# ---- bit_serializer_msb ----
bit_serializer_msb, metal layers overlaid:
Only two layers are drawn.
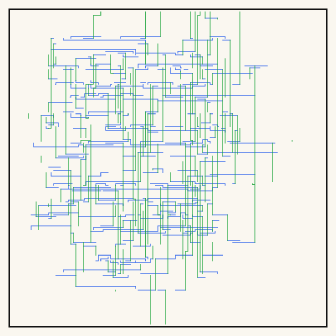
bit_serializer_msb, signal metal coverage by tile:
The die is cut into 12 by 12 equal tiles; dark blue is low, red is high, scaled to the fullest tile. Values are wire area over tile area, all layers added.
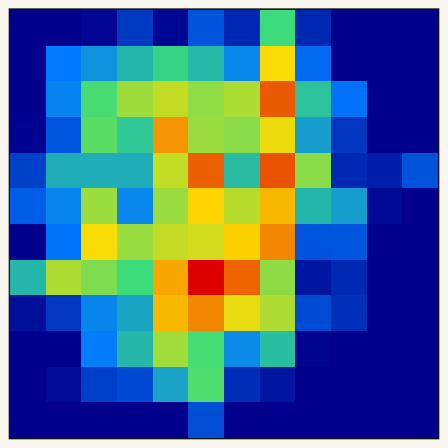
**config.mk**
```make
export PLATFORM = sky130hd
export DESIGN_NAME = bit_serializer_msb
export DESIGN_NICKNAME = d
export VERILOG_FILES = /design/src/rtl/bit_serializer_msb.sv
export SDC_FILE = /design/constraint.sdc
export NUM_CORES = 1
export LEC_CHECK = 0
export ABC_AREA = 1
export CAP_MARGIN = 20
export CORE_MARGIN = 3
export CORE_UTILIZATION = 33
export CTS_BUF_LIST = sky130_fd_sc_hd__clkbuf_8
export CTS_CLUSTER_SIZE = 24
export DETAILED_ROUTE_END_ITERATION = 10
export HOLD_SLACK_MARGIN = 0.03
export PLACE_DENSITY = 0.63
export SKIP_LAST_GASP = 1
export SYNTH_ARGS = -nofsm -noshare
export SYNTH_HDL_FRONTEND = slang
export SYNTH_SLANG_ARGS = --single-unit
```
**constraint.sdc**
```tcl
create_clock -name clk -period 1.3 [get_ports clk]
set_input_delay 0.325 -clock clk [delete_from_list [all_inputs] [get_ports clk]]
set_output_delay 0.325 -clock clk [all_outputs]
set_load 0.02 [all_outputs]
```
**src/rtl/bit_serializer_msb.sv**
```systemverilog
// bit_serializer_msb
//   Takes parallel words over a valid/ready handshake and shifts each one out
//   MSB first, one bit per clk, to feed the serial pattern detector.
//
//   Optional build macro: SER_PARITY_EN
//     When defined, an even-parity bit (XOR of the accepted word) follows the
//     LSB, making each frame WIDTH+1 bits long.
//
//   Ports
//     clk        in   system clock, rising edge
//     reset      in   asynchronous active-low reset
//     din        in   [WIDTH-1:0] parallel word
//     din_valid  in   source has a word on din
//     din_ready  out  word accepted at this edge if din_valid is high
//     ser_out    out  serial bit, straight from a flop
//     ser_valid  out  ser_out carries a frame bit (registered)
//     frame_done out  last bit of the frame is on ser_out
//     busy       out  shifting a frame
module bit_serializer_msb #(
  parameter int WIDTH = 8,
  parameter int CNT_W = 6
) (
  input  logic             clk,
  input  logic             reset,
  input  logic [WIDTH-1:0] din,
  input  logic             din_valid,
  output logic             din_ready,
  output logic             ser_out,
  output logic             ser_valid,
  output logic             frame_done,
  output logic             busy
);

`ifdef SER_PARITY_EN
  localparam int SW = WIDTH + 1;
`else
  localparam int SW = WIDTH;
`endif
  localparam logic [CNT_W-1:0] LAST = CNT_W'(SW - 1);

  typedef enum logic {IDLE = 1'b0, SHIFT = 1'b1} state_e;

  state_e           state_q, state_d;
  logic [SW-1:0]    shreg_q, shreg_d;
  logic [CNT_W-1:0] cnt_q,   cnt_d;
  logic             sv_q,    sv_d;
  logic             last_bit;
  logic             accept;
  logic [SW-1:0]    load_word;

  assign last_bit = (state_q == SHIFT) && (cnt_q == LAST);
  assign accept   = din_valid && din_ready;

  // Parity rides in the shift register below the LSB, so the plain MSB-first
  // shift emits it right after the data bits.
`ifdef SER_PARITY_EN
  assign load_word = {din, ^din};
`else
  assign load_word = din;
`endif

  // State register
  always_ff @(posedge clk or negedge reset) begin
    if (!reset) state_q <= IDLE;
    else        state_q <= state_d;
  end

  // Next state
  always_comb begin
    state_d = state_q;
    unique case (state_q)
      IDLE:    if (accept) state_d = SHIFT;
      SHIFT:   if (last_bit && !accept) state_d = IDLE;
      default: state_d = IDLE;
    endcase
  end

  // Outputs decoded from state/count
  always_comb begin
    din_ready  = (state_q == IDLE) || last_bit;
    frame_done = last_bit;
    busy       = (state_q == SHIFT);
  end

  // Datapath next state. Reload on the last bit gives back-to-back frames;
  // leaving SHIFT clears shreg so ser_out idles at 0.
  always_comb begin
    shreg_d = shreg_q;
    cnt_d   = cnt_q;
    sv_d    = sv_q;
    if (accept) begin
      shreg_d = load_word;
      cnt_d   = '0;
      sv_d    = 1'b1;
    end else if (state_q == SHIFT) begin
      if (last_bit) begin
        shreg_d = '0;
        cnt_d   = '0;
        sv_d    = 1'b0;
      end else begin
        shreg_d = shreg_q << 1;
        cnt_d   = cnt_q + 1'b1;
      end
    end
  end

  always_ff @(posedge clk or negedge reset) begin
    if (!reset) begin
      shreg_q <= '0;
      cnt_q   <= '0;
      sv_q    <= 1'b0;
    end else begin
      shreg_q <= shreg_d;
      cnt_q   <= cnt_d;
      sv_q    <= sv_d;
    end
  end

  assign ser_out   = shreg_q[SW-1];
  assign ser_valid = sv_q;

endmodule

```
==> changes_impl.md <==
## Implementation

* Final setup fails at 18
* WP buf/inv at 2
* Combinational power at 1.44 mW
* Failing checks: setup timing
* Distinct lib cells at 22
* Port Buffers at 15
* CTS tree: done
* Fin crit period at 1.63 ns
* Met3 Use GR at 2.63%
* Asr flop ratio synth at 100%
* Layout cells sized above 1 at 41.4%
* Worst setup slack after layout at -0.333 ns
* Simple-Gate Fraction of Synth Area at 32.8%
* Die Y at 58.5 µm
* Routed vias/inst at 4.69
* CTS buffer count at 3
* Synth Area per Inst at 8.91 µm²
* GRT met2 Usage at 22.6%
* Fin area at 1410 µm²
* Tool Warnings at 29
* CP arrival at 1.31 ns
* Status: finished with violations
* Crit-path cells: ha_4 > nand2_4 > nor2_4 > nand3_2 > inv_2 > buf_6
* Largest register FFs at 8
Notes on 'metal layers overlaid' of bit_serializer_msb above:
Key: met1 = blue [wire length 987 µm]; met2 = green [wire length 1070 µm]
Tot GR Track Use: 14.5%
via count: 798

Notes on 'signal metal coverage by tile' of bit_serializer_msb above:
The emptiest ninth of the die: lower right. 28% of the tiles are over half the peak. The densest ninth of the die: center. The fullest tile reaches 0.34.
routed length per instance: 12.7 µm
DRT Wirelength: 2160 µm


# ---- aes_shiftrows_stage ----
aes_shiftrows_stage, metal layers overlaid:
Only two layers are drawn.
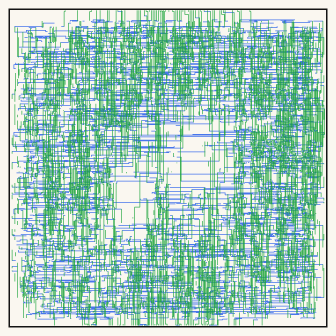
aes_shiftrows_stage, close-up of the layout:
Window x 21 to 61, y 104 to 144 µm. Cells in gray, sequential cells in the stronger gray; small squares are vias.
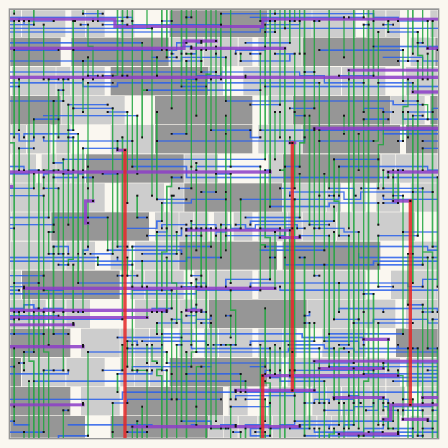
### src/rtl/aes_pkg.sv
// Shared Rijndael helpers: row shift offsets, byte indexing within a
// column-major state, and the legal block-width check.
package aes_pkg;

  localparam int ROWS = 4;

  // NB=8 moves rows 2 and 3 one column further than the 128/192-bit blocks do.
  function automatic int shift_off(input int nb, input int r);
    if (nb == 8 && r >= 2) return r + 1;
    return r;
  endfunction

  function automatic int byte_idx(input int r, input int c);
    return 4 * c + r;
  endfunction

  function automatic bit nb_legal(input int nb);
    return (nb == 4) || (nb == 6) || (nb == 8);
  endfunction

endpackage

### src/rtl/aes_shiftrows_nb.sv
// Combinational Rijndael ShiftRows / InvShiftRows for NB columns.
// Pure wiring plus one 2:1 byte mux per byte selected by i_inv.
module aes_shiftrows_nb
  import aes_pkg::*;
#(
  parameter int NB = 4
) (
  input  logic [32*NB-1:0] i_state,
  input  logic             i_inv,
  output logic [32*NB-1:0] o_state
);

  for (genvar gi = 0; gi < ROWS; gi++) begin : g_row
    for (genvar gj = 0; gj < NB; gj++) begin : g_col
      localparam int OFF   = shift_off(NB, gi);
      localparam int SRC_F = (gj + OFF) % NB;
      localparam int SRC_I = (gj - OFF + NB) % NB;
      localparam int DST   = byte_idx(gi, gj);
      localparam int BF    = byte_idx(gi, SRC_F);
      localparam int BI    = byte_idx(gi, SRC_I);

      assign o_state[8*DST +: 8] = i_inv ? i_state[8*BI +: 8] : i_state[8*BF +: 8];
    end
  end

endmodule

### src/rtl/aes_shiftrows_stage.sv
// Registered ShiftRows/InvShiftRows stage: transform on the write path into
// a small FIFO so the round pipeline can absorb downstream stalls.
module aes_shiftrows_stage
  import aes_pkg::*;
#(
  parameter int NB    = 4,
  parameter int DEPTH = 2,
  parameter int TAG_W = 4
) (
  input  logic                       clk,
  input  logic                       rst_n,
  input  logic                       flush,
  input  logic                       in_valid,
  output logic                       in_ready,
  input  logic [32*NB-1:0]           in_data,
  input  logic                       in_inv,
  input  logic [TAG_W-1:0]           in_tag,
  output logic                       out_valid,
  input  logic                       out_ready,
  output logic [32*NB-1:0]           out_data,
  output logic [TAG_W-1:0]           out_tag,
  output logic [$clog2(DEPTH+1)-1:0] level
);

  localparam int W     = 32 * NB;
  localparam int LVL_W = $clog2(DEPTH + 1);
  localparam int PTR_W = (DEPTH > 1) ? $clog2(DEPTH) : 1;

  localparam logic [LVL_W-1:0] LVL_FULL = LVL_W'(DEPTH);
  localparam logic [PTR_W-1:0] PTR_LAST = PTR_W'(DEPTH - 1);

  if (!nb_legal(NB)) begin : g_err_nb
    $error("aes_shiftrows_stage: NB must be 4, 6 or 8");
  end
  if (DEPTH < 1 || DEPTH > 4) begin : g_err_depth
    $error("aes_shiftrows_stage: DEPTH must be in 1..4");
  end
  if (TAG_W < 1) begin : g_err_tag
    $error("aes_shiftrows_stage: TAG_W must be at least 1");
  end

  logic [W-1:0]     r_mem_data [DEPTH];
  logic [TAG_W-1:0] r_mem_tag  [DEPTH];
  logic [PTR_W-1:0] r_wr_ptr;
  logic [PTR_W-1:0] r_rd_ptr;
  logic [LVL_W-1:0] r_level;

  logic [W-1:0]     w_xform;
  logic             w_accept;
  logic             w_emit;

  aes_shiftrows_nb #(
    .NB (NB)
  ) u_shiftrows (
    .i_state (in_data),
    .i_inv   (in_inv),
    .o_state (w_xform)
  );

  // in_ready depends only on registered occupancy, never on out_ready.
  assign in_ready  = (r_level < LVL_FULL);
  assign out_valid = (r_level != '0);
  assign out_data  = r_mem_data[r_rd_ptr];
  assign out_tag   = r_mem_tag[r_rd_ptr];
  assign level     = r_level;

  assign w_accept  = in_valid && in_ready && !flush;
  assign w_emit    = out_valid && out_ready;

  always_ff @(posedge clk or negedge rst_n) begin
    if (!rst_n) begin
      for (int i = 0; i < DEPTH; i++) begin
        r_mem_data[i] <= '0;
        r_mem_tag[i]  <= '0;
      end
    end else if (w_accept) begin
      r_mem_data[r_wr_ptr] <= w_xform;
      r_mem_tag[r_wr_ptr]  <= in_tag;
    end
  end

  always_ff @(posedge clk or negedge rst_n) begin
    if (!rst_n) begin
      r_wr_ptr <= '0;
      r_rd_ptr <= '0;
      r_level  <= '0;
    end else if (flush) begin
      r_wr_ptr <= '0;
      r_rd_ptr <= '0;
      r_level  <= '0;
    end else begin
      if (w_accept) begin
        r_wr_ptr <= (r_wr_ptr == PTR_LAST) ? '0 : r_wr_ptr + PTR_W'(1);
      end
      if (w_emit) begin
        r_rd_ptr <= (r_rd_ptr == PTR_LAST) ? '0 : r_rd_ptr + PTR_W'(1);
      end
      if (w_accept && !w_emit) begin
        r_level <= r_level + LVL_W'(1);
      end else if (!w_accept && w_emit) begin
        r_level <= r_level - LVL_W'(1);
      end
    end
  end

endmodule

### config.mk
export PLATFORM = sky130hd
export DESIGN_NAME = aes_shiftrows_stage
export DESIGN_NICKNAME = d
export VERILOG_FILES = /design/src/rtl/aes_pkg.sv /design/src/rtl/aes_shiftrows_nb.sv /design/src/rtl/aes_shiftrows_stage.sv
export SDC_FILE = /design/constraint.sdc
export NUM_CORES = 1
export LEC_CHECK = 0
export ABC_AREA = 1
export CORE_MARGIN = 2
export CORE_UTILIZATION = 52
export CTS_CLUSTER_DIAMETER = 200
export DETAILED_ROUTE_END_ITERATION = 8
export GPL_TIMING_DRIVEN = 0
export HOLD_SLACK_MARGIN = 0.15
export PLACE_DENSITY = 0.78
export REMOVE_ABC_BUFFERS = 1
export SETUP_SLACK_MARGIN = 0.2
export SKIP_LAST_GASP = 1
export SLEW_MARGIN = 5
export SYNTH_ARGS = -nofsm -noshare
export SYNTH_HDL_FRONTEND = slang
export SYNTH_HIERARCHICAL = 1
export SYNTH_SLANG_ARGS = --single-unit
### constraint.sdc
create_clock -name clk -period 1.9 [get_ports clk]
set_input_delay 0.38 -clock clk [delete_from_list [all_inputs] [get_ports clk]]
set_output_delay 0.38 -clock clk [all_outputs]
set_load 0.02 [all_outputs]
==> changes_impl.md <==
## Implementation

* Status: finished with violations
* Failing checks: hold timing, setup timing
* Clock Power Share at 17.8%
* WP buf/inv at 5
* Clk_skew at 0.00918 ns
* CP required at 1.52 ns
* Tool Warnings at 33
* Final setup fails at 159
* DRT met1 WL at 18200 µm
* Worst setup slack after layout at -0.472 ns
* Seq pwr share at 32.1%
* Asr flop ratio synth at 100%
* Distinct lib cells at 20
* Hold Slack at -0.249 ns
* H-tree levels at 1
* R2r worst-path depth at 6
* Design Power at 33.0 mW
* Final hold violations at 57
* Critical path startpoint: r_rd_ptr$_DFFE_PN0P_
* Clk tree area frac at 4.97%
* Clock Path Buffers at 3
## Picture notes: 'metal layers overlaid' of aes_shiftrows_stage
Key: met2 = green [wire length 22.7 mm]; met1 = blue [wire length 18200 µm]
routed length per instance: 21.0 µm
DRT Wirelength: 48600 µm
via count: 12800
Tot GR Track Use: 27.7%

## Picture notes: 'close-up of the layout' of aes_shiftrows_stage
Key: met4 = red; met3 = purple; met1 = blue; met2 = green
140 logic cells have their middle in the window. Netlist names of flops here include r_mem_data (24). Sequential cells in the window: 24. Most frequent: nand2_1 (44), dfrtp_1 (24), nand2_4 (18).


# ---- dbus_arbiter ----
dbus_arbiter, metal layers overlaid:
Only two layers are drawn.
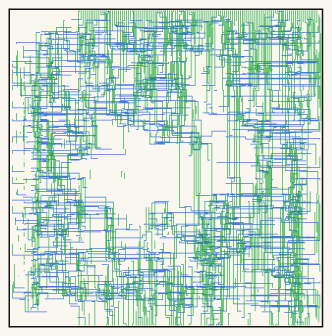
dbus_arbiter, nets reached from selected ports:
Scale bar: 50 µm.
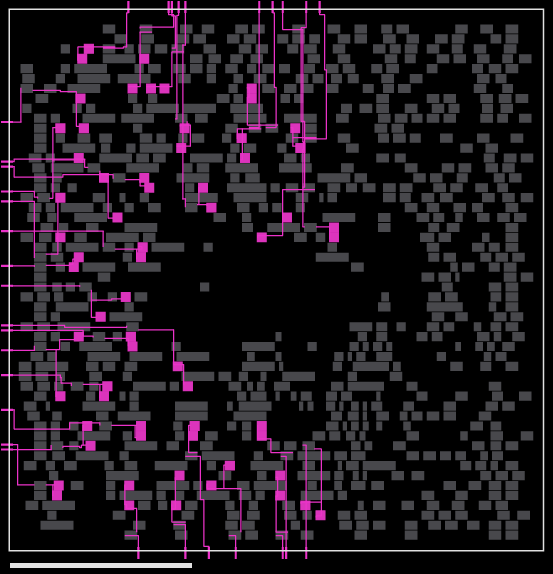
<file path="src/rtl/dbus_arbiter_pkg.sv">
// Shared data-bus definitions: memory map, target select encodings and arbiter FSM states.
package dbus_arbiter_pkg;

  // RAM occupies the bottom half of the space starting at address 0.
  localparam logic [31:0] RAM_LIMIT  = 32'h7FFF_FFFF;
  localparam logic [31:0] GPIO_ADDR  = 32'h8000_0000;
  localparam logic [31:0] UART_BASE  = 32'h8000_0004;
  localparam logic [31:0] UART_LIMIT = 32'h8000_000F;

  typedef logic [1:0] sel_t;

  localparam sel_t SEL_RAM  = 2'd0;
  localparam sel_t SEL_GPIO = 2'd1;
  localparam sel_t SEL_UART = 2'd2;
  localparam sel_t SEL_NONE = 2'd3;

  typedef enum logic [0:0] {
    StArb,
    StLock
  } arb_state_e;

endpackage

</file>
<file path="src/rtl/dbus_arbiter_addr_decode.sv">
// Maps a bus address onto its target select; shared with the top-level IO select logic.
module dbus_arbiter_addr_decode
  import dbus_arbiter_pkg::*;
(
  input  logic [31:0] addr,
  output sel_t        sel
);

  always_comb begin
    sel = SEL_NONE;
    if (addr <= RAM_LIMIT) begin
      sel = SEL_RAM;
    end else if (addr == GPIO_ADDR) begin
      sel = SEL_GPIO;
    end else if (addr >= UART_BASE && addr <= UART_LIMIT) begin
      sel = SEL_UART;
    end
  end

endmodule

</file>
<file path="src/rtl/dbus_arbiter.sv">
// Two-master data-bus arbiter: CPU vs. loader, loader priority with starvation guard and
// a lock mode, single-cycle target access with registered read responses.
module dbus_arbiter
  import dbus_arbiter_pkg::*;
#(
  parameter int unsigned LDR_MAX = 4
) (
  input  logic        CLK,
  input  logic        reset,
  input  logic        cpu_req,
  input  logic        cpu_we,
  input  logic [31:0] cpu_addr,
  input  logic [31:0] cpu_wdata,
  output logic        cpu_gnt,
  output logic        cpu_rvalid,
  output logic [31:0] cpu_rdata,
  output logic        cpu_stall,
  input  logic        ldr_req,
  input  logic        ldr_we,
  input  logic [31:0] ldr_addr,
  input  logic [31:0] ldr_wdata,
  input  logic        ldr_lock,
  output logic        ldr_gnt,
  output logic        ldr_rvalid,
  output logic [31:0] ldr_rdata,
  output logic        tgt_en,
  output logic        tgt_we,
  output logic [1:0]  tgt_sel,
  output logic [31:0] tgt_addr,
  output logic [31:0] tgt_wdata,
  input  logic [31:0] ram_rdata,
  input  logic [31:0] gpio_rdata,
  input  logic [31:0] uart_rdata,
  output logic        err
);

  localparam int unsigned CntW = (LDR_MAX < 1) ? 1 : $clog2(LDR_MAX + 1);
  localparam logic [CntW-1:0] StarveMax = CntW'(LDR_MAX);

  arb_state_e      state_q, state_d;
  logic [CntW-1:0] starve_q, starve_d;

  logic        gnt_any;
  logic        gnt_we;
  logic [31:0] gnt_addr;
  logic [31:0] gnt_wdata;
  sel_t        sel;
  logic [31:0] rd_mux;

  logic        cpu_rvalid_q, ldr_rvalid_q, err_q;
  logic [31:0] cpu_rdata_q, ldr_rdata_q;

  // Grants are gated by reset so every combinational output sits at zero while held in reset.
  always_comb begin
    cpu_gnt = 1'b0;
    ldr_gnt = 1'b0;
    if (reset) begin
      if (state_q == StLock) begin
        ldr_gnt = ldr_req;
      end else if (cpu_req && ldr_req) begin
        if (starve_q == StarveMax) cpu_gnt = 1'b1;
        else                       ldr_gnt = 1'b1;
      end else begin
        cpu_gnt = cpu_req;
        ldr_gnt = ldr_req;
      end
    end
  end

  assign cpu_stall = reset & cpu_req & ~cpu_gnt;
  assign gnt_any   = cpu_gnt | ldr_gnt;

  always_comb begin
    gnt_we    = 1'b0;
    gnt_addr  = '0;
    gnt_wdata = '0;
    if (cpu_gnt) begin
      gnt_we    = cpu_we;
      gnt_addr  = cpu_addr;
      gnt_wdata = cpu_wdata;
    end else if (ldr_gnt) begin
      gnt_we    = ldr_we;
      gnt_addr  = ldr_addr;
      gnt_wdata = ldr_wdata;
    end
  end

  dbus_arbiter_addr_decode addr_decode (
    .addr (gnt_addr),
    .sel  (sel)
  );

  assign tgt_en    = gnt_any & (sel != SEL_NONE);
  assign tgt_we    = gnt_any & gnt_we;
  assign tgt_sel   = sel;
  assign tgt_addr  = gnt_addr;
  assign tgt_wdata = gnt_wdata;

  always_comb begin
    rd_mux = '0;
    unique case (sel)
      SEL_RAM:  rd_mux = ram_rdata;
      SEL_GPIO: rd_mux = gpio_rdata;
      SEL_UART: rd_mux = uart_rdata;
      SEL_NONE: rd_mux = '0;
    endcase
  end

  always_comb begin
    state_d  = ldr_lock ? StLock : StArb;
    starve_d = starve_q;
    if (state_q == StLock || !cpu_req || cpu_gnt) begin
      starve_d = '0;
    end else if (ldr_gnt && starve_q != StarveMax) begin
      starve_d = starve_q + 1'b1;
    end
  end

  always_ff @(posedge CLK or negedge reset) begin
    if (!reset) begin
      state_q      <= StArb;
      starve_q     <= '0;
      cpu_rvalid_q <= 1'b0;
      ldr_rvalid_q <= 1'b0;
      err_q        <= 1'b0;
      cpu_rdata_q  <= '0;
      ldr_rdata_q  <= '0;
    end else begin
      state_q      <= state_d;
      starve_q     <= starve_d;
      cpu_rvalid_q <= cpu_gnt & ~cpu_we;
      ldr_rvalid_q <= ldr_gnt & ~ldr_we;
      err_q        <= gnt_any & (sel == SEL_NONE);
      if (cpu_gnt && !cpu_we) cpu_rdata_q <= rd_mux;
      if (ldr_gnt && !ldr_we) ldr_rdata_q <= rd_mux;
    end
  end

  assign cpu_rvalid = cpu_rvalid_q;
  assign ldr_rvalid = ldr_rvalid_q;
  assign cpu_rdata  = cpu_rdata_q;
  assign ldr_rdata  = ldr_rdata_q;
  assign err        = err_q;

endmodule

</file>
<file path="config.mk">
export PLATFORM = sky130hd
export DESIGN_NAME = dbus_arbiter
export DESIGN_NICKNAME = d
export VERILOG_FILES = /design/src/rtl/dbus_arbiter_pkg.sv /design/src/rtl/dbus_arbiter_addr_decode.sv /design/src/rtl/dbus_arbiter.sv
export SDC_FILE = /design/constraint.sdc
export NUM_CORES = 1
export LEC_CHECK = 0
export CAP_MARGIN = 25
export CELL_PAD_IN_SITES_DETAIL_PLACEMENT = 1
export CELL_PAD_IN_SITES_GLOBAL_PLACEMENT = 1
export CORE_AREA = 2 2 144 146
export CTS_BUF_LIST = sky130_fd_sc_hd__clkbuf_4
export CTS_CLUSTER_SIZE = 16
export DETAILED_ROUTE_END_ITERATION = 12
export DIE_AREA = 0 0 146 148
export HOLD_SLACK_MARGIN = 0.1
export PLACE_DENSITY_LB_ADDON = 0.2
export SLEW_MARGIN = 15
export SYNTH_ARGS = -nofsm -noshare
export SYNTH_HDL_FRONTEND = slang
export SYNTH_SLANG_ARGS = --single-unit
export TNS_END_PERCENT = 50
</file>
<file path="constraint.sdc">
create_clock -name CLK -period 7.3 [get_ports CLK]
set_clock_uncertainty 0.2 [all_clocks]
set_input_delay 1.46 -clock CLK [delete_from_list [all_inputs] [get_ports CLK]]
set_output_delay 1.46 -clock CLK [all_outputs]
set_load 0.005 [all_outputs]
</file>
==> changes_impl.md <==
## Implementation

* Most common cell in the synthesized netlist: a22oi_1
* Int Pwr at 0.843 mW
* Pre-Repair DR Iteration Count at 4
* Crit end category: output pin
* Met1 Use GR at 25.4%
* Commonest cells in the netlist: 96 x a22oi_1, 71 x dfrtp_1, 64 x o31ai_1, 63 x a22o_1, 21 x clkbuf_1
* Status: finished, final reports clean
* H-tree levels at 3
* Top cell area share at 40.6%
* Reg-to-reg endpoint: ldr_rdata[28]$_DFFE_PN0P_
* Layout cells sized above 1 at 5.97%
* Gate family responsible for the most delay along the worst path: buffers and inverters
* Yosys stat cell total at 423
* Crit path to: tgt_wdata[11]
* Simple-Gate Fraction of Synth Area at 6.75%
* Area after DPL at 8260 µm²
* Clock Power Share at 21.4%
* DP HPWL at 19800 µm
* Hold Slack at 0.328 ns
* # hold bufs at CTS at 0
* RSZ-0062 raised after global routing: no
* Well-tap cell count at 270
* Leakage power at 3.18 nW
About 'metal layers overlaid' of dbus_arbiter:
Key: met2 = green [wire length 13200 µm]; met1 = blue [wire length 9430 µm]
DRT Wirelength: 25400 µm
routed length per instance: 24.4 µm
via count: 5461
Tot GR Track Use: 22.6%

About 'nets reached from selected ports' of dbus_arbiter:
Key: ram_rdata = magenta [bits 32, direction input, edge 15 left, 10 top, 7 bottom, end cells 64, buffers 32, wire 1300 µm]


# ---- piso_tx_arbiter_flat ----
piso_tx_arbiter_flat, metal layers overlaid:
Only two layers are drawn.
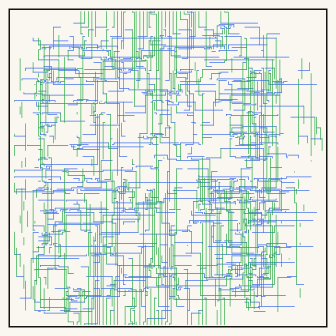
piso_tx_arbiter_flat, register map, names as in the netlist:
Scale bar: 20 µm.
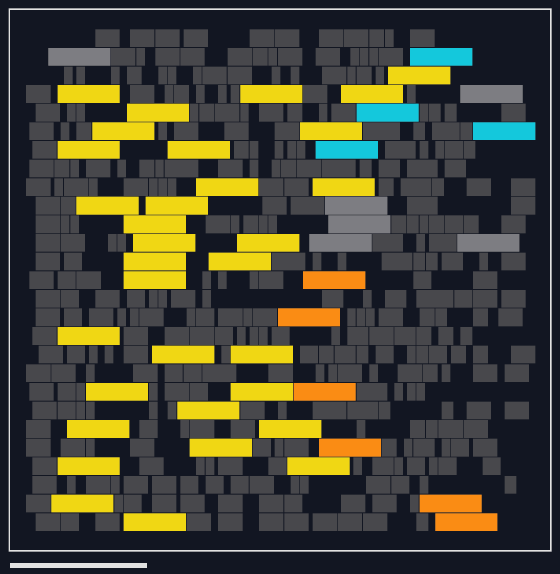
piso_tx_arbiter_flat, nets reached from selected ports:
Scale bar: 20 µm.
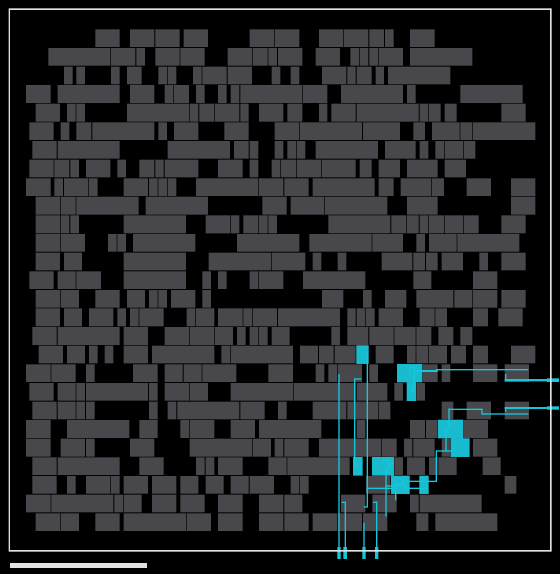
===== config.mk =====
export PLATFORM = sky130hd
export DESIGN_NAME = piso_tx_arbiter_flat
export DESIGN_NICKNAME = d
export VERILOG_FILES = /design/src/rtl/piso_tx_arbiter_if.sv /design/src/rtl/piso_tx_arbiter.sv /design/src/flat_wrapper.sv
export SDC_FILE = /design/constraint.sdc
export NUM_CORES = 1
export LEC_CHECK = 0
export CORE_MARGIN = 2
export CORE_UTILIZATION = 43
export DETAILED_ROUTE_END_ITERATION = 10
export PLACE_DENSITY_LB_ADDON = 0.1
export SYNTH_ARGS = -nofsm -noshare
export SYNTH_HDL_FRONTEND = slang
export SYNTH_SLANG_ARGS = --single-unit
export TNS_END_PERCENT = 30

===== constraint.sdc =====
create_clock -name clk -period 3.5 [get_ports clk]
set_clock_uncertainty 0.05 [all_clocks]
set_input_delay 0.7 -clock clk [delete_from_list [all_inputs] [get_ports clk]]
set_output_delay 0.7 -clock clk [all_outputs]
set_load 0.01 [all_outputs]

===== src/rtl/piso_tx_arbiter_if.sv =====
// Handshake and PISO control bundle for piso_tx_arbiter.
// The slave modport is the arbiter's view; master is the requester/consumer side.
interface piso_tx_arbiter_if #(
    parameter int DATA_WIDTH = 32,
    parameter int LEN_WIDTH  = 6
);
    logic                  enable;
    logic                  req0_valid;
    logic [DATA_WIDTH-1:0] req0_data;
    logic [LEN_WIDTH-1:0]  req0_len;
    logic                  req0_ready;
    logic                  req1_valid;
    logic [DATA_WIDTH-1:0] req1_data;
    logic [LEN_WIDTH-1:0]  req1_len;
    logic                  req1_ready;
    logic                  piso_enable;
    logic                  piso_load;
    logic                  piso_shift;
    logic [DATA_WIDTH-1:0] piso_data;
    logic                  frame_active;
    logic                  frame_start;
    logic                  frame_end;
    logic                  abort;
    logic                  grant_id;
    logic                  busy;

    modport slave (
        input  enable,
        input  req0_valid, req0_data, req0_len,
        output req0_ready,
        input  req1_valid, req1_data, req1_len,
        output req1_ready,
        output piso_enable, piso_load, piso_shift, piso_data,
        output frame_active, frame_start, frame_end, abort,
        output grant_id, busy
    );

    modport master (
        output enable,
        output req0_valid, req0_data, req0_len,
        input  req0_ready,
        output req1_valid, req1_data, req1_len,
        input  req1_ready,
        input  piso_enable, piso_load, piso_shift, piso_data,
        input  frame_active, frame_start, frame_end, abort,
        input  grant_id, busy
    );
endinterface


===== src/rtl/piso_tx_arbiter.sv =====
// Two-requester round-robin transmit scheduler driving a falling-edge PISO.
// A frame is one LOAD cycle followed by L-1 SHIFT cycles, then an optional gap.
module piso_tx_arbiter #(
    parameter int DATA_WIDTH = 32,
    parameter int LEN_WIDTH  = 6,
    parameter int GAP_CYCLES = 1
) (
    input logic               clk,
    input logic               rst_n,
    piso_tx_arbiter_if.slave  bus
);

    typedef enum logic [1:0] {IDLE, LOAD, SHIFT, GAP} state_e;

    localparam logic [LEN_WIDTH-1:0] FULL_LEN = LEN_WIDTH'(DATA_WIDTH);

    state_e                state;
    state_e                state_next;
    logic                  rr_ptr;      // requester preferred on the next tie
    logic                  grant_q;
    logic                  enable_q;
    logic                  abort_q;
    logic [DATA_WIDTH-1:0] data_q;
    logic [LEN_WIDTH-1:0]  bit_cnt;     // bits still to present, including current
    logic [3:0]            gap_cnt;
    logic                  pick0;
    logic                  pick1;
    logic                  accept0;
    logic                  accept1;
    logic                  in_frame;
    logic                  last_bit;

    // Zero and oversize lengths both mean a full-width word.
    function automatic logic [LEN_WIDTH-1:0] eff_len(input logic [LEN_WIDTH-1:0] len);
        if (len == '0 || len > FULL_LEN) begin
            return FULL_LEN;
        end
        return len;
    endfunction

    assign pick0    = bus.req0_valid & (~bus.req1_valid | ~rr_ptr);
    assign pick1    = bus.req1_valid & (~bus.req0_valid | rr_ptr);
    // Reset is folded in so Ready stays low while the block is held in reset.
    assign accept0  = rst_n & bus.enable & (state == IDLE) & pick0;
    assign accept1  = rst_n & bus.enable & (state == IDLE) & pick1;
    assign in_frame = (state == LOAD) || (state == SHIFT);
    assign last_bit = in_frame && (bit_cnt == LEN_WIDTH'(1));

    assign bus.req0_ready   = accept0;
    assign bus.req1_ready   = accept1;
    assign bus.piso_enable  = enable_q;
    assign bus.piso_load    = (state == LOAD);
    assign bus.piso_shift   = (state == SHIFT);
    assign bus.piso_data    = data_q;
    assign bus.frame_active = in_frame;
    assign bus.frame_start  = (state == LOAD);
    // A frame cut short by Enable never reports an end.
    assign bus.frame_end    = last_bit & bus.enable;
    assign bus.abort        = abort_q;
    assign bus.grant_id     = grant_q;
    assign bus.busy         = (state != IDLE);

    // Next-state selection for the frame sequencer.
    always_comb begin
        // NOTE: default assignment first so no path through the case infers a latch.
        state_next = state;
        unique case (state)
            IDLE: begin
                if (accept0 || accept1) begin
                    state_next = LOAD;
                end
            end
            LOAD, SHIFT: begin
                if (!bus.enable) begin
                    state_next = IDLE;
                end else if (last_bit) begin
                    state_next = (GAP_CYCLES == 0) ? IDLE : GAP;
                end else begin
                    state_next = SHIFT;
                end
            end
            GAP: begin
                if (!bus.enable || gap_cnt == '0) begin
                    state_next = IDLE;
                end
            end
            default: state_next = IDLE;
        endcase
    end

    // State register.
    always_ff @(posedge clk or negedge rst_n) begin
        if (!rst_n) begin
            state <= IDLE;
        end else begin
            // NOTE: non-blocking assignments so every flop samples pre-edge values.
            state <= state_next;
        end
    end

    // Capture of the accepted request, bit/gap counting and registered strobes.
    always_ff @(posedge clk or negedge rst_n) begin
        if (!rst_n) begin
            enable_q <= 1'b0;
            abort_q  <= 1'b0;
            rr_ptr   <= 1'b0;
            grant_q  <= 1'b0;
            data_q   <= '0;
            bit_cnt  <= '0;
            gap_cnt  <= '0;
        end else begin
            enable_q <= bus.enable;
            abort_q  <= in_frame & ~bus.enable;

            if (accept0) begin
                data_q  <= bus.req0_data;
                bit_cnt <= eff_len(bus.req0_len);
                grant_q <= 1'b0;
                rr_ptr  <= 1'b1;
            end else if (accept1) begin
                data_q  <= bus.req1_data;
                bit_cnt <= eff_len(bus.req1_len);
                grant_q <= 1'b1;
                rr_ptr  <= 1'b0;
            end else if (in_frame) begin
                bit_cnt <= bit_cnt - LEN_WIDTH'(1);
            end

            if (state_next == GAP && state != GAP) begin
                gap_cnt <= 4'(GAP_CYCLES - 1);
            end else if (state == GAP && gap_cnt != '0) begin
                gap_cnt <= gap_cnt - 4'd1;
            end
        end
    end

endmodule

===== src/flat_wrapper.sv =====
// flat-port wrapper written by rule: the top's interface ports become plain ports
module piso_tx_arbiter_flat 
#(
    parameter int DATA_WIDTH = 32,
    parameter int LEN_WIDTH  = 6,
    parameter int GAP_CYCLES = 1
)
  (clk, rst_n, bus_enable, bus_req0_valid, bus_req0_data, bus_req0_len, bus_req0_ready, bus_req1_valid, bus_req1_data, bus_req1_len, bus_req1_ready, bus_piso_enable, bus_piso_load, bus_piso_shift, bus_piso_data, bus_frame_active, bus_frame_start, bus_frame_end, bus_abort, bus_grant_id, bus_busy);
  piso_tx_arbiter_if #(.DATA_WIDTH(DATA_WIDTH), .LEN_WIDTH(LEN_WIDTH)) bus_i ();
  input logic clk;
  input logic rst_n;
  input wire logic [$bits(bus_i.enable)-1:0] bus_enable;
  input wire logic [$bits(bus_i.req0_valid)-1:0] bus_req0_valid;
  input wire logic [$bits(bus_i.req0_data)-1:0] bus_req0_data;
  input wire logic [$bits(bus_i.req0_len)-1:0] bus_req0_len;
  output wire logic [$bits(bus_i.req0_ready)-1:0] bus_req0_ready;
  input wire logic [$bits(bus_i.req1_valid)-1:0] bus_req1_valid;
  input wire logic [$bits(bus_i.req1_data)-1:0] bus_req1_data;
  input wire logic [$bits(bus_i.req1_len)-1:0] bus_req1_len;
  output wire logic [$bits(bus_i.req1_ready)-1:0] bus_req1_ready;
  output wire logic [$bits(bus_i.piso_enable)-1:0] bus_piso_enable;
  output wire logic [$bits(bus_i.piso_load)-1:0] bus_piso_load;
  output wire logic [$bits(bus_i.piso_shift)-1:0] bus_piso_shift;
  output wire logic [$bits(bus_i.piso_data)-1:0] bus_piso_data;
  output wire logic [$bits(bus_i.frame_active)-1:0] bus_frame_active;
  output wire logic [$bits(bus_i.frame_start)-1:0] bus_frame_start;
  output wire logic [$bits(bus_i.frame_end)-1:0] bus_frame_end;
  output wire logic [$bits(bus_i.abort)-1:0] bus_abort;
  output wire logic [$bits(bus_i.grant_id)-1:0] bus_grant_id;
  output wire logic [$bits(bus_i.busy)-1:0] bus_busy;
  assign bus_i.enable = bus_enable;
  assign bus_i.req0_valid = bus_req0_valid;
  assign bus_i.req0_data = bus_req0_data;
  assign bus_i.req0_len = bus_req0_len;
  assign bus_req0_ready = bus_i.req0_ready;
  assign bus_i.req1_valid = bus_req1_valid;
  assign bus_i.req1_data = bus_req1_data;
  assign bus_i.req1_len = bus_req1_len;
  assign bus_req1_ready = bus_i.req1_ready;
  assign bus_piso_enable = bus_i.piso_enable;
  assign bus_piso_load = bus_i.piso_load;
  assign bus_piso_shift = bus_i.piso_shift;
  assign bus_piso_data = bus_i.piso_data;
  assign bus_frame_active = bus_i.frame_active;
  assign bus_frame_start = bus_i.frame_start;
  assign bus_frame_end = bus_i.frame_end;
  assign bus_abort = bus_i.abort;
  assign bus_grant_id = bus_i.grant_id;
  assign bus_busy = bus_i.busy;
  piso_tx_arbiter #(.DATA_WIDTH(DATA_WIDTH), .LEN_WIDTH(LEN_WIDTH), .GAP_CYCLES(GAP_CYCLES)) u_core (.clk(clk), .rst_n(rst_n), .bus(bus_i));
endmodule

==> changes_impl.md <==
## Implementation

* Status: finished, final reports clean
* Non-clk bufs at 130
* Core Area at 5470 µm²
* Non-Filler Instances at 468
* Clk pwr at 0.345 mW
* Cycle use final at 90.7%
* Slew @ Worst Pin at 0.622 ns
* GPL Wtd Cong at 0.891
* RSZ-0062 raised after global routing: no
* Die width at 78.9 µm
* Dominant combinational family: simple AND/OR/NAND/NOR gates
* CP peak stage delay at 0.55 ns
* Seq pwr share at 36.5%
* Buffering overhead at 33.4%
* WP buf/inv at 2
About 'metal layers overlaid' of piso_tx_arbiter_flat:
Key: met1 = blue [wire length 2720 µm]; met2 = green [wire length 3500 µm]
DRT Wirelength: 6860 µm
routed length per instance: 14.6 µm
Tot GR Track Use: 22.8%
via count: 2460

About 'register map, names as in the netlist' of piso_tx_arbiter_flat:
Key: u_core.bus.piso_data = yellow [placed flops 32]; u_core.bit_cnt = orange [placed flops 6]; u_core.gap_cnt = cyan [placed flops 4, where upper right]
Another 6 sequential cells are not colored.
P_seq: 0.982 mW
register area: 1200 µm²
Seq/total area: 31.4%
Final Core Density: 70.0%

About 'nets reached from selected ports' of piso_tx_arbiter_flat:
Key: bus_req0_len = cyan [bits 6, direction input, edge 4 bottom, 2 right, end cells 9, buffers 6, wire 171 µm]


# ---- zle_xc_fsm_ctrl ----
==> src/rtl/zle_xc_fsm_ctrl.sv <==
// rtl/zle_xc_fsm_ctrl.sv - control FSM for the ZLE encoder stream crossing
// Optional macro ZLE_XC_FSM_HALT_EN: after the EOS token the FSM parks in HALT until reset.
module zle_xc_fsm_ctrl (
    input  logic       clock,
    input  logic       reset,
    input  logic       i_v,
    output logic       i_b_,
    output logic       o_v,
    input  logic       o_b,
    output logic [3:0] state,
    input  logic       f1,
    input  logic       f2,
    input  logic       f3
);

    localparam logic [3:0] S_IDLE  = 4'd0;
    localparam logic [3:0] S_RUN   = 4'd1;
    localparam logic [3:0] S_LIT   = 4'd2;
    localparam logic [3:0] S_FLSAT = 4'd3;
    localparam logic [3:0] S_EOS   = 4'd4;
    localparam logic [3:0] S_FLEOS = 4'd5;
    localparam logic [3:0] S_FLLIT = 4'd6;
`ifdef ZLE_XC_FSM_HALT_EN
    localparam logic [3:0] S_HALT  = 4'd7;
`endif

    logic [3:0] next_state;
    logic       emit;

    assign emit = !o_b;

    always_ff @(posedge clock) begin
        if (reset) begin
            state <= S_IDLE;
        end else begin
            state <= next_state;
        end
    end

    always_comb begin
        next_state = S_IDLE;
        case (state)
            S_IDLE: begin
                if (!i_v)    next_state = S_IDLE;
                else if (f3) next_state = S_EOS;
                else if (f1) next_state = S_RUN;
                else         next_state = S_LIT;
            end
            S_RUN: begin
                // Saturation blocks input this cycle, so no token is consumed.
                if (f2)        next_state = S_FLSAT;
                else if (!i_v) next_state = S_RUN;
                else if (f3)   next_state = S_FLEOS;
                else if (f1)   next_state = S_RUN;
                else           next_state = S_FLLIT;
            end
            S_LIT:   next_state = emit ? S_IDLE : S_LIT;
            S_FLSAT: next_state = emit ? S_IDLE : S_FLSAT;
`ifdef ZLE_XC_FSM_HALT_EN
            S_EOS:   next_state = emit ? S_HALT : S_EOS;
            S_HALT:  next_state = S_HALT;
`else
            S_EOS:   next_state = emit ? S_IDLE : S_EOS;
`endif
            S_FLEOS: next_state = emit ? S_EOS : S_FLEOS;
            S_FLLIT: next_state = emit ? S_LIT : S_FLLIT;
            default: next_state = S_IDLE;
        endcase
    end

    always_comb begin
        i_b_ = 1'b0;
        o_v  = 1'b0;
        if (!reset) begin
            case (state)
                S_IDLE:  i_b_ = 1'b1;
                S_RUN:   i_b_ = !f2;
                S_LIT, S_FLSAT, S_EOS, S_FLEOS, S_FLLIT: o_v = 1'b1;
                default: begin
                    i_b_ = 1'b0;
                    o_v  = 1'b0;
                end
            endcase
        end
    end

endmodule

==> config.mk <==
export PLATFORM = sky130hd
export DESIGN_NAME = zle_xc_fsm_ctrl
export DESIGN_NICKNAME = d
export VERILOG_FILES = /design/src/rtl/zle_xc_fsm_ctrl.sv
export SDC_FILE = /design/constraint.sdc
export NUM_CORES = 1
export LEC_CHECK = 0
export ABC_AREA = 1
export CORE_AREA = 2 2 39 41
export CTS_CLUSTER_DIAMETER = 80
export CTS_CLUSTER_SIZE = 24
export DETAILED_ROUTE_END_ITERATION = 16
export DIE_AREA = 0 0 41 43
export GPL_ROUTABILITY_DRIVEN = 0
export PLACE_DENSITY_LB_ADDON = 0.08
export SYNTH_ARGS = -nofsm -noshare
export SYNTH_HDL_FRONTEND = slang
export SYNTH_SLANG_ARGS = --single-unit
==> constraint.sdc <==
create_clock -name clock -period 1.3 [get_ports clock]
set_input_delay 0.195 -clock clock [delete_from_list [all_inputs] [get_ports clock]]
set_output_delay 0.195 -clock clock [all_outputs]
set_load 0.01 [all_outputs]
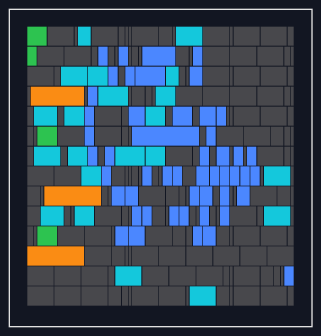
zle_xc_fsm_ctrl: placement by cell class
Fill, decap, tap and diode cells in gray.
Key: clock drivers and dummy loads = green [cells 4, share of their area 5.1%]; flip-flops = orange [cells 3, share of their area 12%]; all other logic = blue [cells 50, share of their area 48%]; other buffers and delay cells = cyan [cells 21, share of their area 35%]

==> changes_impl.md <==
## Implementation

* Clk pwr at 0.159 mW
* Yosys stat cell total at 55
* Grt ovf at 0
* Most common cell in the synthesized netlist: nand2_1
* Number of logic gates at 41
* Fp_density at 21.7%
* Root buffer cell: clkbuf_4
* Status: finished with violations
* Leakage power at 0.282 nW
* Pre-Repair DR Iteration Count at 3
* Switching share of power at 29.8%
* Setup TNS at -0.00477 ns
* Flops & latches, synth at 3
* WL met2 at 406 µm
* Int Pwr at 0.297 mW
* Failing checks: setup timing
* Seq pwr share at 24.9%
* Worst setup slack after layout at -0.00477 ns
* Hold crit path type: in2reg
* Final setup fails at 1
* DP HPWL at 652 µm
* Die width at 41 µm
* First-pass GRT wire length at 1370 µm
* # hold bufs at CTS at 0
* # IOs at 13
* Routed length per instance at 9.01 µm
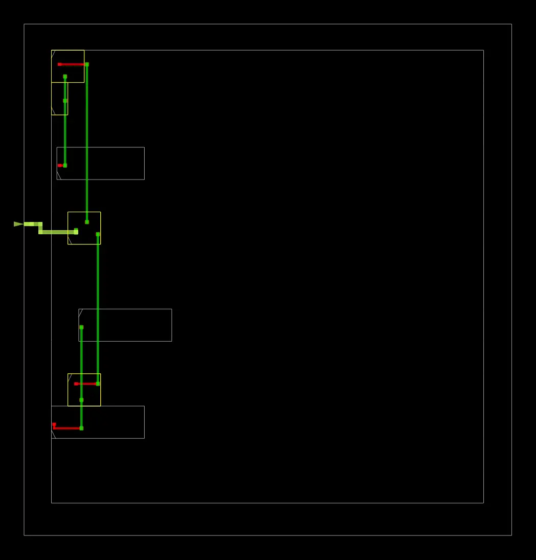
zle_xc_fsm_ctrl: clock routing
CTS buffer count: 3
TritonCTS Sinks: 3
registers: 3
later-pin clock latency in the skew report: 0.23 ns
clk_buf instances: 4


# ---- stream_rr_arbiter ----
File: src/rtl/stream_rr_arbiter.sv
// Packet-atomic round-robin arbiter that merges NUM_REQ valid/ready streams
// into one registered output slice, tagging each beat with its source index.
module stream_rr_arbiter #(
   parameter  int NUM_REQ    = 4,
   parameter  int DATA_WIDTH = 32,
   localparam int ID_WIDTH   = (NUM_REQ > 1) ? $clog2(NUM_REQ) : 1
) (
   input  logic                          clk,
   input  logic                          rst,
   input  logic [NUM_REQ-1:0]            in_valid_i,
   output logic [NUM_REQ-1:0]            in_ready_o,
   input  logic [NUM_REQ*DATA_WIDTH-1:0] in_data_i,
   input  logic [NUM_REQ-1:0]            in_last_i,
   output logic                          out_valid_o,
   input  logic                          out_ready_i,
   output logic [DATA_WIDTH-1:0]         out_data_o,
   output logic                          out_last_o,
   output logic [ID_WIDTH-1:0]           out_id_o
);

   logic                  lock_q, lock_d;
   logic [ID_WIDTH-1:0]   lockId_q, lockId_d;
   logic [ID_WIDTH-1:0]   rrPtr_q, rrPtr_d;
   logic                  outValid_q, outValid_d;
   logic [DATA_WIDTH-1:0] outData_q, outData_d;
   logic                  outLast_q, outLast_d;
   logic [ID_WIDTH-1:0]   outId_q, outId_d;

   logic                  load;
   logic                  accept;
   logic                  grantValid;
   logic [ID_WIDTH-1:0]   grantIdx;
   logic [ID_WIDTH-1:0]   scanIdx;
   logic [ID_WIDTH-1:0]   nextPtr;

   assign load   = ~outValid_q | out_ready_i;
   assign accept = grantValid & load;

   // Scanning from the far end down lets the requester closest to rrPtr_q win.
   always_comb begin
      grantValid = 1'b0;
      grantIdx   = '0;
      scanIdx    = '0;
      if (lock_q) begin
         if (in_valid_i[lockId_q]) begin
            grantValid = 1'b1;
            grantIdx   = lockId_q;
         end
      end else begin
         for (int k = NUM_REQ - 1; k >= 0; k--) begin
            scanIdx = ID_WIDTH'((int'(rrPtr_q) + k) % NUM_REQ);
            if (in_valid_i[scanIdx]) begin
               grantValid = 1'b1;
               grantIdx   = scanIdx;
            end
         end
      end
   end

   always_comb begin
      in_ready_o = '0;
      if (accept && !rst) begin
         in_ready_o[grantIdx] = 1'b1;
      end
   end

   assign nextPtr = ID_WIDTH'((int'(grantIdx) + 1) % NUM_REQ);

   // A beat may enter while the old one drains, which keeps full throughput.
   always_comb begin
      lock_d     = lock_q;
      lockId_d   = lockId_q;
      rrPtr_d    = rrPtr_q;
      outValid_d = outValid_q;
      outData_d  = outData_q;
      outLast_d  = outLast_q;
      outId_d    = outId_q;
      if (accept) begin
         outValid_d = 1'b1;
         outData_d  = in_data_i[int'(grantIdx)*DATA_WIDTH +: DATA_WIDTH];
         outLast_d  = in_last_i[grantIdx];
         outId_d    = grantIdx;
         if (in_last_i[grantIdx]) begin
            lock_d  = 1'b0;
            rrPtr_d = nextPtr;
         end else begin
            lock_d   = 1'b1;
            lockId_d = grantIdx;
         end
      end else if (out_ready_i) begin
         outValid_d = 1'b0;
      end
   end

   always_ff @(posedge clk or posedge rst) begin
      if (rst) begin
         lock_q     <= 1'b0;
         lockId_q   <= '0;
         rrPtr_q    <= '0;
         outValid_q <= 1'b0;
         outData_q  <= '0;
         outLast_q  <= 1'b0;
         outId_q    <= '0;
      end else begin
         lock_q     <= lock_d;
         lockId_q   <= lockId_d;
         rrPtr_q    <= rrPtr_d;
         outValid_q <= outValid_d;
         outData_q  <= outData_d;
         outLast_q  <= outLast_d;
         outId_q    <= outId_d;
      end
   end

   assign out_valid_o = outValid_q;
   assign out_data_o  = outData_q;
   assign out_last_o  = outLast_q;
   assign out_id_o    = outId_q;

   readyOneHot: assert property (@(posedge clk) disable iff (rst)
      $onehot0(in_ready_o));

   stallStable: assert property (@(posedge clk) disable iff (rst)
      (out_valid_o && !out_ready_i) |=>
         ($stable(out_data_o) && $stable(out_last_o) && $stable(out_id_o)));

endmodule

File: config.mk
export PLATFORM = sky130hd
export DESIGN_NAME = stream_rr_arbiter
export DESIGN_NICKNAME = d
export VERILOG_FILES = /design/src/rtl/stream_rr_arbiter.sv
export SDC_FILE = /design/constraint.sdc
export NUM_CORES = 1
export LEC_CHECK = 0
export ABC_AREA = 1
export CAP_MARGIN = 5
export CORE_AREA = 10 10 99 101
export CTS_CLUSTER_SIZE = 30
export DETAILED_ROUTE_END_ITERATION = 6
export DIE_AREA = 0 0 109 111
export PLACE_DENSITY = 0.93
export SKIP_CTS_REPAIR_TIMING = 1
export SLEW_MARGIN = 20
export SYNTH_ARGS = -nofsm -noshare
export SYNTH_HDL_FRONTEND = slang
export SYNTH_SLANG_ARGS = --single-unit
export TNS_END_PERCENT = 10
File: constraint.sdc
create_clock -name clk -period 4.23 [get_ports clk]
set_input_delay 0.6345 -clock clk [delete_from_list [all_inputs] [get_ports clk]]
set_output_delay 0.6345 -clock clk [all_outputs]
set_load 0.1 [all_outputs]
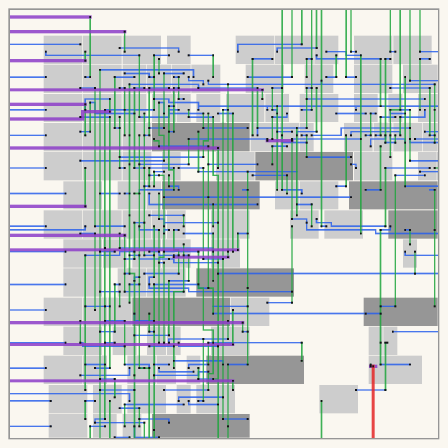
stream_rr_arbiter: close-up of the layout
Window x 7 to 47, y 63 to 103 µm. Cells in gray, sequential cells in the stronger gray; small squares are vias.
Key: met3 = purple; met1 = blue; met4 = red; met2 = green
Sequential cells in the window: 10. Netlist names of flops here include out_data_o (9), out_valid_o (1). 106 logic cells have their middle in the window. Most frequent: clkdlybuf4s50_1 (41), o211ai_1 (17).

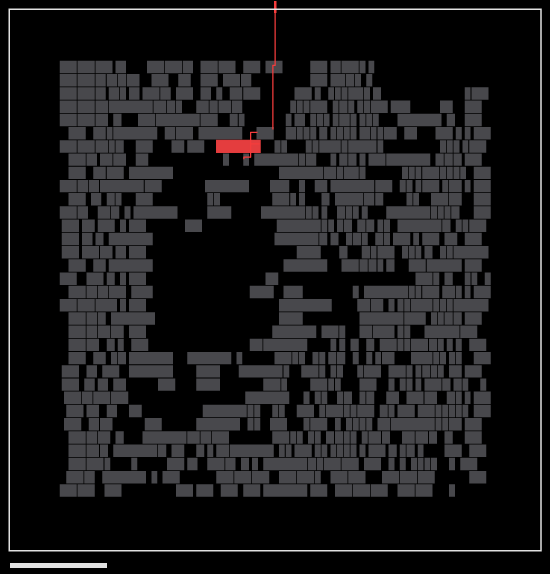
stream_rr_arbiter: nets reached from selected ports
Scale bar: 20 µm.
Key: out_valid_o = red [bits 1, direction output, edge top, end cells 1, buffers 1, wire 34.7 µm]
Port Buffers: 178
# IOs: 179

==> changes_impl.md <==
## Implementation

* Area after DPL at 5070 µm²
* Critical path startpoint: in_valid_i[3]
* Post-Place Cells at 739
* Asr flop ratio synth at 100%
* Flops & latches, synth at 41
* Status: finished, final reports clean
* Yosys xor share at 0%
* CTS clk-pin slew, worst paths at 0.07 ns
* CP Launch Type: input pin
* DP HPWL at 9570 µm
* Via count at 3747
* Nets at 784
* Setup TNS at 0 ns
* CP required at 3.60 ns
* Crit end category: output pin
* Tot GR Track Use at 19.5%
* Slew @ Worst Pin at 1.02 ns
* WP buf/inv at 5
* CP peak stage delay at 0.49 ns
* Simple-Gate Fraction of Synth Area at 40.8%
* Most frequent logic cell in the layout: clkdlybuf4s50_1
* R2r worst-path depth at 14

# ---- i2s_dsp_master ----
<file path="src/rtl/i2s_pkg.sv">
// PCM Format A (DSP mode A) constants and frame-slot helpers shared by both ends of the link.
// Pure definitions: no latency or flow control of its own.
package i2s_pkg;

  localparam int DEF_BITS       = 24;
  localparam int DEF_FRAME_BITS = 64;
  localparam int DEF_SCLK_HALF  = 8;

  // Role of an SCLK period within a frame, indexed by the period counter.
  typedef enum logic [1:0] {
    SLOT_SYNC = 2'd0,
    SLOT_DATA = 2'd1,
    SLOT_PAD  = 2'd2
  } slot_e;

  function automatic int sync_idx(input int frame_bits);
    return frame_bits - 1;
  endfunction

  function automatic slot_e slot_of(input int p, input int bits, input int frame_bits);
    if (p == sync_idx(frame_bits)) begin
      return SLOT_SYNC;
    end else if (p < bits) begin
      return SLOT_DATA;
    end else begin
      return SLOT_PAD;
    end
  endfunction

endpackage

</file>
<file path="src/rtl/i2s_sclk_gen.sv">
// Bit-clock generator: SCLK toggles every SCLK_HALF enabled clk cycles, first rise on the SCLK_HALF-th.
// Rise/fall strobes are asserted in the cycle whose clock edge performs the toggle; en low parks SCLK low.
module i2s_sclk_gen
  import i2s_pkg::*;
#(
  parameter int SCLK_HALF = DEF_SCLK_HALF
) (
  input  logic clk,
  input  logic rst_n,
  input  logic i_en,
  output logic o_sclk,
  output logic o_rise,
  output logic o_fall
);

  localparam int            DW     = $clog2(SCLK_HALF);
  localparam logic [DW-1:0] DIV_TC = DW'(SCLK_HALF - 1);

  logic [DW-1:0] r_div;
  logic          r_sclk;
  logic          w_tc;

  assign w_tc = i_en && (r_div == DIV_TC);

  // Strobes are combinational so the master's registers update on the very edge that toggles SCLK.
  assign o_rise = w_tc && !r_sclk;
  assign o_fall = w_tc && r_sclk;
  assign o_sclk = r_sclk;

  always_ff @(posedge clk or negedge rst_n) begin
    if (!rst_n) begin
      r_div  <= '0;
      r_sclk <= 1'b0;
    end else if (!i_en) begin
      r_div  <= '0;
      r_sclk <= 1'b0;
    end else if (w_tc) begin
      r_div  <= '0;
      r_sclk <= ~r_sclk;
    end else begin
      r_div  <= r_div + 1'b1;
    end
  end

endmodule

</file>
<file path="src/rtl/i2s_dsp_master.sv">
// Clock-master PCM Format A port: one MSB-first sample out and one in per frame, sync one period before MSB.
// No backpressure: audio_o is taken in the ack cycle, audio_i is presented with a one-cycle valid.
module i2s_dsp_master
  import i2s_pkg::*;
#(
  parameter int BITS       = DEF_BITS,
  parameter int FRAME_BITS = DEF_FRAME_BITS,
  parameter int SCLK_HALF  = DEF_SCLK_HALF
) (
  input  logic                   clk,
  input  logic                   rst_n,
  input  logic                   en,
  output logic                   i2s_sclk,
  output logic                   i2s_lrclk,
  output logic                   i2s_dout,
  input  logic                   i2s_din,
  input  logic signed [BITS-1:0] audio_o,
  output logic                   audio_o_ack,
  output logic signed [BITS-1:0] audio_i,
  output logic                   audio_i_valid
);

  localparam int            PW         = $clog2(FRAME_BITS);
  localparam logic [PW-1:0] P_SYNC     = PW'(sync_idx(FRAME_BITS));
  localparam logic [PW-1:0] P_IDLE     = PW'(FRAME_BITS - 2);
  localparam logic [PW-1:0] P_NBITS    = PW'(BITS);
  localparam logic [PW-1:0] P_LAST_BIT = PW'(BITS - 1);

  logic            w_rise;
  logic            w_fall;
  logic            w_sclk;
  logic [PW-1:0]   w_p_next;
  slot_e           w_slot;
  logic [BITS-1:0] w_rx_next;

  logic            r_din_meta;
  logic            r_din_s;
  logic [PW-1:0]   r_p;
  logic            r_lrclk;
  logic            r_dout;
  logic            r_ack;
  logic            r_valid;
  logic [BITS-1:0] r_tx;
  logic [BITS-2:0] r_rx;
  logic [BITS-1:0] r_audio_i;

  i2s_sclk_gen #(
    .SCLK_HALF (SCLK_HALF)
  ) u_sclk_gen (
    .clk    (clk),
    .rst_n  (rst_n),
    .i_en   (en),
    .o_sclk (w_sclk),
    .o_rise (w_rise),
    .o_fall (w_fall)
  );

  assign w_p_next  = (r_p == P_SYNC) ? '0 : r_p + 1'b1;
  assign w_slot    = slot_of(int'(w_p_next), BITS, FRAME_BITS);
  assign w_rx_next = {r_rx, r_din_s};

  always_ff @(posedge clk or negedge rst_n) begin
    if (!rst_n) begin
      r_din_meta <= 1'b0;
      r_din_s    <= 1'b0;
    end else begin
      r_din_meta <= i2s_din;
      r_din_s    <= r_din_meta;
    end
  end

  // Launch on rise, capture on fall; rise and fall strobes are never active together.
  always_ff @(posedge clk or negedge rst_n) begin
    if (!rst_n) begin
      r_p       <= P_IDLE;
      r_lrclk   <= 1'b0;
      r_dout    <= 1'b0;
      r_ack     <= 1'b0;
      r_valid   <= 1'b0;
      r_tx      <= '0;
      r_rx      <= '0;
      r_audio_i <= '0;
    end else begin
      r_ack   <= 1'b0;
      r_valid <= 1'b0;
      if (!en) begin
        r_p     <= P_IDLE;
        r_lrclk <= 1'b0;
        r_dout  <= 1'b0;
        r_tx    <= '0;
        r_rx    <= '0;
      end else if (w_rise) begin
        r_p     <= w_p_next;
        r_lrclk <= (w_slot == SLOT_SYNC);
        case (w_slot)
          SLOT_SYNC: begin
            r_tx   <= audio_o;
            r_ack  <= 1'b1;
            r_dout <= 1'b0;
          end
          SLOT_DATA: begin
            r_dout <= r_tx[BITS-1];
            r_tx   <= {r_tx[BITS-2:0], 1'b0};
          end
          default: begin
            r_dout <= 1'b0;
          end
        endcase
      end else if (w_fall && (r_p < P_NBITS)) begin
        r_rx <= w_rx_next[BITS-2:0];
        if (r_p == P_LAST_BIT) begin
          r_audio_i <= w_rx_next;
          r_valid   <= 1'b1;
        end
      end
    end
  end

  assign i2s_sclk      = w_sclk;
  assign i2s_lrclk     = r_lrclk;
  assign i2s_dout      = r_dout;
  assign audio_o_ack   = r_ack;
  assign audio_i       = r_audio_i;
  assign audio_i_valid = r_valid;

endmodule

</file>
<file path="config.mk">
export PLATFORM = sky130hd
export DESIGN_NAME = i2s_dsp_master
export DESIGN_NICKNAME = d
export VERILOG_FILES = /design/src/rtl/i2s_pkg.sv /design/src/rtl/i2s_sclk_gen.sv /design/src/rtl/i2s_dsp_master.sv
export SDC_FILE = /design/constraint.sdc
export NUM_CORES = 1
export LEC_CHECK = 0
export CORE_MARGIN = 3
export CORE_UTILIZATION = 30
export DETAILED_ROUTE_END_ITERATION = 8
export PLACE_DENSITY = 0.47
export SYNTH_ARGS = -nofsm -noshare
export SYNTH_HDL_FRONTEND = slang
export SYNTH_SLANG_ARGS = --single-unit
</file>
<file path="constraint.sdc">
create_clock -name clk -period 3.2 [get_ports clk]
set_input_delay 0.48 -clock clk [delete_from_list [all_inputs] [get_ports clk]]
set_output_delay 0.48 -clock clk [all_outputs]
set_load 0.005 [all_outputs]
</file>
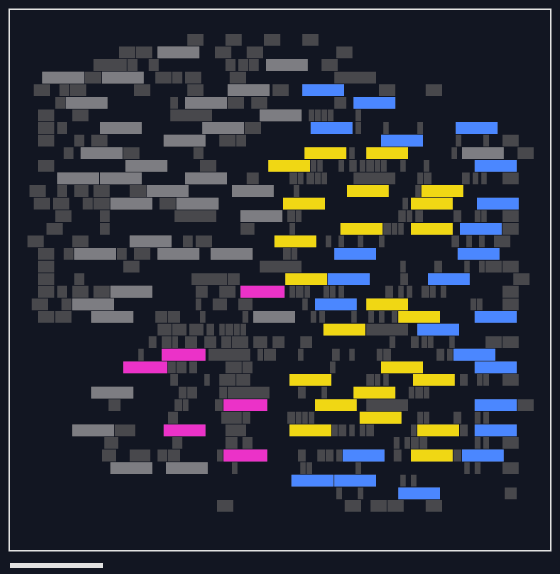
i2s_dsp_master: register map, names as in the netlist
Scale bar: 20 µm.
Key: r_rx = yellow [placed flops 23]; r_p = magenta [placed flops 6]; audio_i = blue [placed flops 24]
Another 34 sequential cells are not colored.
Seq/total area: 47.4%
P_seq: 1.11 mW
register area: 2180 µm²
Final Core Density: 39.5%

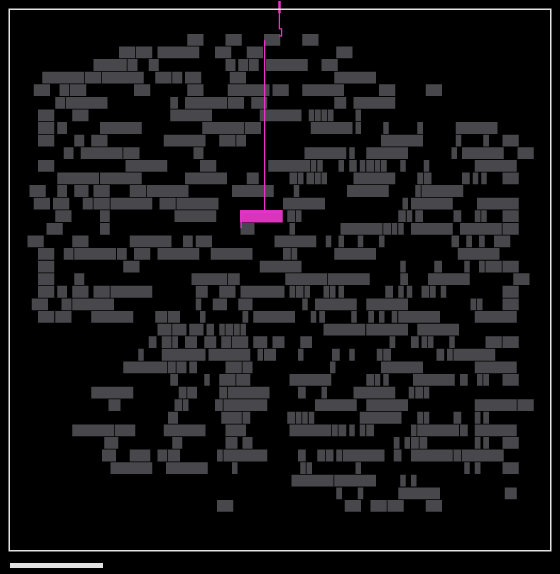
i2s_dsp_master: nets reached from selected ports
Scale bar: 20 µm.
Key: i2s_dout = magenta [bits 1, direction output, edge top, end cells 1, buffers 1, wire 55.5 µm]

==> changes_impl.md <==
## Implementation

* Status: finished, final reports clean
* Later-pin clock latency in the skew report at 0.33 ns
* Yosys xor share at 0.477%
* # fillers at 1188
* Mux cell area share at 0.273%
* Synthesis area per yosys at 3670 µm²
* CP peak stage delay at 0.54 ns
* Port Buffers at 56
* Met3 wire len at 265 µm
* CTS tree: done
* Adder-Cell Fraction of Synth Area at 1.36%
* Core Area at 11700 µm²
* Setup Buffers After CTS at 0
* GPL Wtd Cong at 0.765
* Met1 Use GR at 16.8%
* Area after DPL at 4350 µm²
* Busiest grt layer: met2
* Worst-path maximum fanout at 25
* Met3 Use GR at 2.02%
* Buffering overhead at 13.4%
* Setup TNS at 0 ns
* Critical path depth at 7

# ---- reg_bus_arb_flat ----
reg_bus_arb_flat, close-up of the layout:
Window x 4 to 44, y 52 to 92 µm. Cells in gray, sequential cells in the stronger gray; small squares are vias.
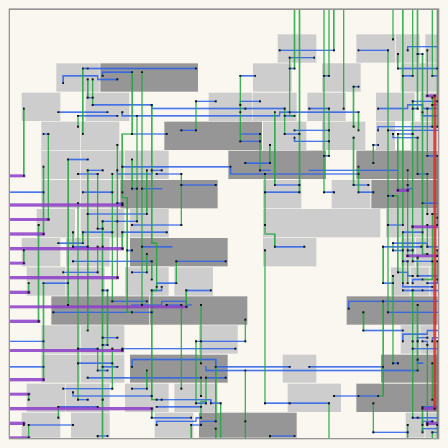
===== config.mk =====
export PLATFORM = sky130hd
export DESIGN_NAME = reg_bus_arb_flat
export DESIGN_NICKNAME = d
export VERILOG_FILES = /design/src/rtl/reg_bus_arb_if.sv /design/src/rtl/reg_bus_arb.sv /design/src/flat_wrapper.sv
export SDC_FILE = /design/constraint.sdc
export NUM_CORES = 1
export LEC_CHECK = 0
export CAP_MARGIN = 40
export CORE_MARGIN = 5
export CORE_UTILIZATION = 45
export CTS_BUF_LIST = sky130_fd_sc_hd__clkbuf_8
export CTS_CLUSTER_SIZE = 12
export DETAILED_ROUTE_END_ITERATION = 10
export PLACE_DENSITY = 0.83
export SYNTH_ARGS = -nofsm -noshare
export SYNTH_HDL_FRONTEND = slang
export SYNTH_SLANG_ARGS = --single-unit

===== constraint.sdc =====
create_clock -name clk -period 2.9 [get_ports clk]
set_clock_uncertainty 0.2 [all_clocks]
set_input_delay 0.29 -clock clk [delete_from_list [all_inputs] [get_ports clk]]
set_output_delay 0.29 -clock clk [all_outputs]
set_load 0.01 [all_outputs]

===== src/rtl/reg_bus_arb_if.sv =====
// reg_bus_arb_if: two requester ports plus the shared register bus of the arbiter
interface reg_bus_arb_if #(
    parameter int ADDR_W = 8,
    parameter int DATA_W = 16
);
    logic              m0_req, m0_wr, m0_ack, m0_err;
    logic [ADDR_W-1:0] m0_addr;
    logic [DATA_W-1:0] m0_wdata, m0_rdata;
    logic              m1_req, m1_wr, m1_ack, m1_err;
    logic [ADDR_W-1:0] m1_addr;
    logic [DATA_W-1:0] m1_wdata, m1_rdata;
    logic              sel, wr, ready;
    logic [ADDR_W-1:0] addr;
    logic [DATA_W-1:0] wdata, rdata;
    modport slave (
        input  m0_req, m0_wr, m0_addr, m0_wdata, m1_req, m1_wr, m1_addr, m1_wdata, rdata, ready,
        output m0_ack, m0_err, m0_rdata, m1_ack, m1_err, m1_rdata, sel, wr, addr, wdata
    );
    modport master (
        output m0_req, m0_wr, m0_addr, m0_wdata, m1_req, m1_wr, m1_addr, m1_wdata, rdata, ready,
        input  m0_ack, m0_err, m0_rdata, m1_ack, m1_err, m1_rdata, sel, wr, addr, wdata
    );
endinterface


===== src/rtl/reg_bus_arb.sv =====
// reg_bus_arb: round-robin arbiter of two requesters onto one register bus with timeout abort
module reg_bus_arb #(
    parameter int ADDR_W  = 8,
    parameter int DATA_W  = 16,
    parameter int TIMEOUT = 64
) (
    input logic          clk,
    input logic          rst,
    reg_bus_arb_if.slave bus
);
    typedef enum logic [1:0] {IDLE, BUSY, ACK} state_t;
    state_t            state, state_nx;
    logic              gnt, last, lat_wr, err0, err1;
    logic [ADDR_W-1:0] lat_addr;
    logic [DATA_W-1:0] lat_wdata, rdata0, rdata1, resp;
    logic [7:0]        cnt;
    logic              win, grant, done, abort;
    always_comb begin
        win      = (bus.m0_req && bus.m1_req) ? ~last : bus.m1_req;
        grant    = state == IDLE && (bus.m0_req || bus.m1_req);
        done     = state == BUSY && bus.ready;
        abort    = state == BUSY && !bus.ready && cnt == 8'(TIMEOUT - 1);
        resp     = abort ? '1 : (lat_wr ? '0 : bus.rdata);
        state_nx = state == IDLE ? (grant ? BUSY : IDLE) :
                   state == BUSY ? ((done || abort) ? ACK : BUSY) : IDLE;
    end
    always_ff @(posedge clk or posedge rst) begin
        if (rst) begin
            state     <= IDLE;
            gnt       <= 1'b0;
            last      <= 1'b1;
            lat_wr    <= 1'b0;
            lat_addr  <= '0;
            lat_wdata <= '0;
            cnt       <= '0;
            rdata0    <= '0;
            rdata1    <= '0;
            err0      <= 1'b0;
            err1      <= 1'b0;
        end else begin
            state <= state_nx;
            cnt   <= state == BUSY ? cnt + 8'd1 : '0;
            if (grant) begin
                gnt       <= win;
                last      <= win;
                lat_wr    <= win ? bus.m1_wr : bus.m0_wr;
                lat_addr  <= win ? bus.m1_addr : bus.m0_addr;
                lat_wdata <= win ? bus.m1_wdata : bus.m0_wdata;
            end
            // per-port response registers double as the held output values
            if ((done || abort) && !gnt) begin
                rdata0 <= resp;
                err0   <= abort;
            end
            if ((done || abort) && gnt) begin
                rdata1 <= resp;
                err1   <= abort;
            end
        end
    end
    assign bus.sel      = state == BUSY;
    assign bus.wr       = lat_wr;
    assign bus.addr     = lat_addr;
    assign bus.wdata    = lat_wdata;
    assign bus.m0_ack   = state == ACK && !gnt;
    assign bus.m1_ack   = state == ACK && gnt;
    assign bus.m0_rdata = rdata0;
    assign bus.m1_rdata = rdata1;
    assign bus.m0_err   = err0;
    assign bus.m1_err   = err1;
endmodule


===== src/flat_wrapper.sv =====
// flat-port wrapper written by rule: the top's interface ports become plain ports
module reg_bus_arb_flat 
#(
    parameter int ADDR_W  = 8,
    parameter int DATA_W  = 16,
    parameter int TIMEOUT = 64
)
  (clk, rst, bus_m0_req, bus_m0_wr, bus_m0_addr, bus_m0_wdata, bus_m1_req, bus_m1_wr, bus_m1_addr, bus_m1_wdata, bus_rdata, bus_ready, bus_m0_ack, bus_m0_err, bus_m0_rdata, bus_m1_ack, bus_m1_err, bus_m1_rdata, bus_sel, bus_wr, bus_addr, bus_wdata);
  reg_bus_arb_if #(.ADDR_W(ADDR_W), .DATA_W(DATA_W)) bus_i ();
  input logic clk;
  input logic rst;
  input wire logic [$bits(bus_i.m0_req)-1:0] bus_m0_req;
  input wire logic [$bits(bus_i.m0_wr)-1:0] bus_m0_wr;
  input wire logic [$bits(bus_i.m0_addr)-1:0] bus_m0_addr;
  input wire logic [$bits(bus_i.m0_wdata)-1:0] bus_m0_wdata;
  input wire logic [$bits(bus_i.m1_req)-1:0] bus_m1_req;
  input wire logic [$bits(bus_i.m1_wr)-1:0] bus_m1_wr;
  input wire logic [$bits(bus_i.m1_addr)-1:0] bus_m1_addr;
  input wire logic [$bits(bus_i.m1_wdata)-1:0] bus_m1_wdata;
  input wire logic [$bits(bus_i.rdata)-1:0] bus_rdata;
  input wire logic [$bits(bus_i.ready)-1:0] bus_ready;
  output wire logic [$bits(bus_i.m0_ack)-1:0] bus_m0_ack;
  output wire logic [$bits(bus_i.m0_err)-1:0] bus_m0_err;
  output wire logic [$bits(bus_i.m0_rdata)-1:0] bus_m0_rdata;
  output wire logic [$bits(bus_i.m1_ack)-1:0] bus_m1_ack;
  output wire logic [$bits(bus_i.m1_err)-1:0] bus_m1_err;
  output wire logic [$bits(bus_i.m1_rdata)-1:0] bus_m1_rdata;
  output wire logic [$bits(bus_i.sel)-1:0] bus_sel;
  output wire logic [$bits(bus_i.wr)-1:0] bus_wr;
  output wire logic [$bits(bus_i.addr)-1:0] bus_addr;
  output wire logic [$bits(bus_i.wdata)-1:0] bus_wdata;
  assign bus_i.m0_req = bus_m0_req;
  assign bus_i.m0_wr = bus_m0_wr;
  assign bus_i.m0_addr = bus_m0_addr;
  assign bus_i.m0_wdata = bus_m0_wdata;
  assign bus_i.m1_req = bus_m1_req;
  assign bus_i.m1_wr = bus_m1_wr;
  assign bus_i.m1_addr = bus_m1_addr;
  assign bus_i.m1_wdata = bus_m1_wdata;
  assign bus_i.rdata = bus_rdata;
  assign bus_i.ready = bus_ready;
  assign bus_m0_ack = bus_i.m0_ack;
  assign bus_m0_err = bus_i.m0_err;
  assign bus_m0_rdata = bus_i.m0_rdata;
  assign bus_m1_ack = bus_i.m1_ack;
  assign bus_m1_err = bus_i.m1_err;
  assign bus_m1_rdata = bus_i.m1_rdata;
  assign bus_sel = bus_i.sel;
  assign bus_wr = bus_i.wr;
  assign bus_addr = bus_i.addr;
  assign bus_wdata = bus_i.wdata;
  reg_bus_arb #(.ADDR_W(ADDR_W), .DATA_W(DATA_W), .TIMEOUT(TIMEOUT)) u_core (.clk(clk), .rst(rst), .bus(bus_i));
endmodule

==> changes_impl.md <==
## Implementation

* Biggest area cells: dfrtp_1 53%, mux2_2 17%, o22ai_1 6.0%, a21oi_1 5.4%, nor2_1 4.3%
* Later-pin clock latency in the skew report at 0.34 ns
* EDFF count, synth at 0
* Routed vias/inst at 5.45
* Switching share of power at 33.2%
* Crit end category: output pin
* Hold crit path type: in2async
* Logic share of the area at 28.4%
* Tool Warnings at 26
* VDD IR-drop max at 419 µV
* # rows at 31
* Clk pwr at 1.13 mW
* Critical path depth at 3
* H-tree levels at 3
* Distinct lib cells at 35
* Post-Syn Instances at 301
* Psw at 1.75 mW
* Status: finished, final reports clean
* RR Startpoint: u_core.state[1]$_DFF_PP0_
* Via count at 2931
* Mux cell area share at 17.0%
* Initial antenna violation count at 0
## Picture notes: 'close-up of the layout' of reg_bus_arb_flat
Key: met4 = red; met1 = blue; met2 = green; met3 = purple
76 logic cells have their middle in the window. Most frequent: clkdlybuf4s50_1 (30), mux2_2 (16), dfrtp_1 (14). Netlist names of flops here include u_core.bus.wdata (9), u_core.bus.m0_rdata (4). Sequential cells in the window: 14.


# ---- if_fetch_queue ----
if_fetch_queue, metal layers overlaid:
Only two layers are drawn.
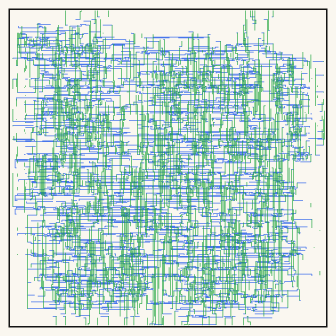
if_fetch_queue, clock routing:
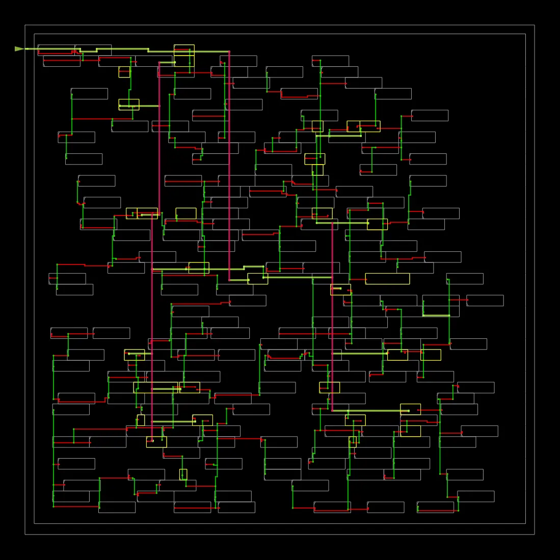
$ cat config.mk
export PLATFORM = sky130hd
export DESIGN_NAME = if_fetch_queue
export DESIGN_NICKNAME = d
export VERILOG_FILES = /design/src/rtl/if_pkg.sv /design/src/rtl/if_fetch_queue_fifo.sv /design/src/rtl/if_fetch_queue.sv
export SDC_FILE = /design/constraint.sdc
export NUM_CORES = 1
export LEC_CHECK = 0
export ABC_AREA = 1
export CAP_MARGIN = 20
export CORE_MARGIN = 2
export CORE_UTILIZATION = 58
export CTS_BUF_LIST = sky130_fd_sc_hd__clkbuf_8
export CTS_CLUSTER_SIZE = 8
export DETAILED_ROUTE_END_ITERATION = 10
export PLACE_DENSITY_LB_ADDON = 0.3
export SYNTH_ARGS = -nofsm -noshare
export SYNTH_HDL_FRONTEND = slang
export SYNTH_SLANG_ARGS = --single-unit
$ cat constraint.sdc
create_clock -name clock -period 5.8 [get_ports clock]
set_input_delay 0.58 -clock clock [delete_from_list [all_inputs] [get_ports clock]]
set_output_delay 0.58 -clock clock [all_outputs]
set_load 0.01 [all_outputs]
$ cat src/rtl/if_pkg.sv
// Shared constants and types for the instruction-fetch stage.
package if_pkg;

    localparam int IF_ADDR_W   = 16;
    localparam int IF_DATA_W   = 16;
    localparam int IF_PC_INC   = 4;
    localparam int IF_RESET_PC = 0;

    typedef struct packed {
        logic [IF_DATA_W-1:0] instr;
        logic [IF_ADDR_W-1:0] pc;
    } fetch_entry_t;

endpackage

$ cat src/rtl/if_fetch_queue_fifo.sv
// Synchronous FIFO of DEPTH entries (any DEPTH >= 2) with a flush that beats push.
module fetch_fifo #(
    parameter int DEPTH = 4,
    parameter int WIDTH = 32
) (
    input  logic                         clock,
    input  logic                         reset,
    input  logic                         push,
    input  logic                         pop,
    input  logic                         flush,
    input  logic [WIDTH-1:0]             wdata,
    output logic [WIDTH-1:0]             rdata,
    output logic [$clog2(DEPTH+1)-1:0]   count,
    output logic                         empty,
    output logic                         full
);

    localparam int CNT_W = $clog2(DEPTH+1);
    localparam int PTR_W = $clog2(DEPTH);

    logic [WIDTH-1:0] mem_q [DEPTH];
    logic [WIDTH-1:0] mem_d [DEPTH];
    logic [PTR_W-1:0] rd_ptr_q, rd_ptr_d;
    logic [PTR_W-1:0] wr_ptr_q, wr_ptr_d;
    logic [CNT_W-1:0] count_q, count_d;
    logic             do_push, do_pop;

    // Pointers wrap explicitly so DEPTH need not be a power of two.
    function automatic logic [PTR_W-1:0] ptr_inc(input logic [PTR_W-1:0] p);
        return (p == PTR_W'(DEPTH - 1)) ? '0 : p + 1'b1;
    endfunction

    always_comb begin
        do_push  = push && !flush;
        do_pop   = pop && !empty && !flush;
        mem_d    = mem_q;
        rd_ptr_d = rd_ptr_q;
        wr_ptr_d = wr_ptr_q;
        count_d  = count_q;
        if (flush) begin
            rd_ptr_d = '0;
            wr_ptr_d = '0;
            count_d  = '0;
        end else begin
            if (do_push) begin
                mem_d[wr_ptr_q] = wdata;
                wr_ptr_d        = ptr_inc(wr_ptr_q);
            end
            if (do_pop) begin
                rd_ptr_d = ptr_inc(rd_ptr_q);
            end
            count_d = count_q + CNT_W'(do_push) - CNT_W'(do_pop);
        end
    end

    always_ff @(posedge clock or posedge reset) begin
        if (reset) begin
            for (int i = 0; i < DEPTH; i++) begin
                mem_q[i] <= '0;
            end
            rd_ptr_q <= '0;
            wr_ptr_q <= '0;
            count_q  <= '0;
        end else begin
            mem_q    <= mem_d;
            rd_ptr_q <= rd_ptr_d;
            wr_ptr_q <= wr_ptr_d;
            count_q  <= count_d;
        end
    end

    always_ff @(posedge clock) begin
        if (!reset) begin
            assert (count_q <= CNT_W'(DEPTH));
        end
    end

    assign rdata = mem_q[rd_ptr_q];
    assign count = count_q;
    assign empty = (count_q == '0);
    assign full  = (count_q == CNT_W'(DEPTH));

endmodule

$ cat src/rtl/if_fetch_queue.sv
// Fetch stage: owns the PC, issues sequential fetches to a 1-cycle memory and
// queues the returned instructions for decode; redirects flush everything in flight.
module if_fetch_queue
    import if_pkg::*;
#(
    parameter int ADDR_W   = IF_ADDR_W,
    parameter int DATA_W   = IF_DATA_W,
    parameter int DEPTH    = 4,
    parameter int PC_INC   = IF_PC_INC,
    parameter int RESET_PC = IF_RESET_PC
) (
    input  logic                       clock,
    input  logic                       reset,
    output logic                       imem_req,
    output logic [ADDR_W-1:0]          imem_addr,
    input  logic [DATA_W-1:0]          imem_rdata,
    input  logic                       redirect_valid,
    input  logic [ADDR_W-1:0]          redirect_target,
    output logic                       out_valid,
    input  logic                       out_ready,
    output logic [DATA_W-1:0]          out_instr,
    output logic [ADDR_W-1:0]          out_pc,
    output logic [ADDR_W-1:0]          out_pc_next,
    output logic [$clog2(DEPTH+1)-1:0] occupancy
);

    localparam int CNT_W   = $clog2(DEPTH+1);
    localparam int ENTRY_W = DATA_W + ADDR_W;

    logic [ADDR_W-1:0]  pc_q, pc_d;
    logic [ADDR_W-1:0]  req_pc_q, req_pc_d;
    logic               inflight_q, inflight_d;
    logic               epoch_q, epoch_d;
    logic               req_epoch_q, req_epoch_d;
    logic               pop, push, issue;
    logic [CNT_W:0]     pending;
    logic [ENTRY_W-1:0] fifo_rdata;
    logic               fifo_empty, fifo_full;

    // Counting the same-cycle pop lets a DEPTH=2 queue sustain one fetch per cycle.
    always_comb begin
        pop     = out_valid && out_ready;
        push    = inflight_q && (req_epoch_q == epoch_q) && !redirect_valid;
        pending = {1'b0, occupancy} + (CNT_W+1)'(inflight_q) - (CNT_W+1)'(pop);
        issue   = !reset && !redirect_valid && (pending < (CNT_W+1)'(DEPTH));
    end

    always_comb begin
        pc_d        = pc_q;
        req_pc_d    = req_pc_q;
        inflight_d  = issue;
        epoch_d     = epoch_q;
        req_epoch_d = req_epoch_q;
        if (redirect_valid) begin
            pc_d    = redirect_target;
            epoch_d = !epoch_q;
        end else if (issue) begin
            pc_d        = pc_q + ADDR_W'(PC_INC);
            req_pc_d    = pc_q;
            req_epoch_d = epoch_q;
        end
    end

    always_ff @(posedge clock or posedge reset) begin
        if (reset) begin
            pc_q        <= ADDR_W'(RESET_PC);
            req_pc_q    <= '0;
            inflight_q  <= 1'b0;
            epoch_q     <= 1'b0;
            req_epoch_q <= 1'b0;
        end else begin
            pc_q        <= pc_d;
            req_pc_q    <= req_pc_d;
            inflight_q  <= inflight_d;
            epoch_q     <= epoch_d;
            req_epoch_q <= req_epoch_d;
        end
    end

    fetch_fifo #(
        .DEPTH (DEPTH),
        .WIDTH (ENTRY_W)
    ) u_fifo (
        .clock (clock),
        .reset (reset),
        .push  (push),
        .pop   (pop),
        .flush (redirect_valid),
        .wdata ({imem_rdata, req_pc_q}),
        .rdata (fifo_rdata),
        .count (occupancy),
        .empty (fifo_empty),
        .full  (fifo_full)
    );

    always_ff @(posedge clock) begin
        if (!reset) begin
            assert (!(fifo_full && push && !pop));
        end
    end

    assign imem_req    = issue;
    assign imem_addr   = pc_q;
    assign out_valid   = !fifo_empty;
    assign out_instr   = fifo_rdata[ENTRY_W-1:ADDR_W];
    assign out_pc      = fifo_rdata[ADDR_W-1:0];
    // Forced to zero while empty so the whole output bundle reads zero in reset.
    assign out_pc_next = out_valid ? (out_pc + ADDR_W'(PC_INC)) : '0;

endmodule

==> changes_impl.md <==
## Implementation

* Status: finished, final reports clean
* Syn Nets at 1197
* DRT met1 WL at 9810 µm
* Root buffer cell: clkbuf_8
* Area-dominant class: sequential cells
* Top reg by flops: u_fifo.mem_q
* RSZ-0062 raised after global routing: no
* Most common cell in the synthesized netlist: nand2_1
* Routed vias/inst at 5.55
* Top cells excl fill/tap: 430 x nand2_1, 169 x dfrtp_1, 104 x clkdlybuf4s50_1, 102 x o21ai_1, 96 x o21ai_0
* Fp_density at 58.7%
* Dominant combinational family: simple AND/OR/NAND/NOR gates
* Max-cap viol count at 0
* Flops & latches, synth at 170
* Worst setup slack after layout at 1.80 ns
* Biggest area cells: dfrtp_1 48%, nand2_1 18%, o21ai_1 5.8%, o21ai_0 5.4%, nand3_1 3.2%
* Hold crit path type: in2async
* Post-Place Cells at 1383
* Buffering overhead at 11.3%
* Int Pwr at 2.78 mW
* First-pass GRT wire length at 37300 µm
* Pre-Repair DR Iteration Count at 7
* Register area share after synthesis at 48.2%
* RR Startpoint: u_fifo.count[1]$_DFF_PP0_
* Seq/total area at 41.7%
* CP Launch Type: register
* Tot GR Track Use at 28.6%
* Seq pwr share at 37.5%
* CTS clk-pin slew, worst paths at 0.10 ns
* # IOs at 105
Notes on 'metal layers overlaid' of if_fetch_queue above:
Key: met2 = green [wire length 10300 µm]; met1 = blue [wire length 9810 µm]

Notes on 'clock routing' of if_fetch_queue above:
clk_skew: 0.0129 ns
CTS buffer count: 17


# ---- se_fetch_queue ----
se_fetch_queue, metal layers overlaid:
Only two layers are drawn.
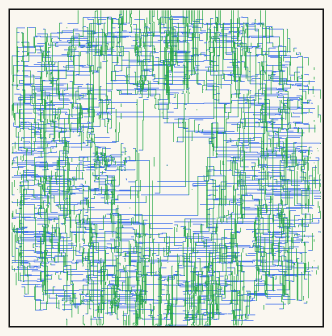
se_fetch_queue, nets reached from selected ports:
Scale bar: 50 µm.
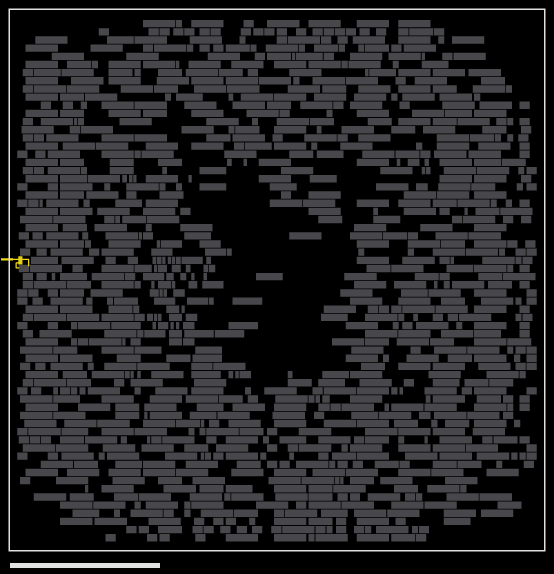
$ cat config.mk
export PLATFORM = sky130hd
export DESIGN_NAME = se_fetch_queue
export DESIGN_NICKNAME = d
export VERILOG_FILES = /design/src/rtl/se_pkg.sv /design/src/rtl/se_fetch_queue.sv
export SDC_FILE = /design/constraint.sdc
export NUM_CORES = 1
export LEC_CHECK = 0
export CORE_AREA = 2 2 176 178
export DETAILED_ROUTE_END_ITERATION = 12
export DIE_AREA = 0 0 178 180
export GPL_TIMING_DRIVEN = 0
export MAX_ROUTING_LAYER = met4
export PLACE_DENSITY = 0.75
export SLEW_MARGIN = 25
export SYNTH_ARGS = -nofsm -noshare
export SYNTH_HDL_FRONTEND = slang
export SYNTH_SLANG_ARGS = --single-unit
$ cat constraint.sdc
create_clock -name clk_i -period 9.8 [get_ports clk_i]
set_input_delay 2.45 -clock clk_i [delete_from_list [all_inputs] [get_ports clk_i]]
set_output_delay 2.45 -clock clk_i [all_outputs]
set_load 0.02 [all_outputs]
$ cat src/rtl/se_pkg.sv
// Shared definitions for the fetch queue.
// NOP constant and the fetch_entry_t storage record.
package se_pkg;

  localparam logic [31:0] NOP = 32'h0000_0013;

  // Widest program counter an entry can hold.
  // Narrower PC_W values are zero-extended into it.
  localparam int unsigned PC_MAX = 64;

  typedef struct packed {
    logic [31:0]       instr;
    logic [PC_MAX-1:0] pc;
  } fetch_entry_t;

endpackage

$ cat src/rtl/se_fetch_queue.sv
// Fetch-to-decode instruction queue, DEPTH entries, no bypass.
// Ports:
//   clk_i, rst_i (sync, active-high)
//   valid_i/instr_i/pc_i/ready_o : push side (from fetch)
//   valid_o/instr_o/pc_o/ready_i : pop side (to decode)
//   flush_i : drop all entries
//   count_o : occupancy
module se_fetch_queue
  import se_pkg::*;
#(
  parameter int unsigned DEPTH = 4,
  parameter int unsigned PC_W  = 64
) (
  input  logic                     clk_i,
  input  logic                     rst_i,
  input  logic                     valid_i,
  input  logic [31:0]              instr_i,
  input  logic [PC_W-1:0]          pc_i,
  output logic                     ready_o,
  input  logic                     flush_i,
  output logic                     valid_o,
  output logic [31:0]              instr_o,
  output logic [PC_W-1:0]          pc_o,
  input  logic                     ready_i,
  output logic [$clog2(DEPTH):0]   count_o
);

  localparam int unsigned AW = $clog2(DEPTH);
  localparam int unsigned CW = AW + 1;

  fetch_entry_t mem_q [DEPTH];

  logic [AW-1:0] wr_q, wr_d;
  logic [AW-1:0] rd_q, rd_d;
  logic [CW-1:0] cnt_q, cnt_d;

  logic         push;
  logic         pop;
  fetch_entry_t head;
  fetch_entry_t wentry;

  // Full blocks pushes even when a pop happens this cycle.
  assign ready_o = (cnt_q < CW'(DEPTH));
  assign valid_o = (cnt_q != '0);
  assign count_o = cnt_q;

  assign push = valid_i && ready_o;
  assign pop  = valid_o && ready_i;

  assign head    = mem_q[rd_q];
  assign instr_o = valid_o ? head.instr : NOP;
  assign pc_o    = valid_o ? PC_W'(head.pc) : '0;

  always_comb begin
    wentry       = '0;
    wentry.instr = instr_i;
    wentry.pc    = PC_MAX'(pc_i);
  end

  always_comb begin
    wr_d  = wr_q;
    rd_d  = rd_q;
    cnt_d = cnt_q;
    if (flush_i) begin
      wr_d  = '0;
      rd_d  = '0;
      cnt_d = '0;
    end else begin
      if (push) wr_d = wr_q + AW'(1);
      if (pop)  rd_d = rd_q + AW'(1);
      unique case ({push, pop})
        2'b10:   cnt_d = cnt_q + CW'(1);
        2'b01:   cnt_d = cnt_q - CW'(1);
        default: cnt_d = cnt_q;
      endcase
    end
  end

  always_ff @(posedge clk_i) begin
    if (rst_i) begin
      wr_q  <= '0;
      rd_q  <= '0;
      cnt_q <= '0;
    end else begin
      wr_q  <= wr_d;
      rd_q  <= rd_d;
      cnt_q <= cnt_d;
    end
  end

  // Storage is not reset; the count alone marks what is live.
  always_ff @(posedge clk_i) begin
    if (push && !flush_i && !rst_i) begin
      mem_q[wr_q] <= wentry;
    end
  end

endmodule

==> changes_impl.md <==
## Implementation

* Status: finished, final reports clean
* Combinational power at 0.230 mW
* Pin count of the biggest net entering global routing at 43
* DP HPWL at 17800 µm
* RSZ-0062 raised after global routing: no
* Fp_density at 49.5%
* Hold Crit Start: rd_q[1]$_SDFFE_PP0P_
* Clk_skew at 0.0107 ns
* Registers at 393
* Setup TNS at 0 ns
* Top cell area share at 77.1%
* Adder-Cell Fraction of Synth Area at 0.552%
* Logic share of the area at 16.0%
* Later-pin clock latency in the skew report at 0.51 ns
* Dominant combinational family: multiplexers
* Slew @ Worst Pin at 0.660 ns
* Switching share of power at 19.4%
* Number of logic gates at 227
* Clk_buf instances at 51
* Clock Power Share at 42.2%
* Commonest cells in the netlist: 384 x edfxtp_1, 96 x mux4_2, 94 x nor2b_1, 16 x clkbuf_1, 13 x buf_2
* CTS resizes at 0
* Most common cell in the synthesized netlist: edfxtp_1
## Picture notes: 'metal layers overlaid' of se_fetch_queue
Key: met1 = blue [wire length 11700 µm]; met2 = green [wire length 14000 µm]

## Picture notes: 'nets reached from selected ports' of se_fetch_queue
Key: ready_o = yellow [bits 1, direction output, edge left, end cells 1, buffers 1, wire 12.2 µm]
Port Buffers: 201
# IOs: 202


# ---- pwm_multi ----
pwm_multi, nets reached from selected ports:
Scale bar: 50 µm.
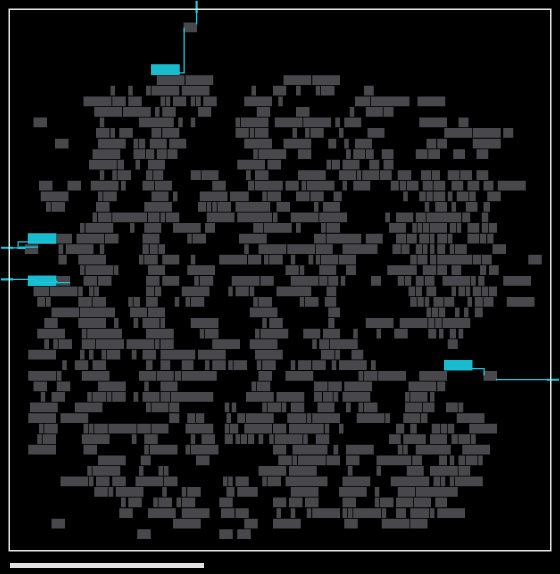
pwm_multi, clock routing:
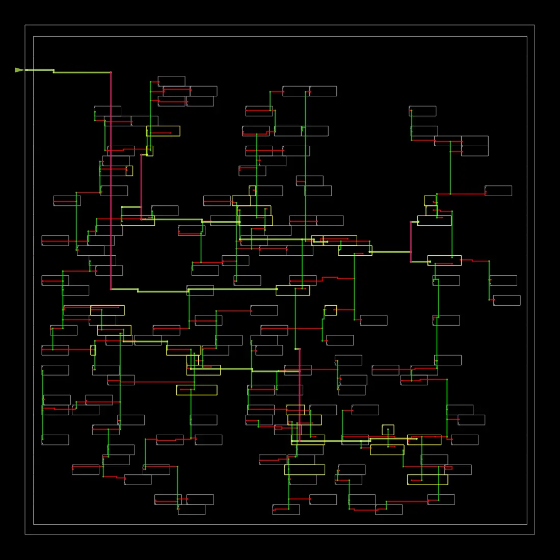
File: config.mk
export PLATFORM = sky130hd
export DESIGN_NAME = pwm_multi
export DESIGN_NICKNAME = d
export VERILOG_FILES = /design/src/rtl/pwm_pkg.sv /design/src/rtl/pwm_channel.sv /design/src/rtl/pwm_multi.sv
export SDC_FILE = /design/constraint.sdc
export NUM_CORES = 1
export LEC_CHECK = 0
export CAP_MARGIN = 25
export CORE_MARGIN = 2
export CORE_UTILIZATION = 35
export DETAILED_ROUTE_END_ITERATION = 8
export MAX_ROUTING_LAYER = met4
export PLACE_DENSITY_LB_ADDON = 0.15
export SYNTH_ARGS = -nofsm -noshare
export SYNTH_HDL_FRONTEND = slang
export SYNTH_SLANG_ARGS = --single-unit
export TNS_END_PERCENT = 100
File: constraint.sdc
create_clock -name clk -period 3.64 [get_ports clk]
set_clock_uncertainty 0.2 [all_clocks]
set_input_delay 0.728 -clock clk [delete_from_list [all_inputs] [get_ports clk]]
set_output_delay 0.728 -clock clk [all_outputs]
set_load 0.01 [all_outputs]
File: src/rtl/pwm_pkg.sv
// rtl/pwm_pkg.sv - shared encodings and register map for the multi-channel PWM
package pwm_pkg;

    typedef enum logic {
        EDGE   = 1'b0,
        CENTER = 1'b1
    } pwm_mode_e;

    localparam int ADDR_TOP   = 0;
    localparam int ADDR_PRESC = 1;
    localparam int ADDR_MODE  = 2;
    localparam int ADDR_POL   = 3;
    localparam int ADDR_DUTY0 = 4;

endpackage

File: src/rtl/pwm_channel.sv
// rtl/pwm_channel.sv - one PWM output: compare against the shared counter, apply polarity, register
module pwm_channel
    import pwm_pkg::*;
#(
    parameter int WIDTH = 8
) (
    input  logic             clk,
    input  logic             rst,
    input  logic             en,
    input  logic [WIDTH-1:0] cnt,
    input  logic [WIDTH-1:0] duty,
    input  logic             pol,
    output logic             pwm_out
);

    // While stopped the raw level is forced inactive so the pin rests at its polarity.
    always_ff @(posedge clk) begin
        if (rst) begin
            pwm_out <= 1'b0;
        end else begin
            pwm_out <= (en && (cnt < duty)) ^ pol;
        end
    end

endmodule

File: src/rtl/pwm_multi.sv
// rtl/pwm_multi.sv - multi-channel PWM with shadowed configuration and edge/center counting
module pwm_multi
    import pwm_pkg::*;
#(
    parameter int WIDTH    = 8,
    parameter int CHANNELS = 4,
    parameter int PRESC_W  = 8
) (
    input  logic                        clk,
    input  logic                        rst,
    input  logic                        en,
    input  logic                        cfg_we,
    input  logic [$clog2(CHANNELS)+2:0] cfg_addr,
    input  logic [WIDTH-1:0]            cfg_wdata,
    output logic [CHANNELS-1:0]         pwm_out,
    output logic                        cycle_start
);

    localparam logic [WIDTH-1:0] ONE = WIDTH'(1);

    logic [WIDTH-1:0]   top_sh, top_a;
    logic [PRESC_W-1:0] presc_sh, presc_a;
    pwm_mode_e          mode_sh, mode_a;
    logic [CHANNELS-1:0] pol_sh, pol_a;
    logic [WIDTH-1:0]   duty_sh [CHANNELS];
    logic [WIDTH-1:0]   duty_a  [CHANNELS];

    logic [PRESC_W-1:0] psc, psc_nxt;
    logic [WIDTH-1:0]   cnt, cnt_nxt;
    logic               dir_down, dir_down_nxt;
    logic               tick, boundary;
    int                 addr_i;

    always_comb addr_i = int'(cfg_addr);

    always_ff @(posedge clk) begin
        if (rst) begin
            top_sh   <= '0;
            presc_sh <= '0;
            mode_sh  <= EDGE;
            pol_sh   <= '0;
            for (int i = 0; i < CHANNELS; i++) duty_sh[i] <= '0;
        end else if (cfg_we) begin
            if (addr_i == ADDR_TOP)   top_sh   <= cfg_wdata;
            if (addr_i == ADDR_PRESC) presc_sh <= PRESC_W'(cfg_wdata);
            if (addr_i == ADDR_MODE)  mode_sh  <= pwm_mode_e'(cfg_wdata[0]);
            if (addr_i == ADDR_POL)   pol_sh   <= CHANNELS'(cfg_wdata);
            for (int i = 0; i < CHANNELS; i++) begin
                if (addr_i == ADDR_DUTY0 + i) duty_sh[i] <= cfg_wdata;
            end
        end
    end

    // Active copies read the pre-write shadow, so a write on the boundary cycle waits a period.
    always_ff @(posedge clk) begin
        if (rst) begin
            top_a   <= '0;
            presc_a <= '0;
            mode_a  <= EDGE;
            pol_a   <= '0;
            for (int i = 0; i < CHANNELS; i++) duty_a[i] <= '0;
        end else if (!en || boundary) begin
            top_a   <= top_sh;
            presc_a <= presc_sh;
            mode_a  <= mode_sh;
            pol_a   <= pol_sh;
            duty_a  <= duty_sh;
        end
    end

    always_comb begin
        tick         = en && (psc >= presc_a);
        boundary     = 1'b0;
        psc_nxt      = psc;
        cnt_nxt      = cnt;
        dir_down_nxt = dir_down;
        if (!en) begin
            psc_nxt      = '0;
            cnt_nxt      = '0;
            dir_down_nxt = 1'b0;
        end else if (!tick) begin
            psc_nxt = psc + 1'b1;
        end else begin
            psc_nxt = '0;
            if (mode_a == EDGE) begin
                if (cnt >= top_a) begin
                    cnt_nxt  = '0;
                    boundary = 1'b1;
                end else begin
                    cnt_nxt = cnt + 1'b1;
                end
            end else if (top_a == '0) begin
                cnt_nxt      = '0;
                dir_down_nxt = 1'b0;
                boundary     = 1'b1;
            end else if (!dir_down) begin
                // Center period starts on the tick that leaves zero going up.
                boundary = (cnt == '0);
                if (cnt >= top_a) begin
                    cnt_nxt      = cnt - 1'b1;
                    dir_down_nxt = (cnt > ONE);
                end else begin
                    cnt_nxt = cnt + 1'b1;
                end
            end else if (cnt <= ONE) begin
                cnt_nxt      = '0;
                dir_down_nxt = 1'b0;
            end else begin
                cnt_nxt = cnt - 1'b1;
            end
            if (boundary && (mode_sh != mode_a)) begin
                cnt_nxt      = '0;
                dir_down_nxt = 1'b0;
            end
        end
    end

    always_ff @(posedge clk) begin
        if (rst) begin
            psc         <= '0;
            cnt         <= '0;
            dir_down    <= 1'b0;
            cycle_start <= 1'b0;
        end else begin
            psc         <= psc_nxt;
            cnt         <= cnt_nxt;
            dir_down    <= dir_down_nxt;
            cycle_start <= boundary;
        end
    end

    for (genvar g = 0; g < CHANNELS; g++) begin : g_ch
        pwm_channel #(.WIDTH(WIDTH)) u_ch (
            .clk     (clk),
            .rst     (rst),
            .en      (en),
            .cnt     (cnt),
            .duty    (duty_a[g]),
            .pol     (pol_a[g]),
            .pwm_out (pwm_out[g])
        );
    end

endmodule
==> changes_impl.md <==
## Implementation

* WP buf/inv at 2
* VDD IR-drop max at 305 µV
* Pin count of the biggest net entering global routing at 54
* WL met2 at 6900 µm
* Synthesis area per yosys at 6390 µm²
* Layout overhead on the synthesized area at 15.5%
* Int Pwr at 2.58 mW
* Largest regs: duty_a x32, duty_sh x32
* Die Y at 139 µm
* Register area at 2560 µm²
* DRT Wirelength at 15000 µm
* Status: finished, final reports clean
* Non-clk bufs at 33
* Ant diodes at 0
* PwrDens at 448 nW/µm²
* Crit path to: duty_a[12]$_SDFFE_PP0P_
* Root buffer cell: clkbuf_16
## Picture notes: 'nets reached from selected ports' of pwm_multi
Key: pwm_out = cyan [bits 4, direction output, edge 2 left, 1 top, 1 right, end cells 4, buffers 4, wire 71.5 µm]

## Picture notes: 'clock routing' of pwm_multi
CTS buffer count: 17
TritonCTS Sinks: 128
registers: 128


# ---- gpio_cfg_ctrl ----
gpio_cfg_ctrl, clock routing:
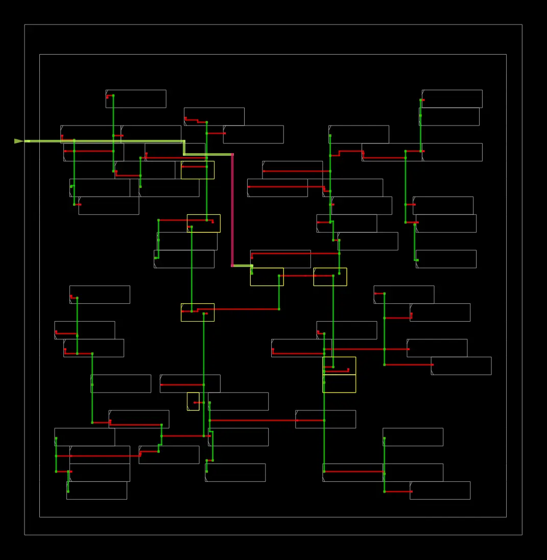
gpio_cfg_ctrl, nets reached from selected ports:
Scale bar: 20 µm.
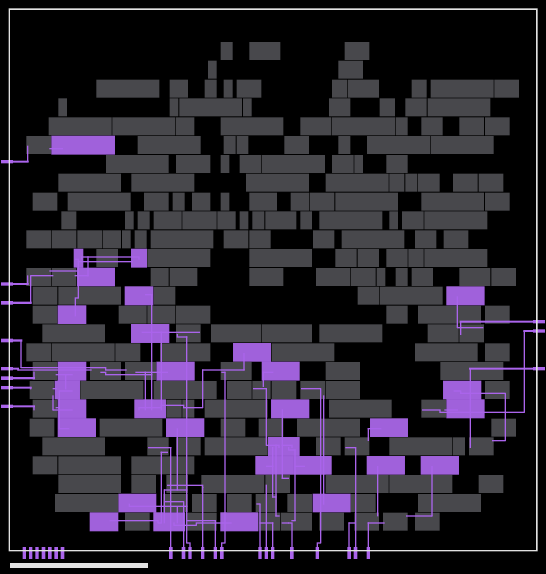
gpio_cfg_ctrl, metal layers overlaid:
Only two layers are drawn.
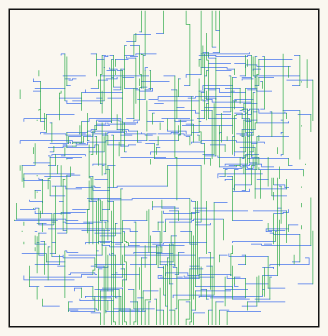
[config.mk]
export PLATFORM = sky130hd
export DESIGN_NAME = gpio_cfg_ctrl
export DESIGN_NICKNAME = d
export VERILOG_FILES = /design/src/rtl/gpio_cfg_ctrl.sv
export SDC_FILE = /design/constraint.sdc
export NUM_CORES = 1
export LEC_CHECK = 0
export CORE_AREA = 2 2 74 76
export DETAILED_ROUTE_END_ITERATION = 10
export DIE_AREA = 0 0 76 78
export GPL_ROUTABILITY_DRIVEN = 0
export PLACE_DENSITY = 0.85
export SETUP_SLACK_MARGIN = 0.4
export SLEW_MARGIN = 0
export SYNTH_ARGS = -nofsm -noshare
export SYNTH_HDL_FRONTEND = slang
export SYNTH_SLANG_ARGS = --single-unit
[constraint.sdc]
create_clock -name clk -period 2 [get_ports clk]
set_input_delay 0.2 -clock clk [delete_from_list [all_inputs] [get_ports clk]]
set_output_delay 0.2 -clock clk [all_outputs]
set_load 0.02 [all_outputs]
[src/rtl/gpio_cfg_ctrl.sv]
// rtl/gpio_cfg_ctrl.sv - PS GPIO strobe decoder that forwards config writes and fires run/delay triggers
// A synchronized write strobe either dispatches a cfg bus write or, for trigger addresses, a one-cycle pulse.
module gpio_cfg_ctrl #(
  parameter int                 ADDR_W   = 16,
  parameter int                 DATA_W   = 8,
  parameter int                 WCLK_BIT = 24,
  parameter logic [ADDR_W-1:0]  RUN_ADDR = 16'h0000,
  parameter logic [ADDR_W-1:0]  DEL_ADDR = 16'h0001
) (
  input  logic              clk,
  input  logic              rst_n,
  input  logic [31:0]       gpio_in,
  output logic [ADDR_W-1:0] cfg_addr,
  output logic [DATA_W-1:0] cfg_data,
  output logic              cfg_valid,
  input  logic              cfg_ready,
  input  logic              run_busy,
  output logic              run_trig,
  output logic              del_trig,
  output logic              run_active,
  output logic              err_drop,
  output logic [15:0]       wr_count
);

  typedef enum logic [1:0] {
    S_IDLE     = 2'd0,
    S_DISPATCH = 2'd1,
    S_TRIG     = 2'd2
  } state_t;

  state_t r_state;
  state_t w_next;

  logic              r_sync1;
  logic              r_sync2;
  logic              r_hist;
  logic [1:0]        r_live;
  logic              r_armed;
  logic [ADDR_W-1:0] r_cfg_addr;
  logic [DATA_W-1:0] r_cfg_data;
  logic              r_trig_run;
  logic              r_trig_del;
  logic              r_run_active;
  logic              r_busy_seen;
  logic              r_err_drop;
  logic [15:0]       r_wr_count;

  logic              w_rise;
  logic              w_is_trig;
  logic              w_run_trig;
  logic              w_del_trig;
  logic              w_cfg_valid;
  logic [ADDR_W-1:0] w_addr;
  logic [DATA_W-1:0] w_data;
  logic              w_unused_gpio;

  assign w_addr        = gpio_in[ADDR_W-1:0];
  assign w_data        = gpio_in[ADDR_W +: DATA_W];
  assign w_unused_gpio = ^gpio_in;
  assign w_is_trig     = (w_addr == RUN_ADDR) || (w_addr == DEL_ADDR);

  // Only arm once sync2 has shown a genuine low sample, so a strobe already high at reset release is ignored.
  always_ff @(posedge clk or negedge rst_n) begin
    if (!rst_n) begin
      r_sync1 <= 1'b0;
      r_sync2 <= 1'b0;
      r_hist  <= 1'b0;
      r_live  <= 2'b00;
      r_armed <= 1'b0;
    end else begin
      r_sync1 <= gpio_in[WCLK_BIT];
      r_sync2 <= r_sync1;
      r_hist  <= r_sync2;
      r_live  <= {r_live[0], 1'b1};
      if (r_live[1] && !r_sync2) begin
        r_armed <= 1'b1;
      end
    end
  end

  assign w_rise = r_sync2 & ~r_hist & r_armed;

  always_ff @(posedge clk or negedge rst_n) begin
    if (!rst_n) begin
      r_state <= S_IDLE;
    end else begin
      r_state <= w_next;
    end
  end

  always_comb begin
    w_next = r_state;
    case (r_state)
      S_IDLE: begin
        if (w_rise) begin
          w_next = w_is_trig ? S_TRIG : S_DISPATCH;
        end
      end
      S_DISPATCH: begin
        if (cfg_ready) begin
          w_next = S_IDLE;
        end
      end
      S_TRIG:  w_next = S_IDLE;
      default: w_next = S_IDLE;
    endcase
  end

  always_comb begin
    w_cfg_valid = 1'b0;
    w_run_trig  = 1'b0;
    w_del_trig  = 1'b0;
    case (r_state)
      S_DISPATCH: w_cfg_valid = 1'b1;
      S_TRIG: begin
        w_run_trig = r_trig_run & ~r_run_active;
        w_del_trig = r_trig_del;
      end
      default: begin
        w_cfg_valid = 1'b0;
      end
    endcase
  end

  always_ff @(posedge clk or negedge rst_n) begin
    if (!rst_n) begin
      r_cfg_addr <= '0;
      r_cfg_data <= '0;
      r_trig_run <= 1'b0;
      r_trig_del <= 1'b0;
      r_wr_count <= 16'h0000;
      r_err_drop <= 1'b0;
    end else begin
      if ((r_state == S_IDLE) && w_rise) begin
        if (w_is_trig) begin
          r_trig_run <= (w_addr == RUN_ADDR) && w_data[0];
          r_trig_del <= (w_addr == DEL_ADDR) && w_data[0];
        end else begin
          r_cfg_addr <= w_addr;
          r_cfg_data <= w_data;
        end
      end
      if ((r_state == S_DISPATCH) && cfg_ready) begin
        r_wr_count <= r_wr_count + 16'h0001;
      end
      if ((w_rise && (r_state != S_IDLE)) ||
          ((r_state == S_TRIG) && r_trig_run && r_run_active)) begin
        r_err_drop <= 1'b1;
      end
    end
  end

  // A run ends only after busy has been observed high and then falls.
  always_ff @(posedge clk or negedge rst_n) begin
    if (!rst_n) begin
      r_run_active <= 1'b0;
      r_busy_seen  <= 1'b0;
    end else if (w_run_trig) begin
      r_run_active <= 1'b1;
      r_busy_seen  <= 1'b0;
    end else if (r_run_active) begin
      if (run_busy) begin
        r_busy_seen <= 1'b1;
      end else if (r_busy_seen) begin
        r_run_active <= 1'b0;
        r_busy_seen  <= 1'b0;
      end
    end
  end

  assign cfg_addr   = r_cfg_addr;
  assign cfg_data   = r_cfg_data;
  assign cfg_valid  = w_cfg_valid;
  assign run_trig   = w_run_trig;
  assign del_trig   = w_del_trig;
  assign run_active = r_run_active;
  assign err_drop   = r_err_drop;
  assign wr_count   = r_wr_count;

endmodule

==> changes_impl.md <==
## Implementation

* Status: finished, final reports clean
* Main flop type: dfrtp_1
* Residual DRC at 0
* Met3 Use GR at 3.72%
* Critical path depth at 1
* CP peak stage delay at 0.63 ns
* Yosys warns at 0
* Largest area contributor in the netlist: dfrtp_1
* Via count at 1457
* Mux cell area share at 17.1%
* Register-to-register setup slack at 0.48 ns
* Post-Syn Instances at 151
* DP HPWL at 3260 µm
* Layout overhead on the synthesized area at 47.2%
* # rows at 26
* Routed vias/inst at 4.75
* Seq pwr share at 46.2%
* RR Startpoint: r_hist$_DFF_PN0_
* PwrDens at 936 nW/µm²
* Hold Crit Start: gpio_in[5]
* Register area at 1330 µm²
* Nets at 273
* Die width at 76 µm
* Crit-path cells: clkdlybuf4s50_1
* Post-DRT Antenna Nets at 0
* CTS tree: done
* CTS resizes at 11
* Number of logic gates at 90
## Picture notes: 'clock routing' of gpio_cfg_ctrl
registers: 53
clk_buf instances: 7
TritonCTS Sinks: 53
later-pin clock latency in the skew report: 0.29 ns
CTS buffer count: 5

## Picture notes: 'nets reached from selected ports' of gpio_cfg_ctrl
Key: gpio_in = purple [bits 32, direction input, edge 21 bottom, 8 left, 3 right, end cells 31, buffers 26, wire 620 µm]
# IOs: 81
Port Buffers: 73

## Picture notes: 'metal layers overlaid' of gpio_cfg_ctrl
Key: met1 = blue [wire length 1940 µm]; met2 = green [wire length 2240 µm]
routed length per instance: 14.4 µm
DRT Wirelength: 4420 µm
Tot GR Track Use: 15.1%


# ---- maxpool_seq_ctrl_flat ----
**config.mk**
```make
export PLATFORM = sky130hd
export DESIGN_NAME = maxpool_seq_ctrl_flat
export DESIGN_NICKNAME = d
export VERILOG_FILES = /design/src/rtl/maxpool_seq_ctrl_if.sv /design/src/rtl/maxpool_seq_ctrl.sv /design/src/flat_wrapper.sv
export SDC_FILE = /design/constraint.sdc
export NUM_CORES = 1
export LEC_CHECK = 0
export CAP_MARGIN = 20
export CORE_ASPECT_RATIO = 1.2
export CORE_MARGIN = 1
export CORE_UTILIZATION = 57
export DETAILED_ROUTE_END_ITERATION = 10
export DONT_BUFFER_PORTS = 1
export GPL_TIMING_DRIVEN = 1
export PLACE_DENSITY = 0.75
export SLEW_MARGIN = 15
export SYNTH_ARGS = -nofsm -noshare
export SYNTH_HDL_FRONTEND = slang
export SYNTH_SLANG_ARGS = --single-unit
```
**constraint.sdc**
```tcl
create_clock -name clk -period 3.69 [get_ports clk]
set_input_delay 0.738 -clock clk [delete_from_list [all_inputs] [get_ports clk]]
set_output_delay 0.738 -clock clk [all_outputs]
set_load 0.01 [all_outputs]
```
**src/rtl/maxpool_seq_ctrl_if.sv**
```systemverilog
// Bus bundle of the pooling engine: scheduler handshake, input-buffer read port
// and output-buffer write port.
interface maxpool_seq_ctrl_if #(
  parameter int unsigned BITWIDTH = 32,
  parameter int unsigned ADDR_W   = 12
);
  logic                start;
  logic                busy;
  logic                done;
  logic                rd_en;
  logic [ADDR_W-1:0]   rd_addr;
  logic [BITWIDTH-1:0] rd_data;
  logic                wr_en;
  logic [ADDR_W-1:0]   wr_addr;
  logic [BITWIDTH-1:0] wr_data;
  logic                wr_ready;

  modport master (
    input  start, rd_data, wr_ready,
    output busy, done, rd_en, rd_addr, wr_en, wr_addr, wr_data
  );

  modport slave (
    output start, rd_data, wr_ready,
    input  busy, done, rd_en, rd_addr, wr_en, wr_addr, wr_data
  );
endinterface

```
**src/rtl/maxpool_seq_ctrl.sv**
```systemverilog
// Sequential 2x2 / stride-2 signed max-pooling controller: four reads per window,
// running signed max, one write per window into the pooled buffer.
module maxpool_seq_ctrl #(
  parameter int unsigned BITWIDTH = 32,
  parameter int unsigned CHANNELS = 2,
  parameter int unsigned IN_DIM   = 28,
  parameter int unsigned ADDR_W   = 12
) (
  input logic                clk,
  input logic                rst_n,
  maxpool_seq_ctrl_if.master bus
);
  localparam int unsigned OUT_DIM  = IN_DIM / 2;
  localparam int unsigned IN_AREA  = IN_DIM * IN_DIM;
  localparam int unsigned OUT_AREA = OUT_DIM * OUT_DIM;
  localparam int unsigned C_W      = (CHANNELS > 1) ? $clog2(CHANNELS) : 1;
  localparam int unsigned P_W      = (OUT_DIM > 1) ? $clog2(OUT_DIM) : 1;

  typedef enum logic [2:0] {IDLE, FETCH, CAPTURE, WRITE, DONE} state_t;

  state_t                     state, state_n;
  logic [C_W-1:0]             c, c_n;
  logic [P_W-1:0]             i, i_n, j, j_n;
  logic [1:0]                 k, k_n;
  logic signed [BITWIDTH-1:0] acc, acc_n, datum, fold;
  logic                       busy_n, done_n, rd_en_n, wr_en_n;
  logic [ADDR_W-1:0]          rd_addr_n, wr_addr_n;
  logic [BITWIDTH-1:0]        wr_data_n;
  logic                       last_win;

  // Input word k of window (row, col): k[1] picks the lower row, k[0] the right column.
  function automatic logic [ADDR_W-1:0] rd_addr_of(input logic [C_W-1:0] ch,
                                                   input logic [P_W-1:0] row,
                                                   input logic [P_W-1:0] col,
                                                   input logic [1:0]     kk);
    return ADDR_W'(32'(ch) * IN_AREA + (2 * 32'(row) + 32'(kk[1])) * IN_DIM
                   + 2 * 32'(col) + 32'(kk[0]));
  endfunction

  function automatic logic [ADDR_W-1:0] wr_addr_of(input logic [C_W-1:0] ch,
                                                   input logic [P_W-1:0] row,
                                                   input logic [P_W-1:0] col);
    return ADDR_W'(32'(ch) * OUT_AREA + 32'(row) * OUT_DIM + 32'(col));
  endfunction

  assign datum    = $signed(bus.rd_data);
  assign fold     = (datum > acc) ? datum : acc;
  assign last_win = (c == C_W'(CHANNELS - 1)) && (i == P_W'(OUT_DIM - 1))
                    && (j == P_W'(OUT_DIM - 1));

  // Next state and next values of every registered output.
  always_comb begin
    state_n   = state;
    c_n       = c;
    i_n       = i;
    j_n       = j;
    k_n       = k;
    acc_n     = acc;
    busy_n    = bus.busy;
    done_n    = 1'b0;
    rd_en_n   = 1'b0;
    rd_addr_n = bus.rd_addr;
    wr_en_n   = bus.wr_en;
    wr_addr_n = bus.wr_addr;
    wr_data_n = bus.wr_data;

    case (state)
      IDLE: begin
        if (bus.start) begin
          state_n   = FETCH;
          c_n       = '0;
          i_n       = '0;
          j_n       = '0;
          k_n       = '0;
          busy_n    = 1'b1;
          rd_en_n   = 1'b1;
          rd_addr_n = '0;
        end
      end

      FETCH: begin
        // Datum of fetch k-1 is on rd_data now; the first one loads acc outright.
        if (k == 2'd1) begin
          acc_n = datum;
        end else if (k != 2'd0) begin
          acc_n = fold;
        end
        if (k == 2'd3) begin
          state_n = CAPTURE;
          k_n     = '0;
        end else begin
          k_n       = k + 2'd1;
          rd_en_n   = 1'b1;
          rd_addr_n = rd_addr_of(c, i, j, k + 2'd1);
        end
      end

      CAPTURE: begin
        state_n   = WRITE;
        wr_en_n   = 1'b1;
        wr_addr_n = wr_addr_of(c, i, j);
        wr_data_n = fold;
      end

      WRITE: begin
        if (bus.wr_ready) begin
          wr_en_n = 1'b0;
          if (last_win) begin
            state_n = DONE;
            busy_n  = 1'b0;
            done_n  = 1'b1;
          end else begin
            if (j == P_W'(OUT_DIM - 1)) begin
              j_n = '0;
              if (i == P_W'(OUT_DIM - 1)) begin
                i_n = '0;
                c_n = c + 1'b1;
              end else begin
                i_n = i + 1'b1;
              end
            end else begin
              j_n = j + 1'b1;
            end
            state_n   = FETCH;
            rd_en_n   = 1'b1;
            rd_addr_n = rd_addr_of(c_n, i_n, j_n, 2'd0);
          end
        end
      end

      DONE: begin
        state_n = IDLE;
      end

      default: begin
        state_n = IDLE;
      end
    endcase
  end

  always_ff @(posedge clk) begin
    if (!rst_n) begin
      state       <= IDLE;
      c           <= '0;
      i           <= '0;
      j           <= '0;
      k           <= '0;
      acc         <= '0;
      bus.busy    <= 1'b0;
      bus.done    <= 1'b0;
      bus.rd_en   <= 1'b0;
      bus.rd_addr <= '0;
      bus.wr_en   <= 1'b0;
      bus.wr_addr <= '0;
      bus.wr_data <= '0;
    end else begin
      state       <= state_n;
      c           <= c_n;
      i           <= i_n;
      j           <= j_n;
      k           <= k_n;
      acc         <= acc_n;
      bus.busy    <= busy_n;
      bus.done    <= done_n;
      bus.rd_en   <= rd_en_n;
      bus.rd_addr <= rd_addr_n;
      bus.wr_en   <= wr_en_n;
      bus.wr_addr <= wr_addr_n;
      bus.wr_data <= wr_data_n;
    end
  end
endmodule

```
**src/flat_wrapper.sv**
```systemverilog
// flat-port wrapper written by rule: the top's interface ports become plain ports
module maxpool_seq_ctrl_flat 
#(
  parameter int unsigned BITWIDTH = 32,
  parameter int unsigned CHANNELS = 2,
  parameter int unsigned IN_DIM   = 28,
  parameter int unsigned ADDR_W   = 12
)
  (clk, rst_n, bus_start, bus_rd_data, bus_wr_ready, bus_busy, bus_done, bus_rd_en, bus_rd_addr, bus_wr_en, bus_wr_addr, bus_wr_data);
  maxpool_seq_ctrl_if #(.BITWIDTH(BITWIDTH), .ADDR_W(ADDR_W)) bus_i ();
  input logic clk;
  input logic rst_n;
  input wire logic [$bits(bus_i.start)-1:0] bus_start;
  input wire logic [$bits(bus_i.rd_data)-1:0] bus_rd_data;
  input wire logic [$bits(bus_i.wr_ready)-1:0] bus_wr_ready;
  output wire logic [$bits(bus_i.busy)-1:0] bus_busy;
  output wire logic [$bits(bus_i.done)-1:0] bus_done;
  output wire logic [$bits(bus_i.rd_en)-1:0] bus_rd_en;
  output wire logic [$bits(bus_i.rd_addr)-1:0] bus_rd_addr;
  output wire logic [$bits(bus_i.wr_en)-1:0] bus_wr_en;
  output wire logic [$bits(bus_i.wr_addr)-1:0] bus_wr_addr;
  output wire logic [$bits(bus_i.wr_data)-1:0] bus_wr_data;
  assign bus_i.start = bus_start;
  assign bus_i.rd_data = bus_rd_data;
  assign bus_i.wr_ready = bus_wr_ready;
  assign bus_busy = bus_i.busy;
  assign bus_done = bus_i.done;
  assign bus_rd_en = bus_i.rd_en;
  assign bus_rd_addr = bus_i.rd_addr;
  assign bus_wr_en = bus_i.wr_en;
  assign bus_wr_addr = bus_i.wr_addr;
  assign bus_wr_data = bus_i.wr_data;
  maxpool_seq_ctrl #(.BITWIDTH(BITWIDTH), .CHANNELS(CHANNELS), .IN_DIM(IN_DIM), .ADDR_W(ADDR_W)) u_core (.clk(clk), .rst_n(rst_n), .bus(bus_i));
endmodule
```
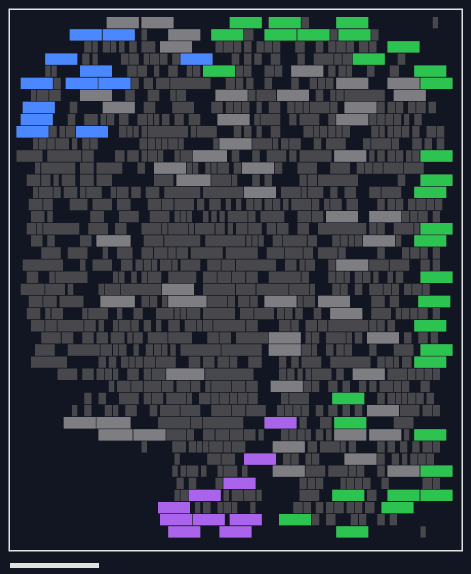
maxpool_seq_ctrl_flat: register map, names as in the netlist
Scale bar: 20 µm.
Key: u_core.bus.wr_addr = purple [placed flops 10, where bottom center]; u_core.bus.rd_addr = blue [placed flops 12, where upper left]; u_core.bus.wr_data = green [placed flops 32]
Another 50 sequential cells are not colored.

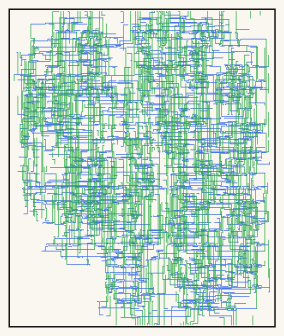
maxpool_seq_ctrl_flat: metal layers overlaid
Only two layers are drawn.
Key: met2 = green [wire length 9290 µm]; met1 = blue [wire length 6900 µm]
routed length per instance: 17.7 µm
DRT Wirelength: 17700 µm

==> changes_impl.md <==
## Implementation

* Clk_skew at 0.00795 ns
* Combinational power at 0.316 mW
* Register area share after synthesis at 30.9%
* Register area at 2100 µm²
* Fin crit period at 3.69 ns
* Yosys aoi share at 23.7%
* Top cells excl fill/tap: 100 x o21ai_0, 96 x dfxtp_1, 79 x a21oi_1, 76 x nand3_1, 67 x ha_1
* Buffering overhead at 4.11%
* Most frequent logic cell in the layout: o21ai_0
* CTS clk-pin slew, worst paths at 0.07 ns
* Root buffer cell: clkbuf_16
* CTS tree: done
* Worst-path maximum fanout at 5
* Residual DRC at 0
* Cells on Worst Hold Path at 2
* Cycle use final at 99.9%
* Post-Place Cells at 984
* Status: finished, final reports clean
* Tot GR Track Use at 29.2%
* Tool Warnings at 35
* DRT met1 WL at 6900 µm
* Nets at 966


==> layout pictures side by side <==
Clock routing.
Plate I
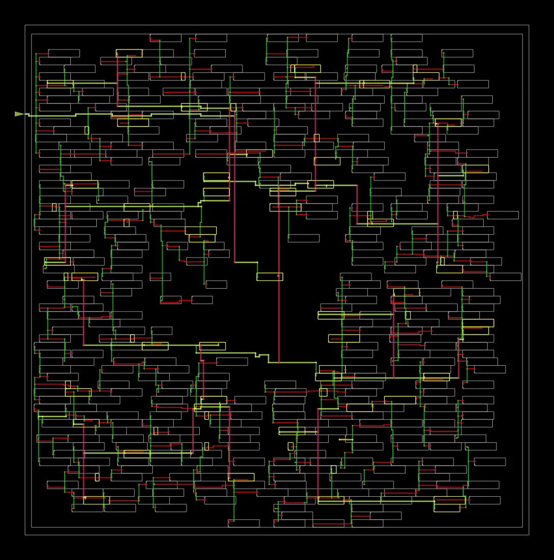
Plate II
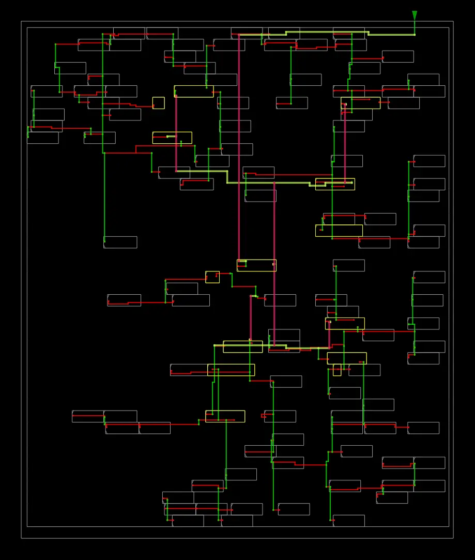
Plate III
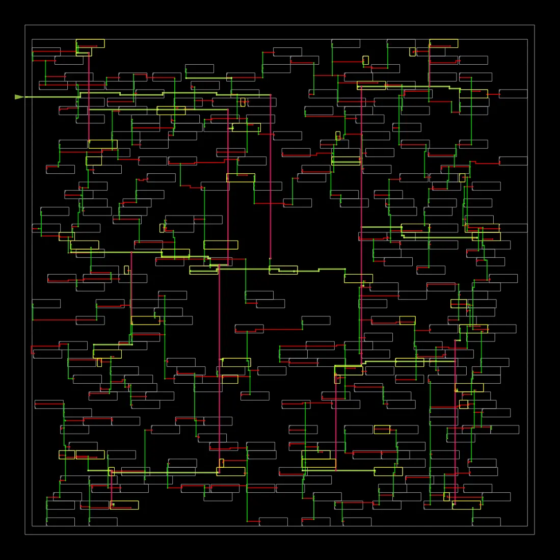
Plate IV
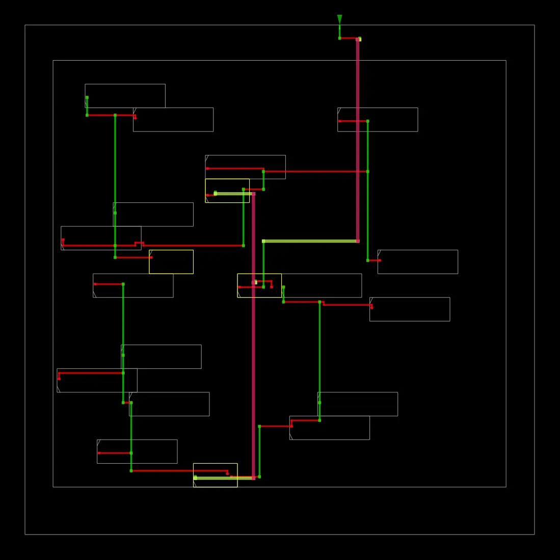
Plate V
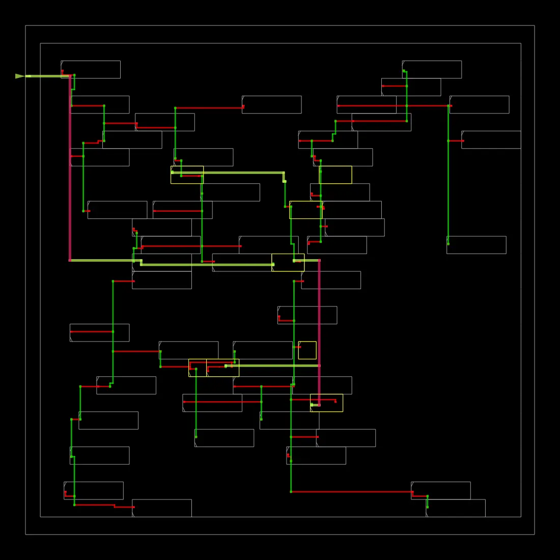
Plate VI
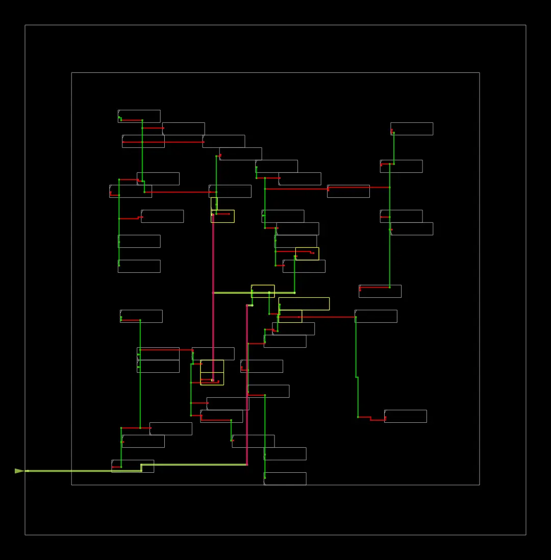
Of these, most sequential cells: Plate I
For maxpool_seq_ctrl_flat, see Plate II.
For piso_tx_arbiter_flat, see Plate V.
For se_fetch_queue, see Plate I.
For stream_rr_arbiter, see Plate VI.
For bit_serializer_msb, see Plate IV.
For aes_shiftrows_stage, see Plate III.


==> screenshots <==
Register map, names as in the netlist.
picture 1
Scale bar: 20 µm.
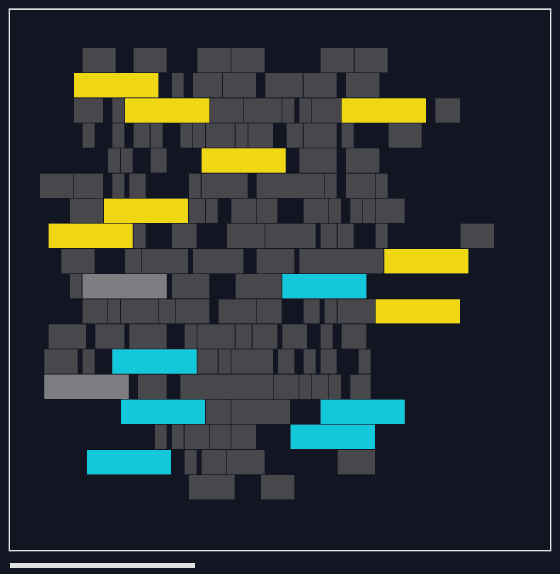
picture 2
Scale bar: 50 µm.
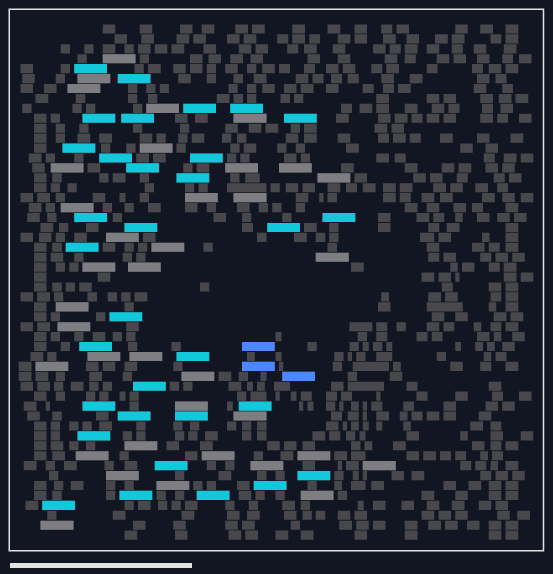
picture 3
Scale bar: 20 µm.
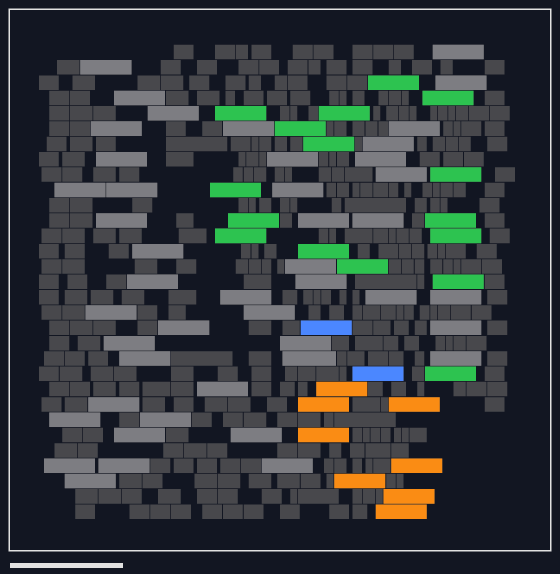
picture 4
Scale bar: 50 µm.
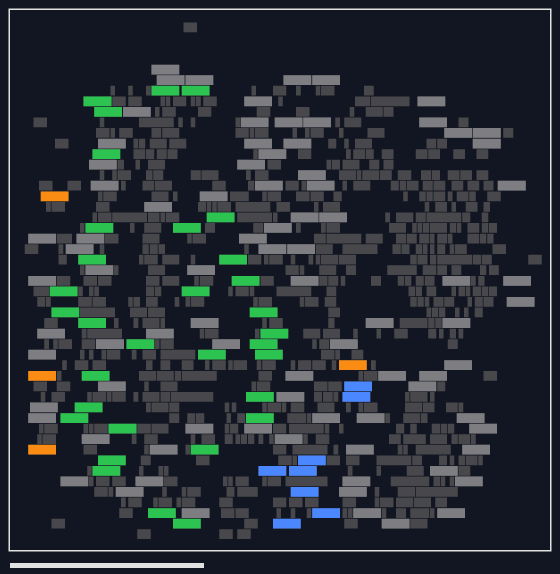
picture 5
Scale bar: 50 µm.
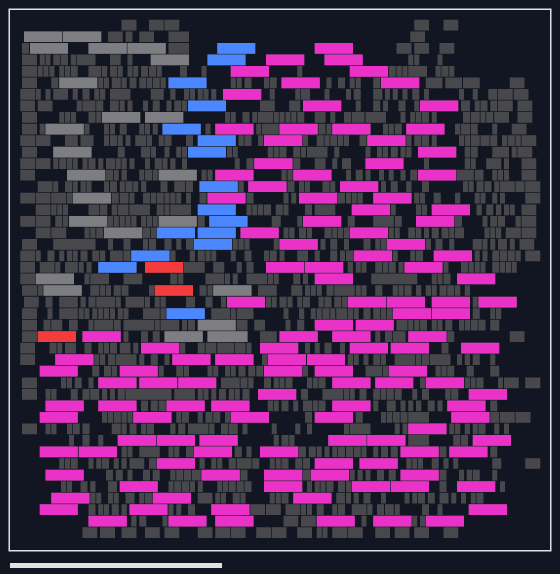
picture 6
Scale bar: 50 µm.
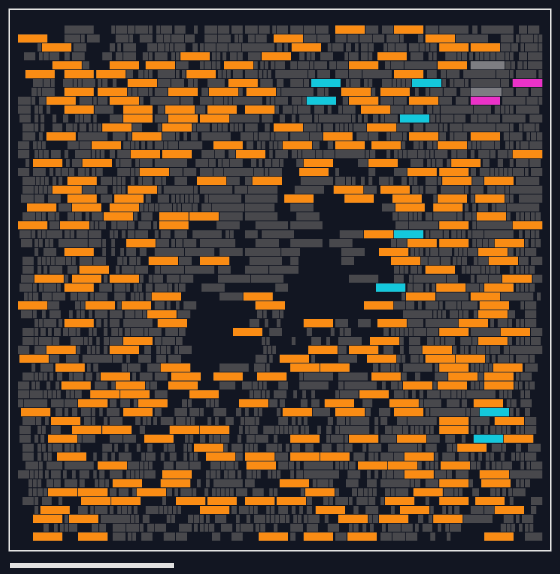
aes_shiftrows_stage: picture 6
dbus_arbiter: picture 2
bit_serializer_msb: picture 1
pwm_multi: picture 4
if_fetch_queue: picture 5
reg_bus_arb_flat: picture 3

Key to picture 1:
Key: shreg_q = yellow [placed flops 8]; cnt_q = cyan [placed flops 6]
Another 2 sequential cells are not colored.

Power figures rest on the tool's default switching activity, not on a simulated workload.
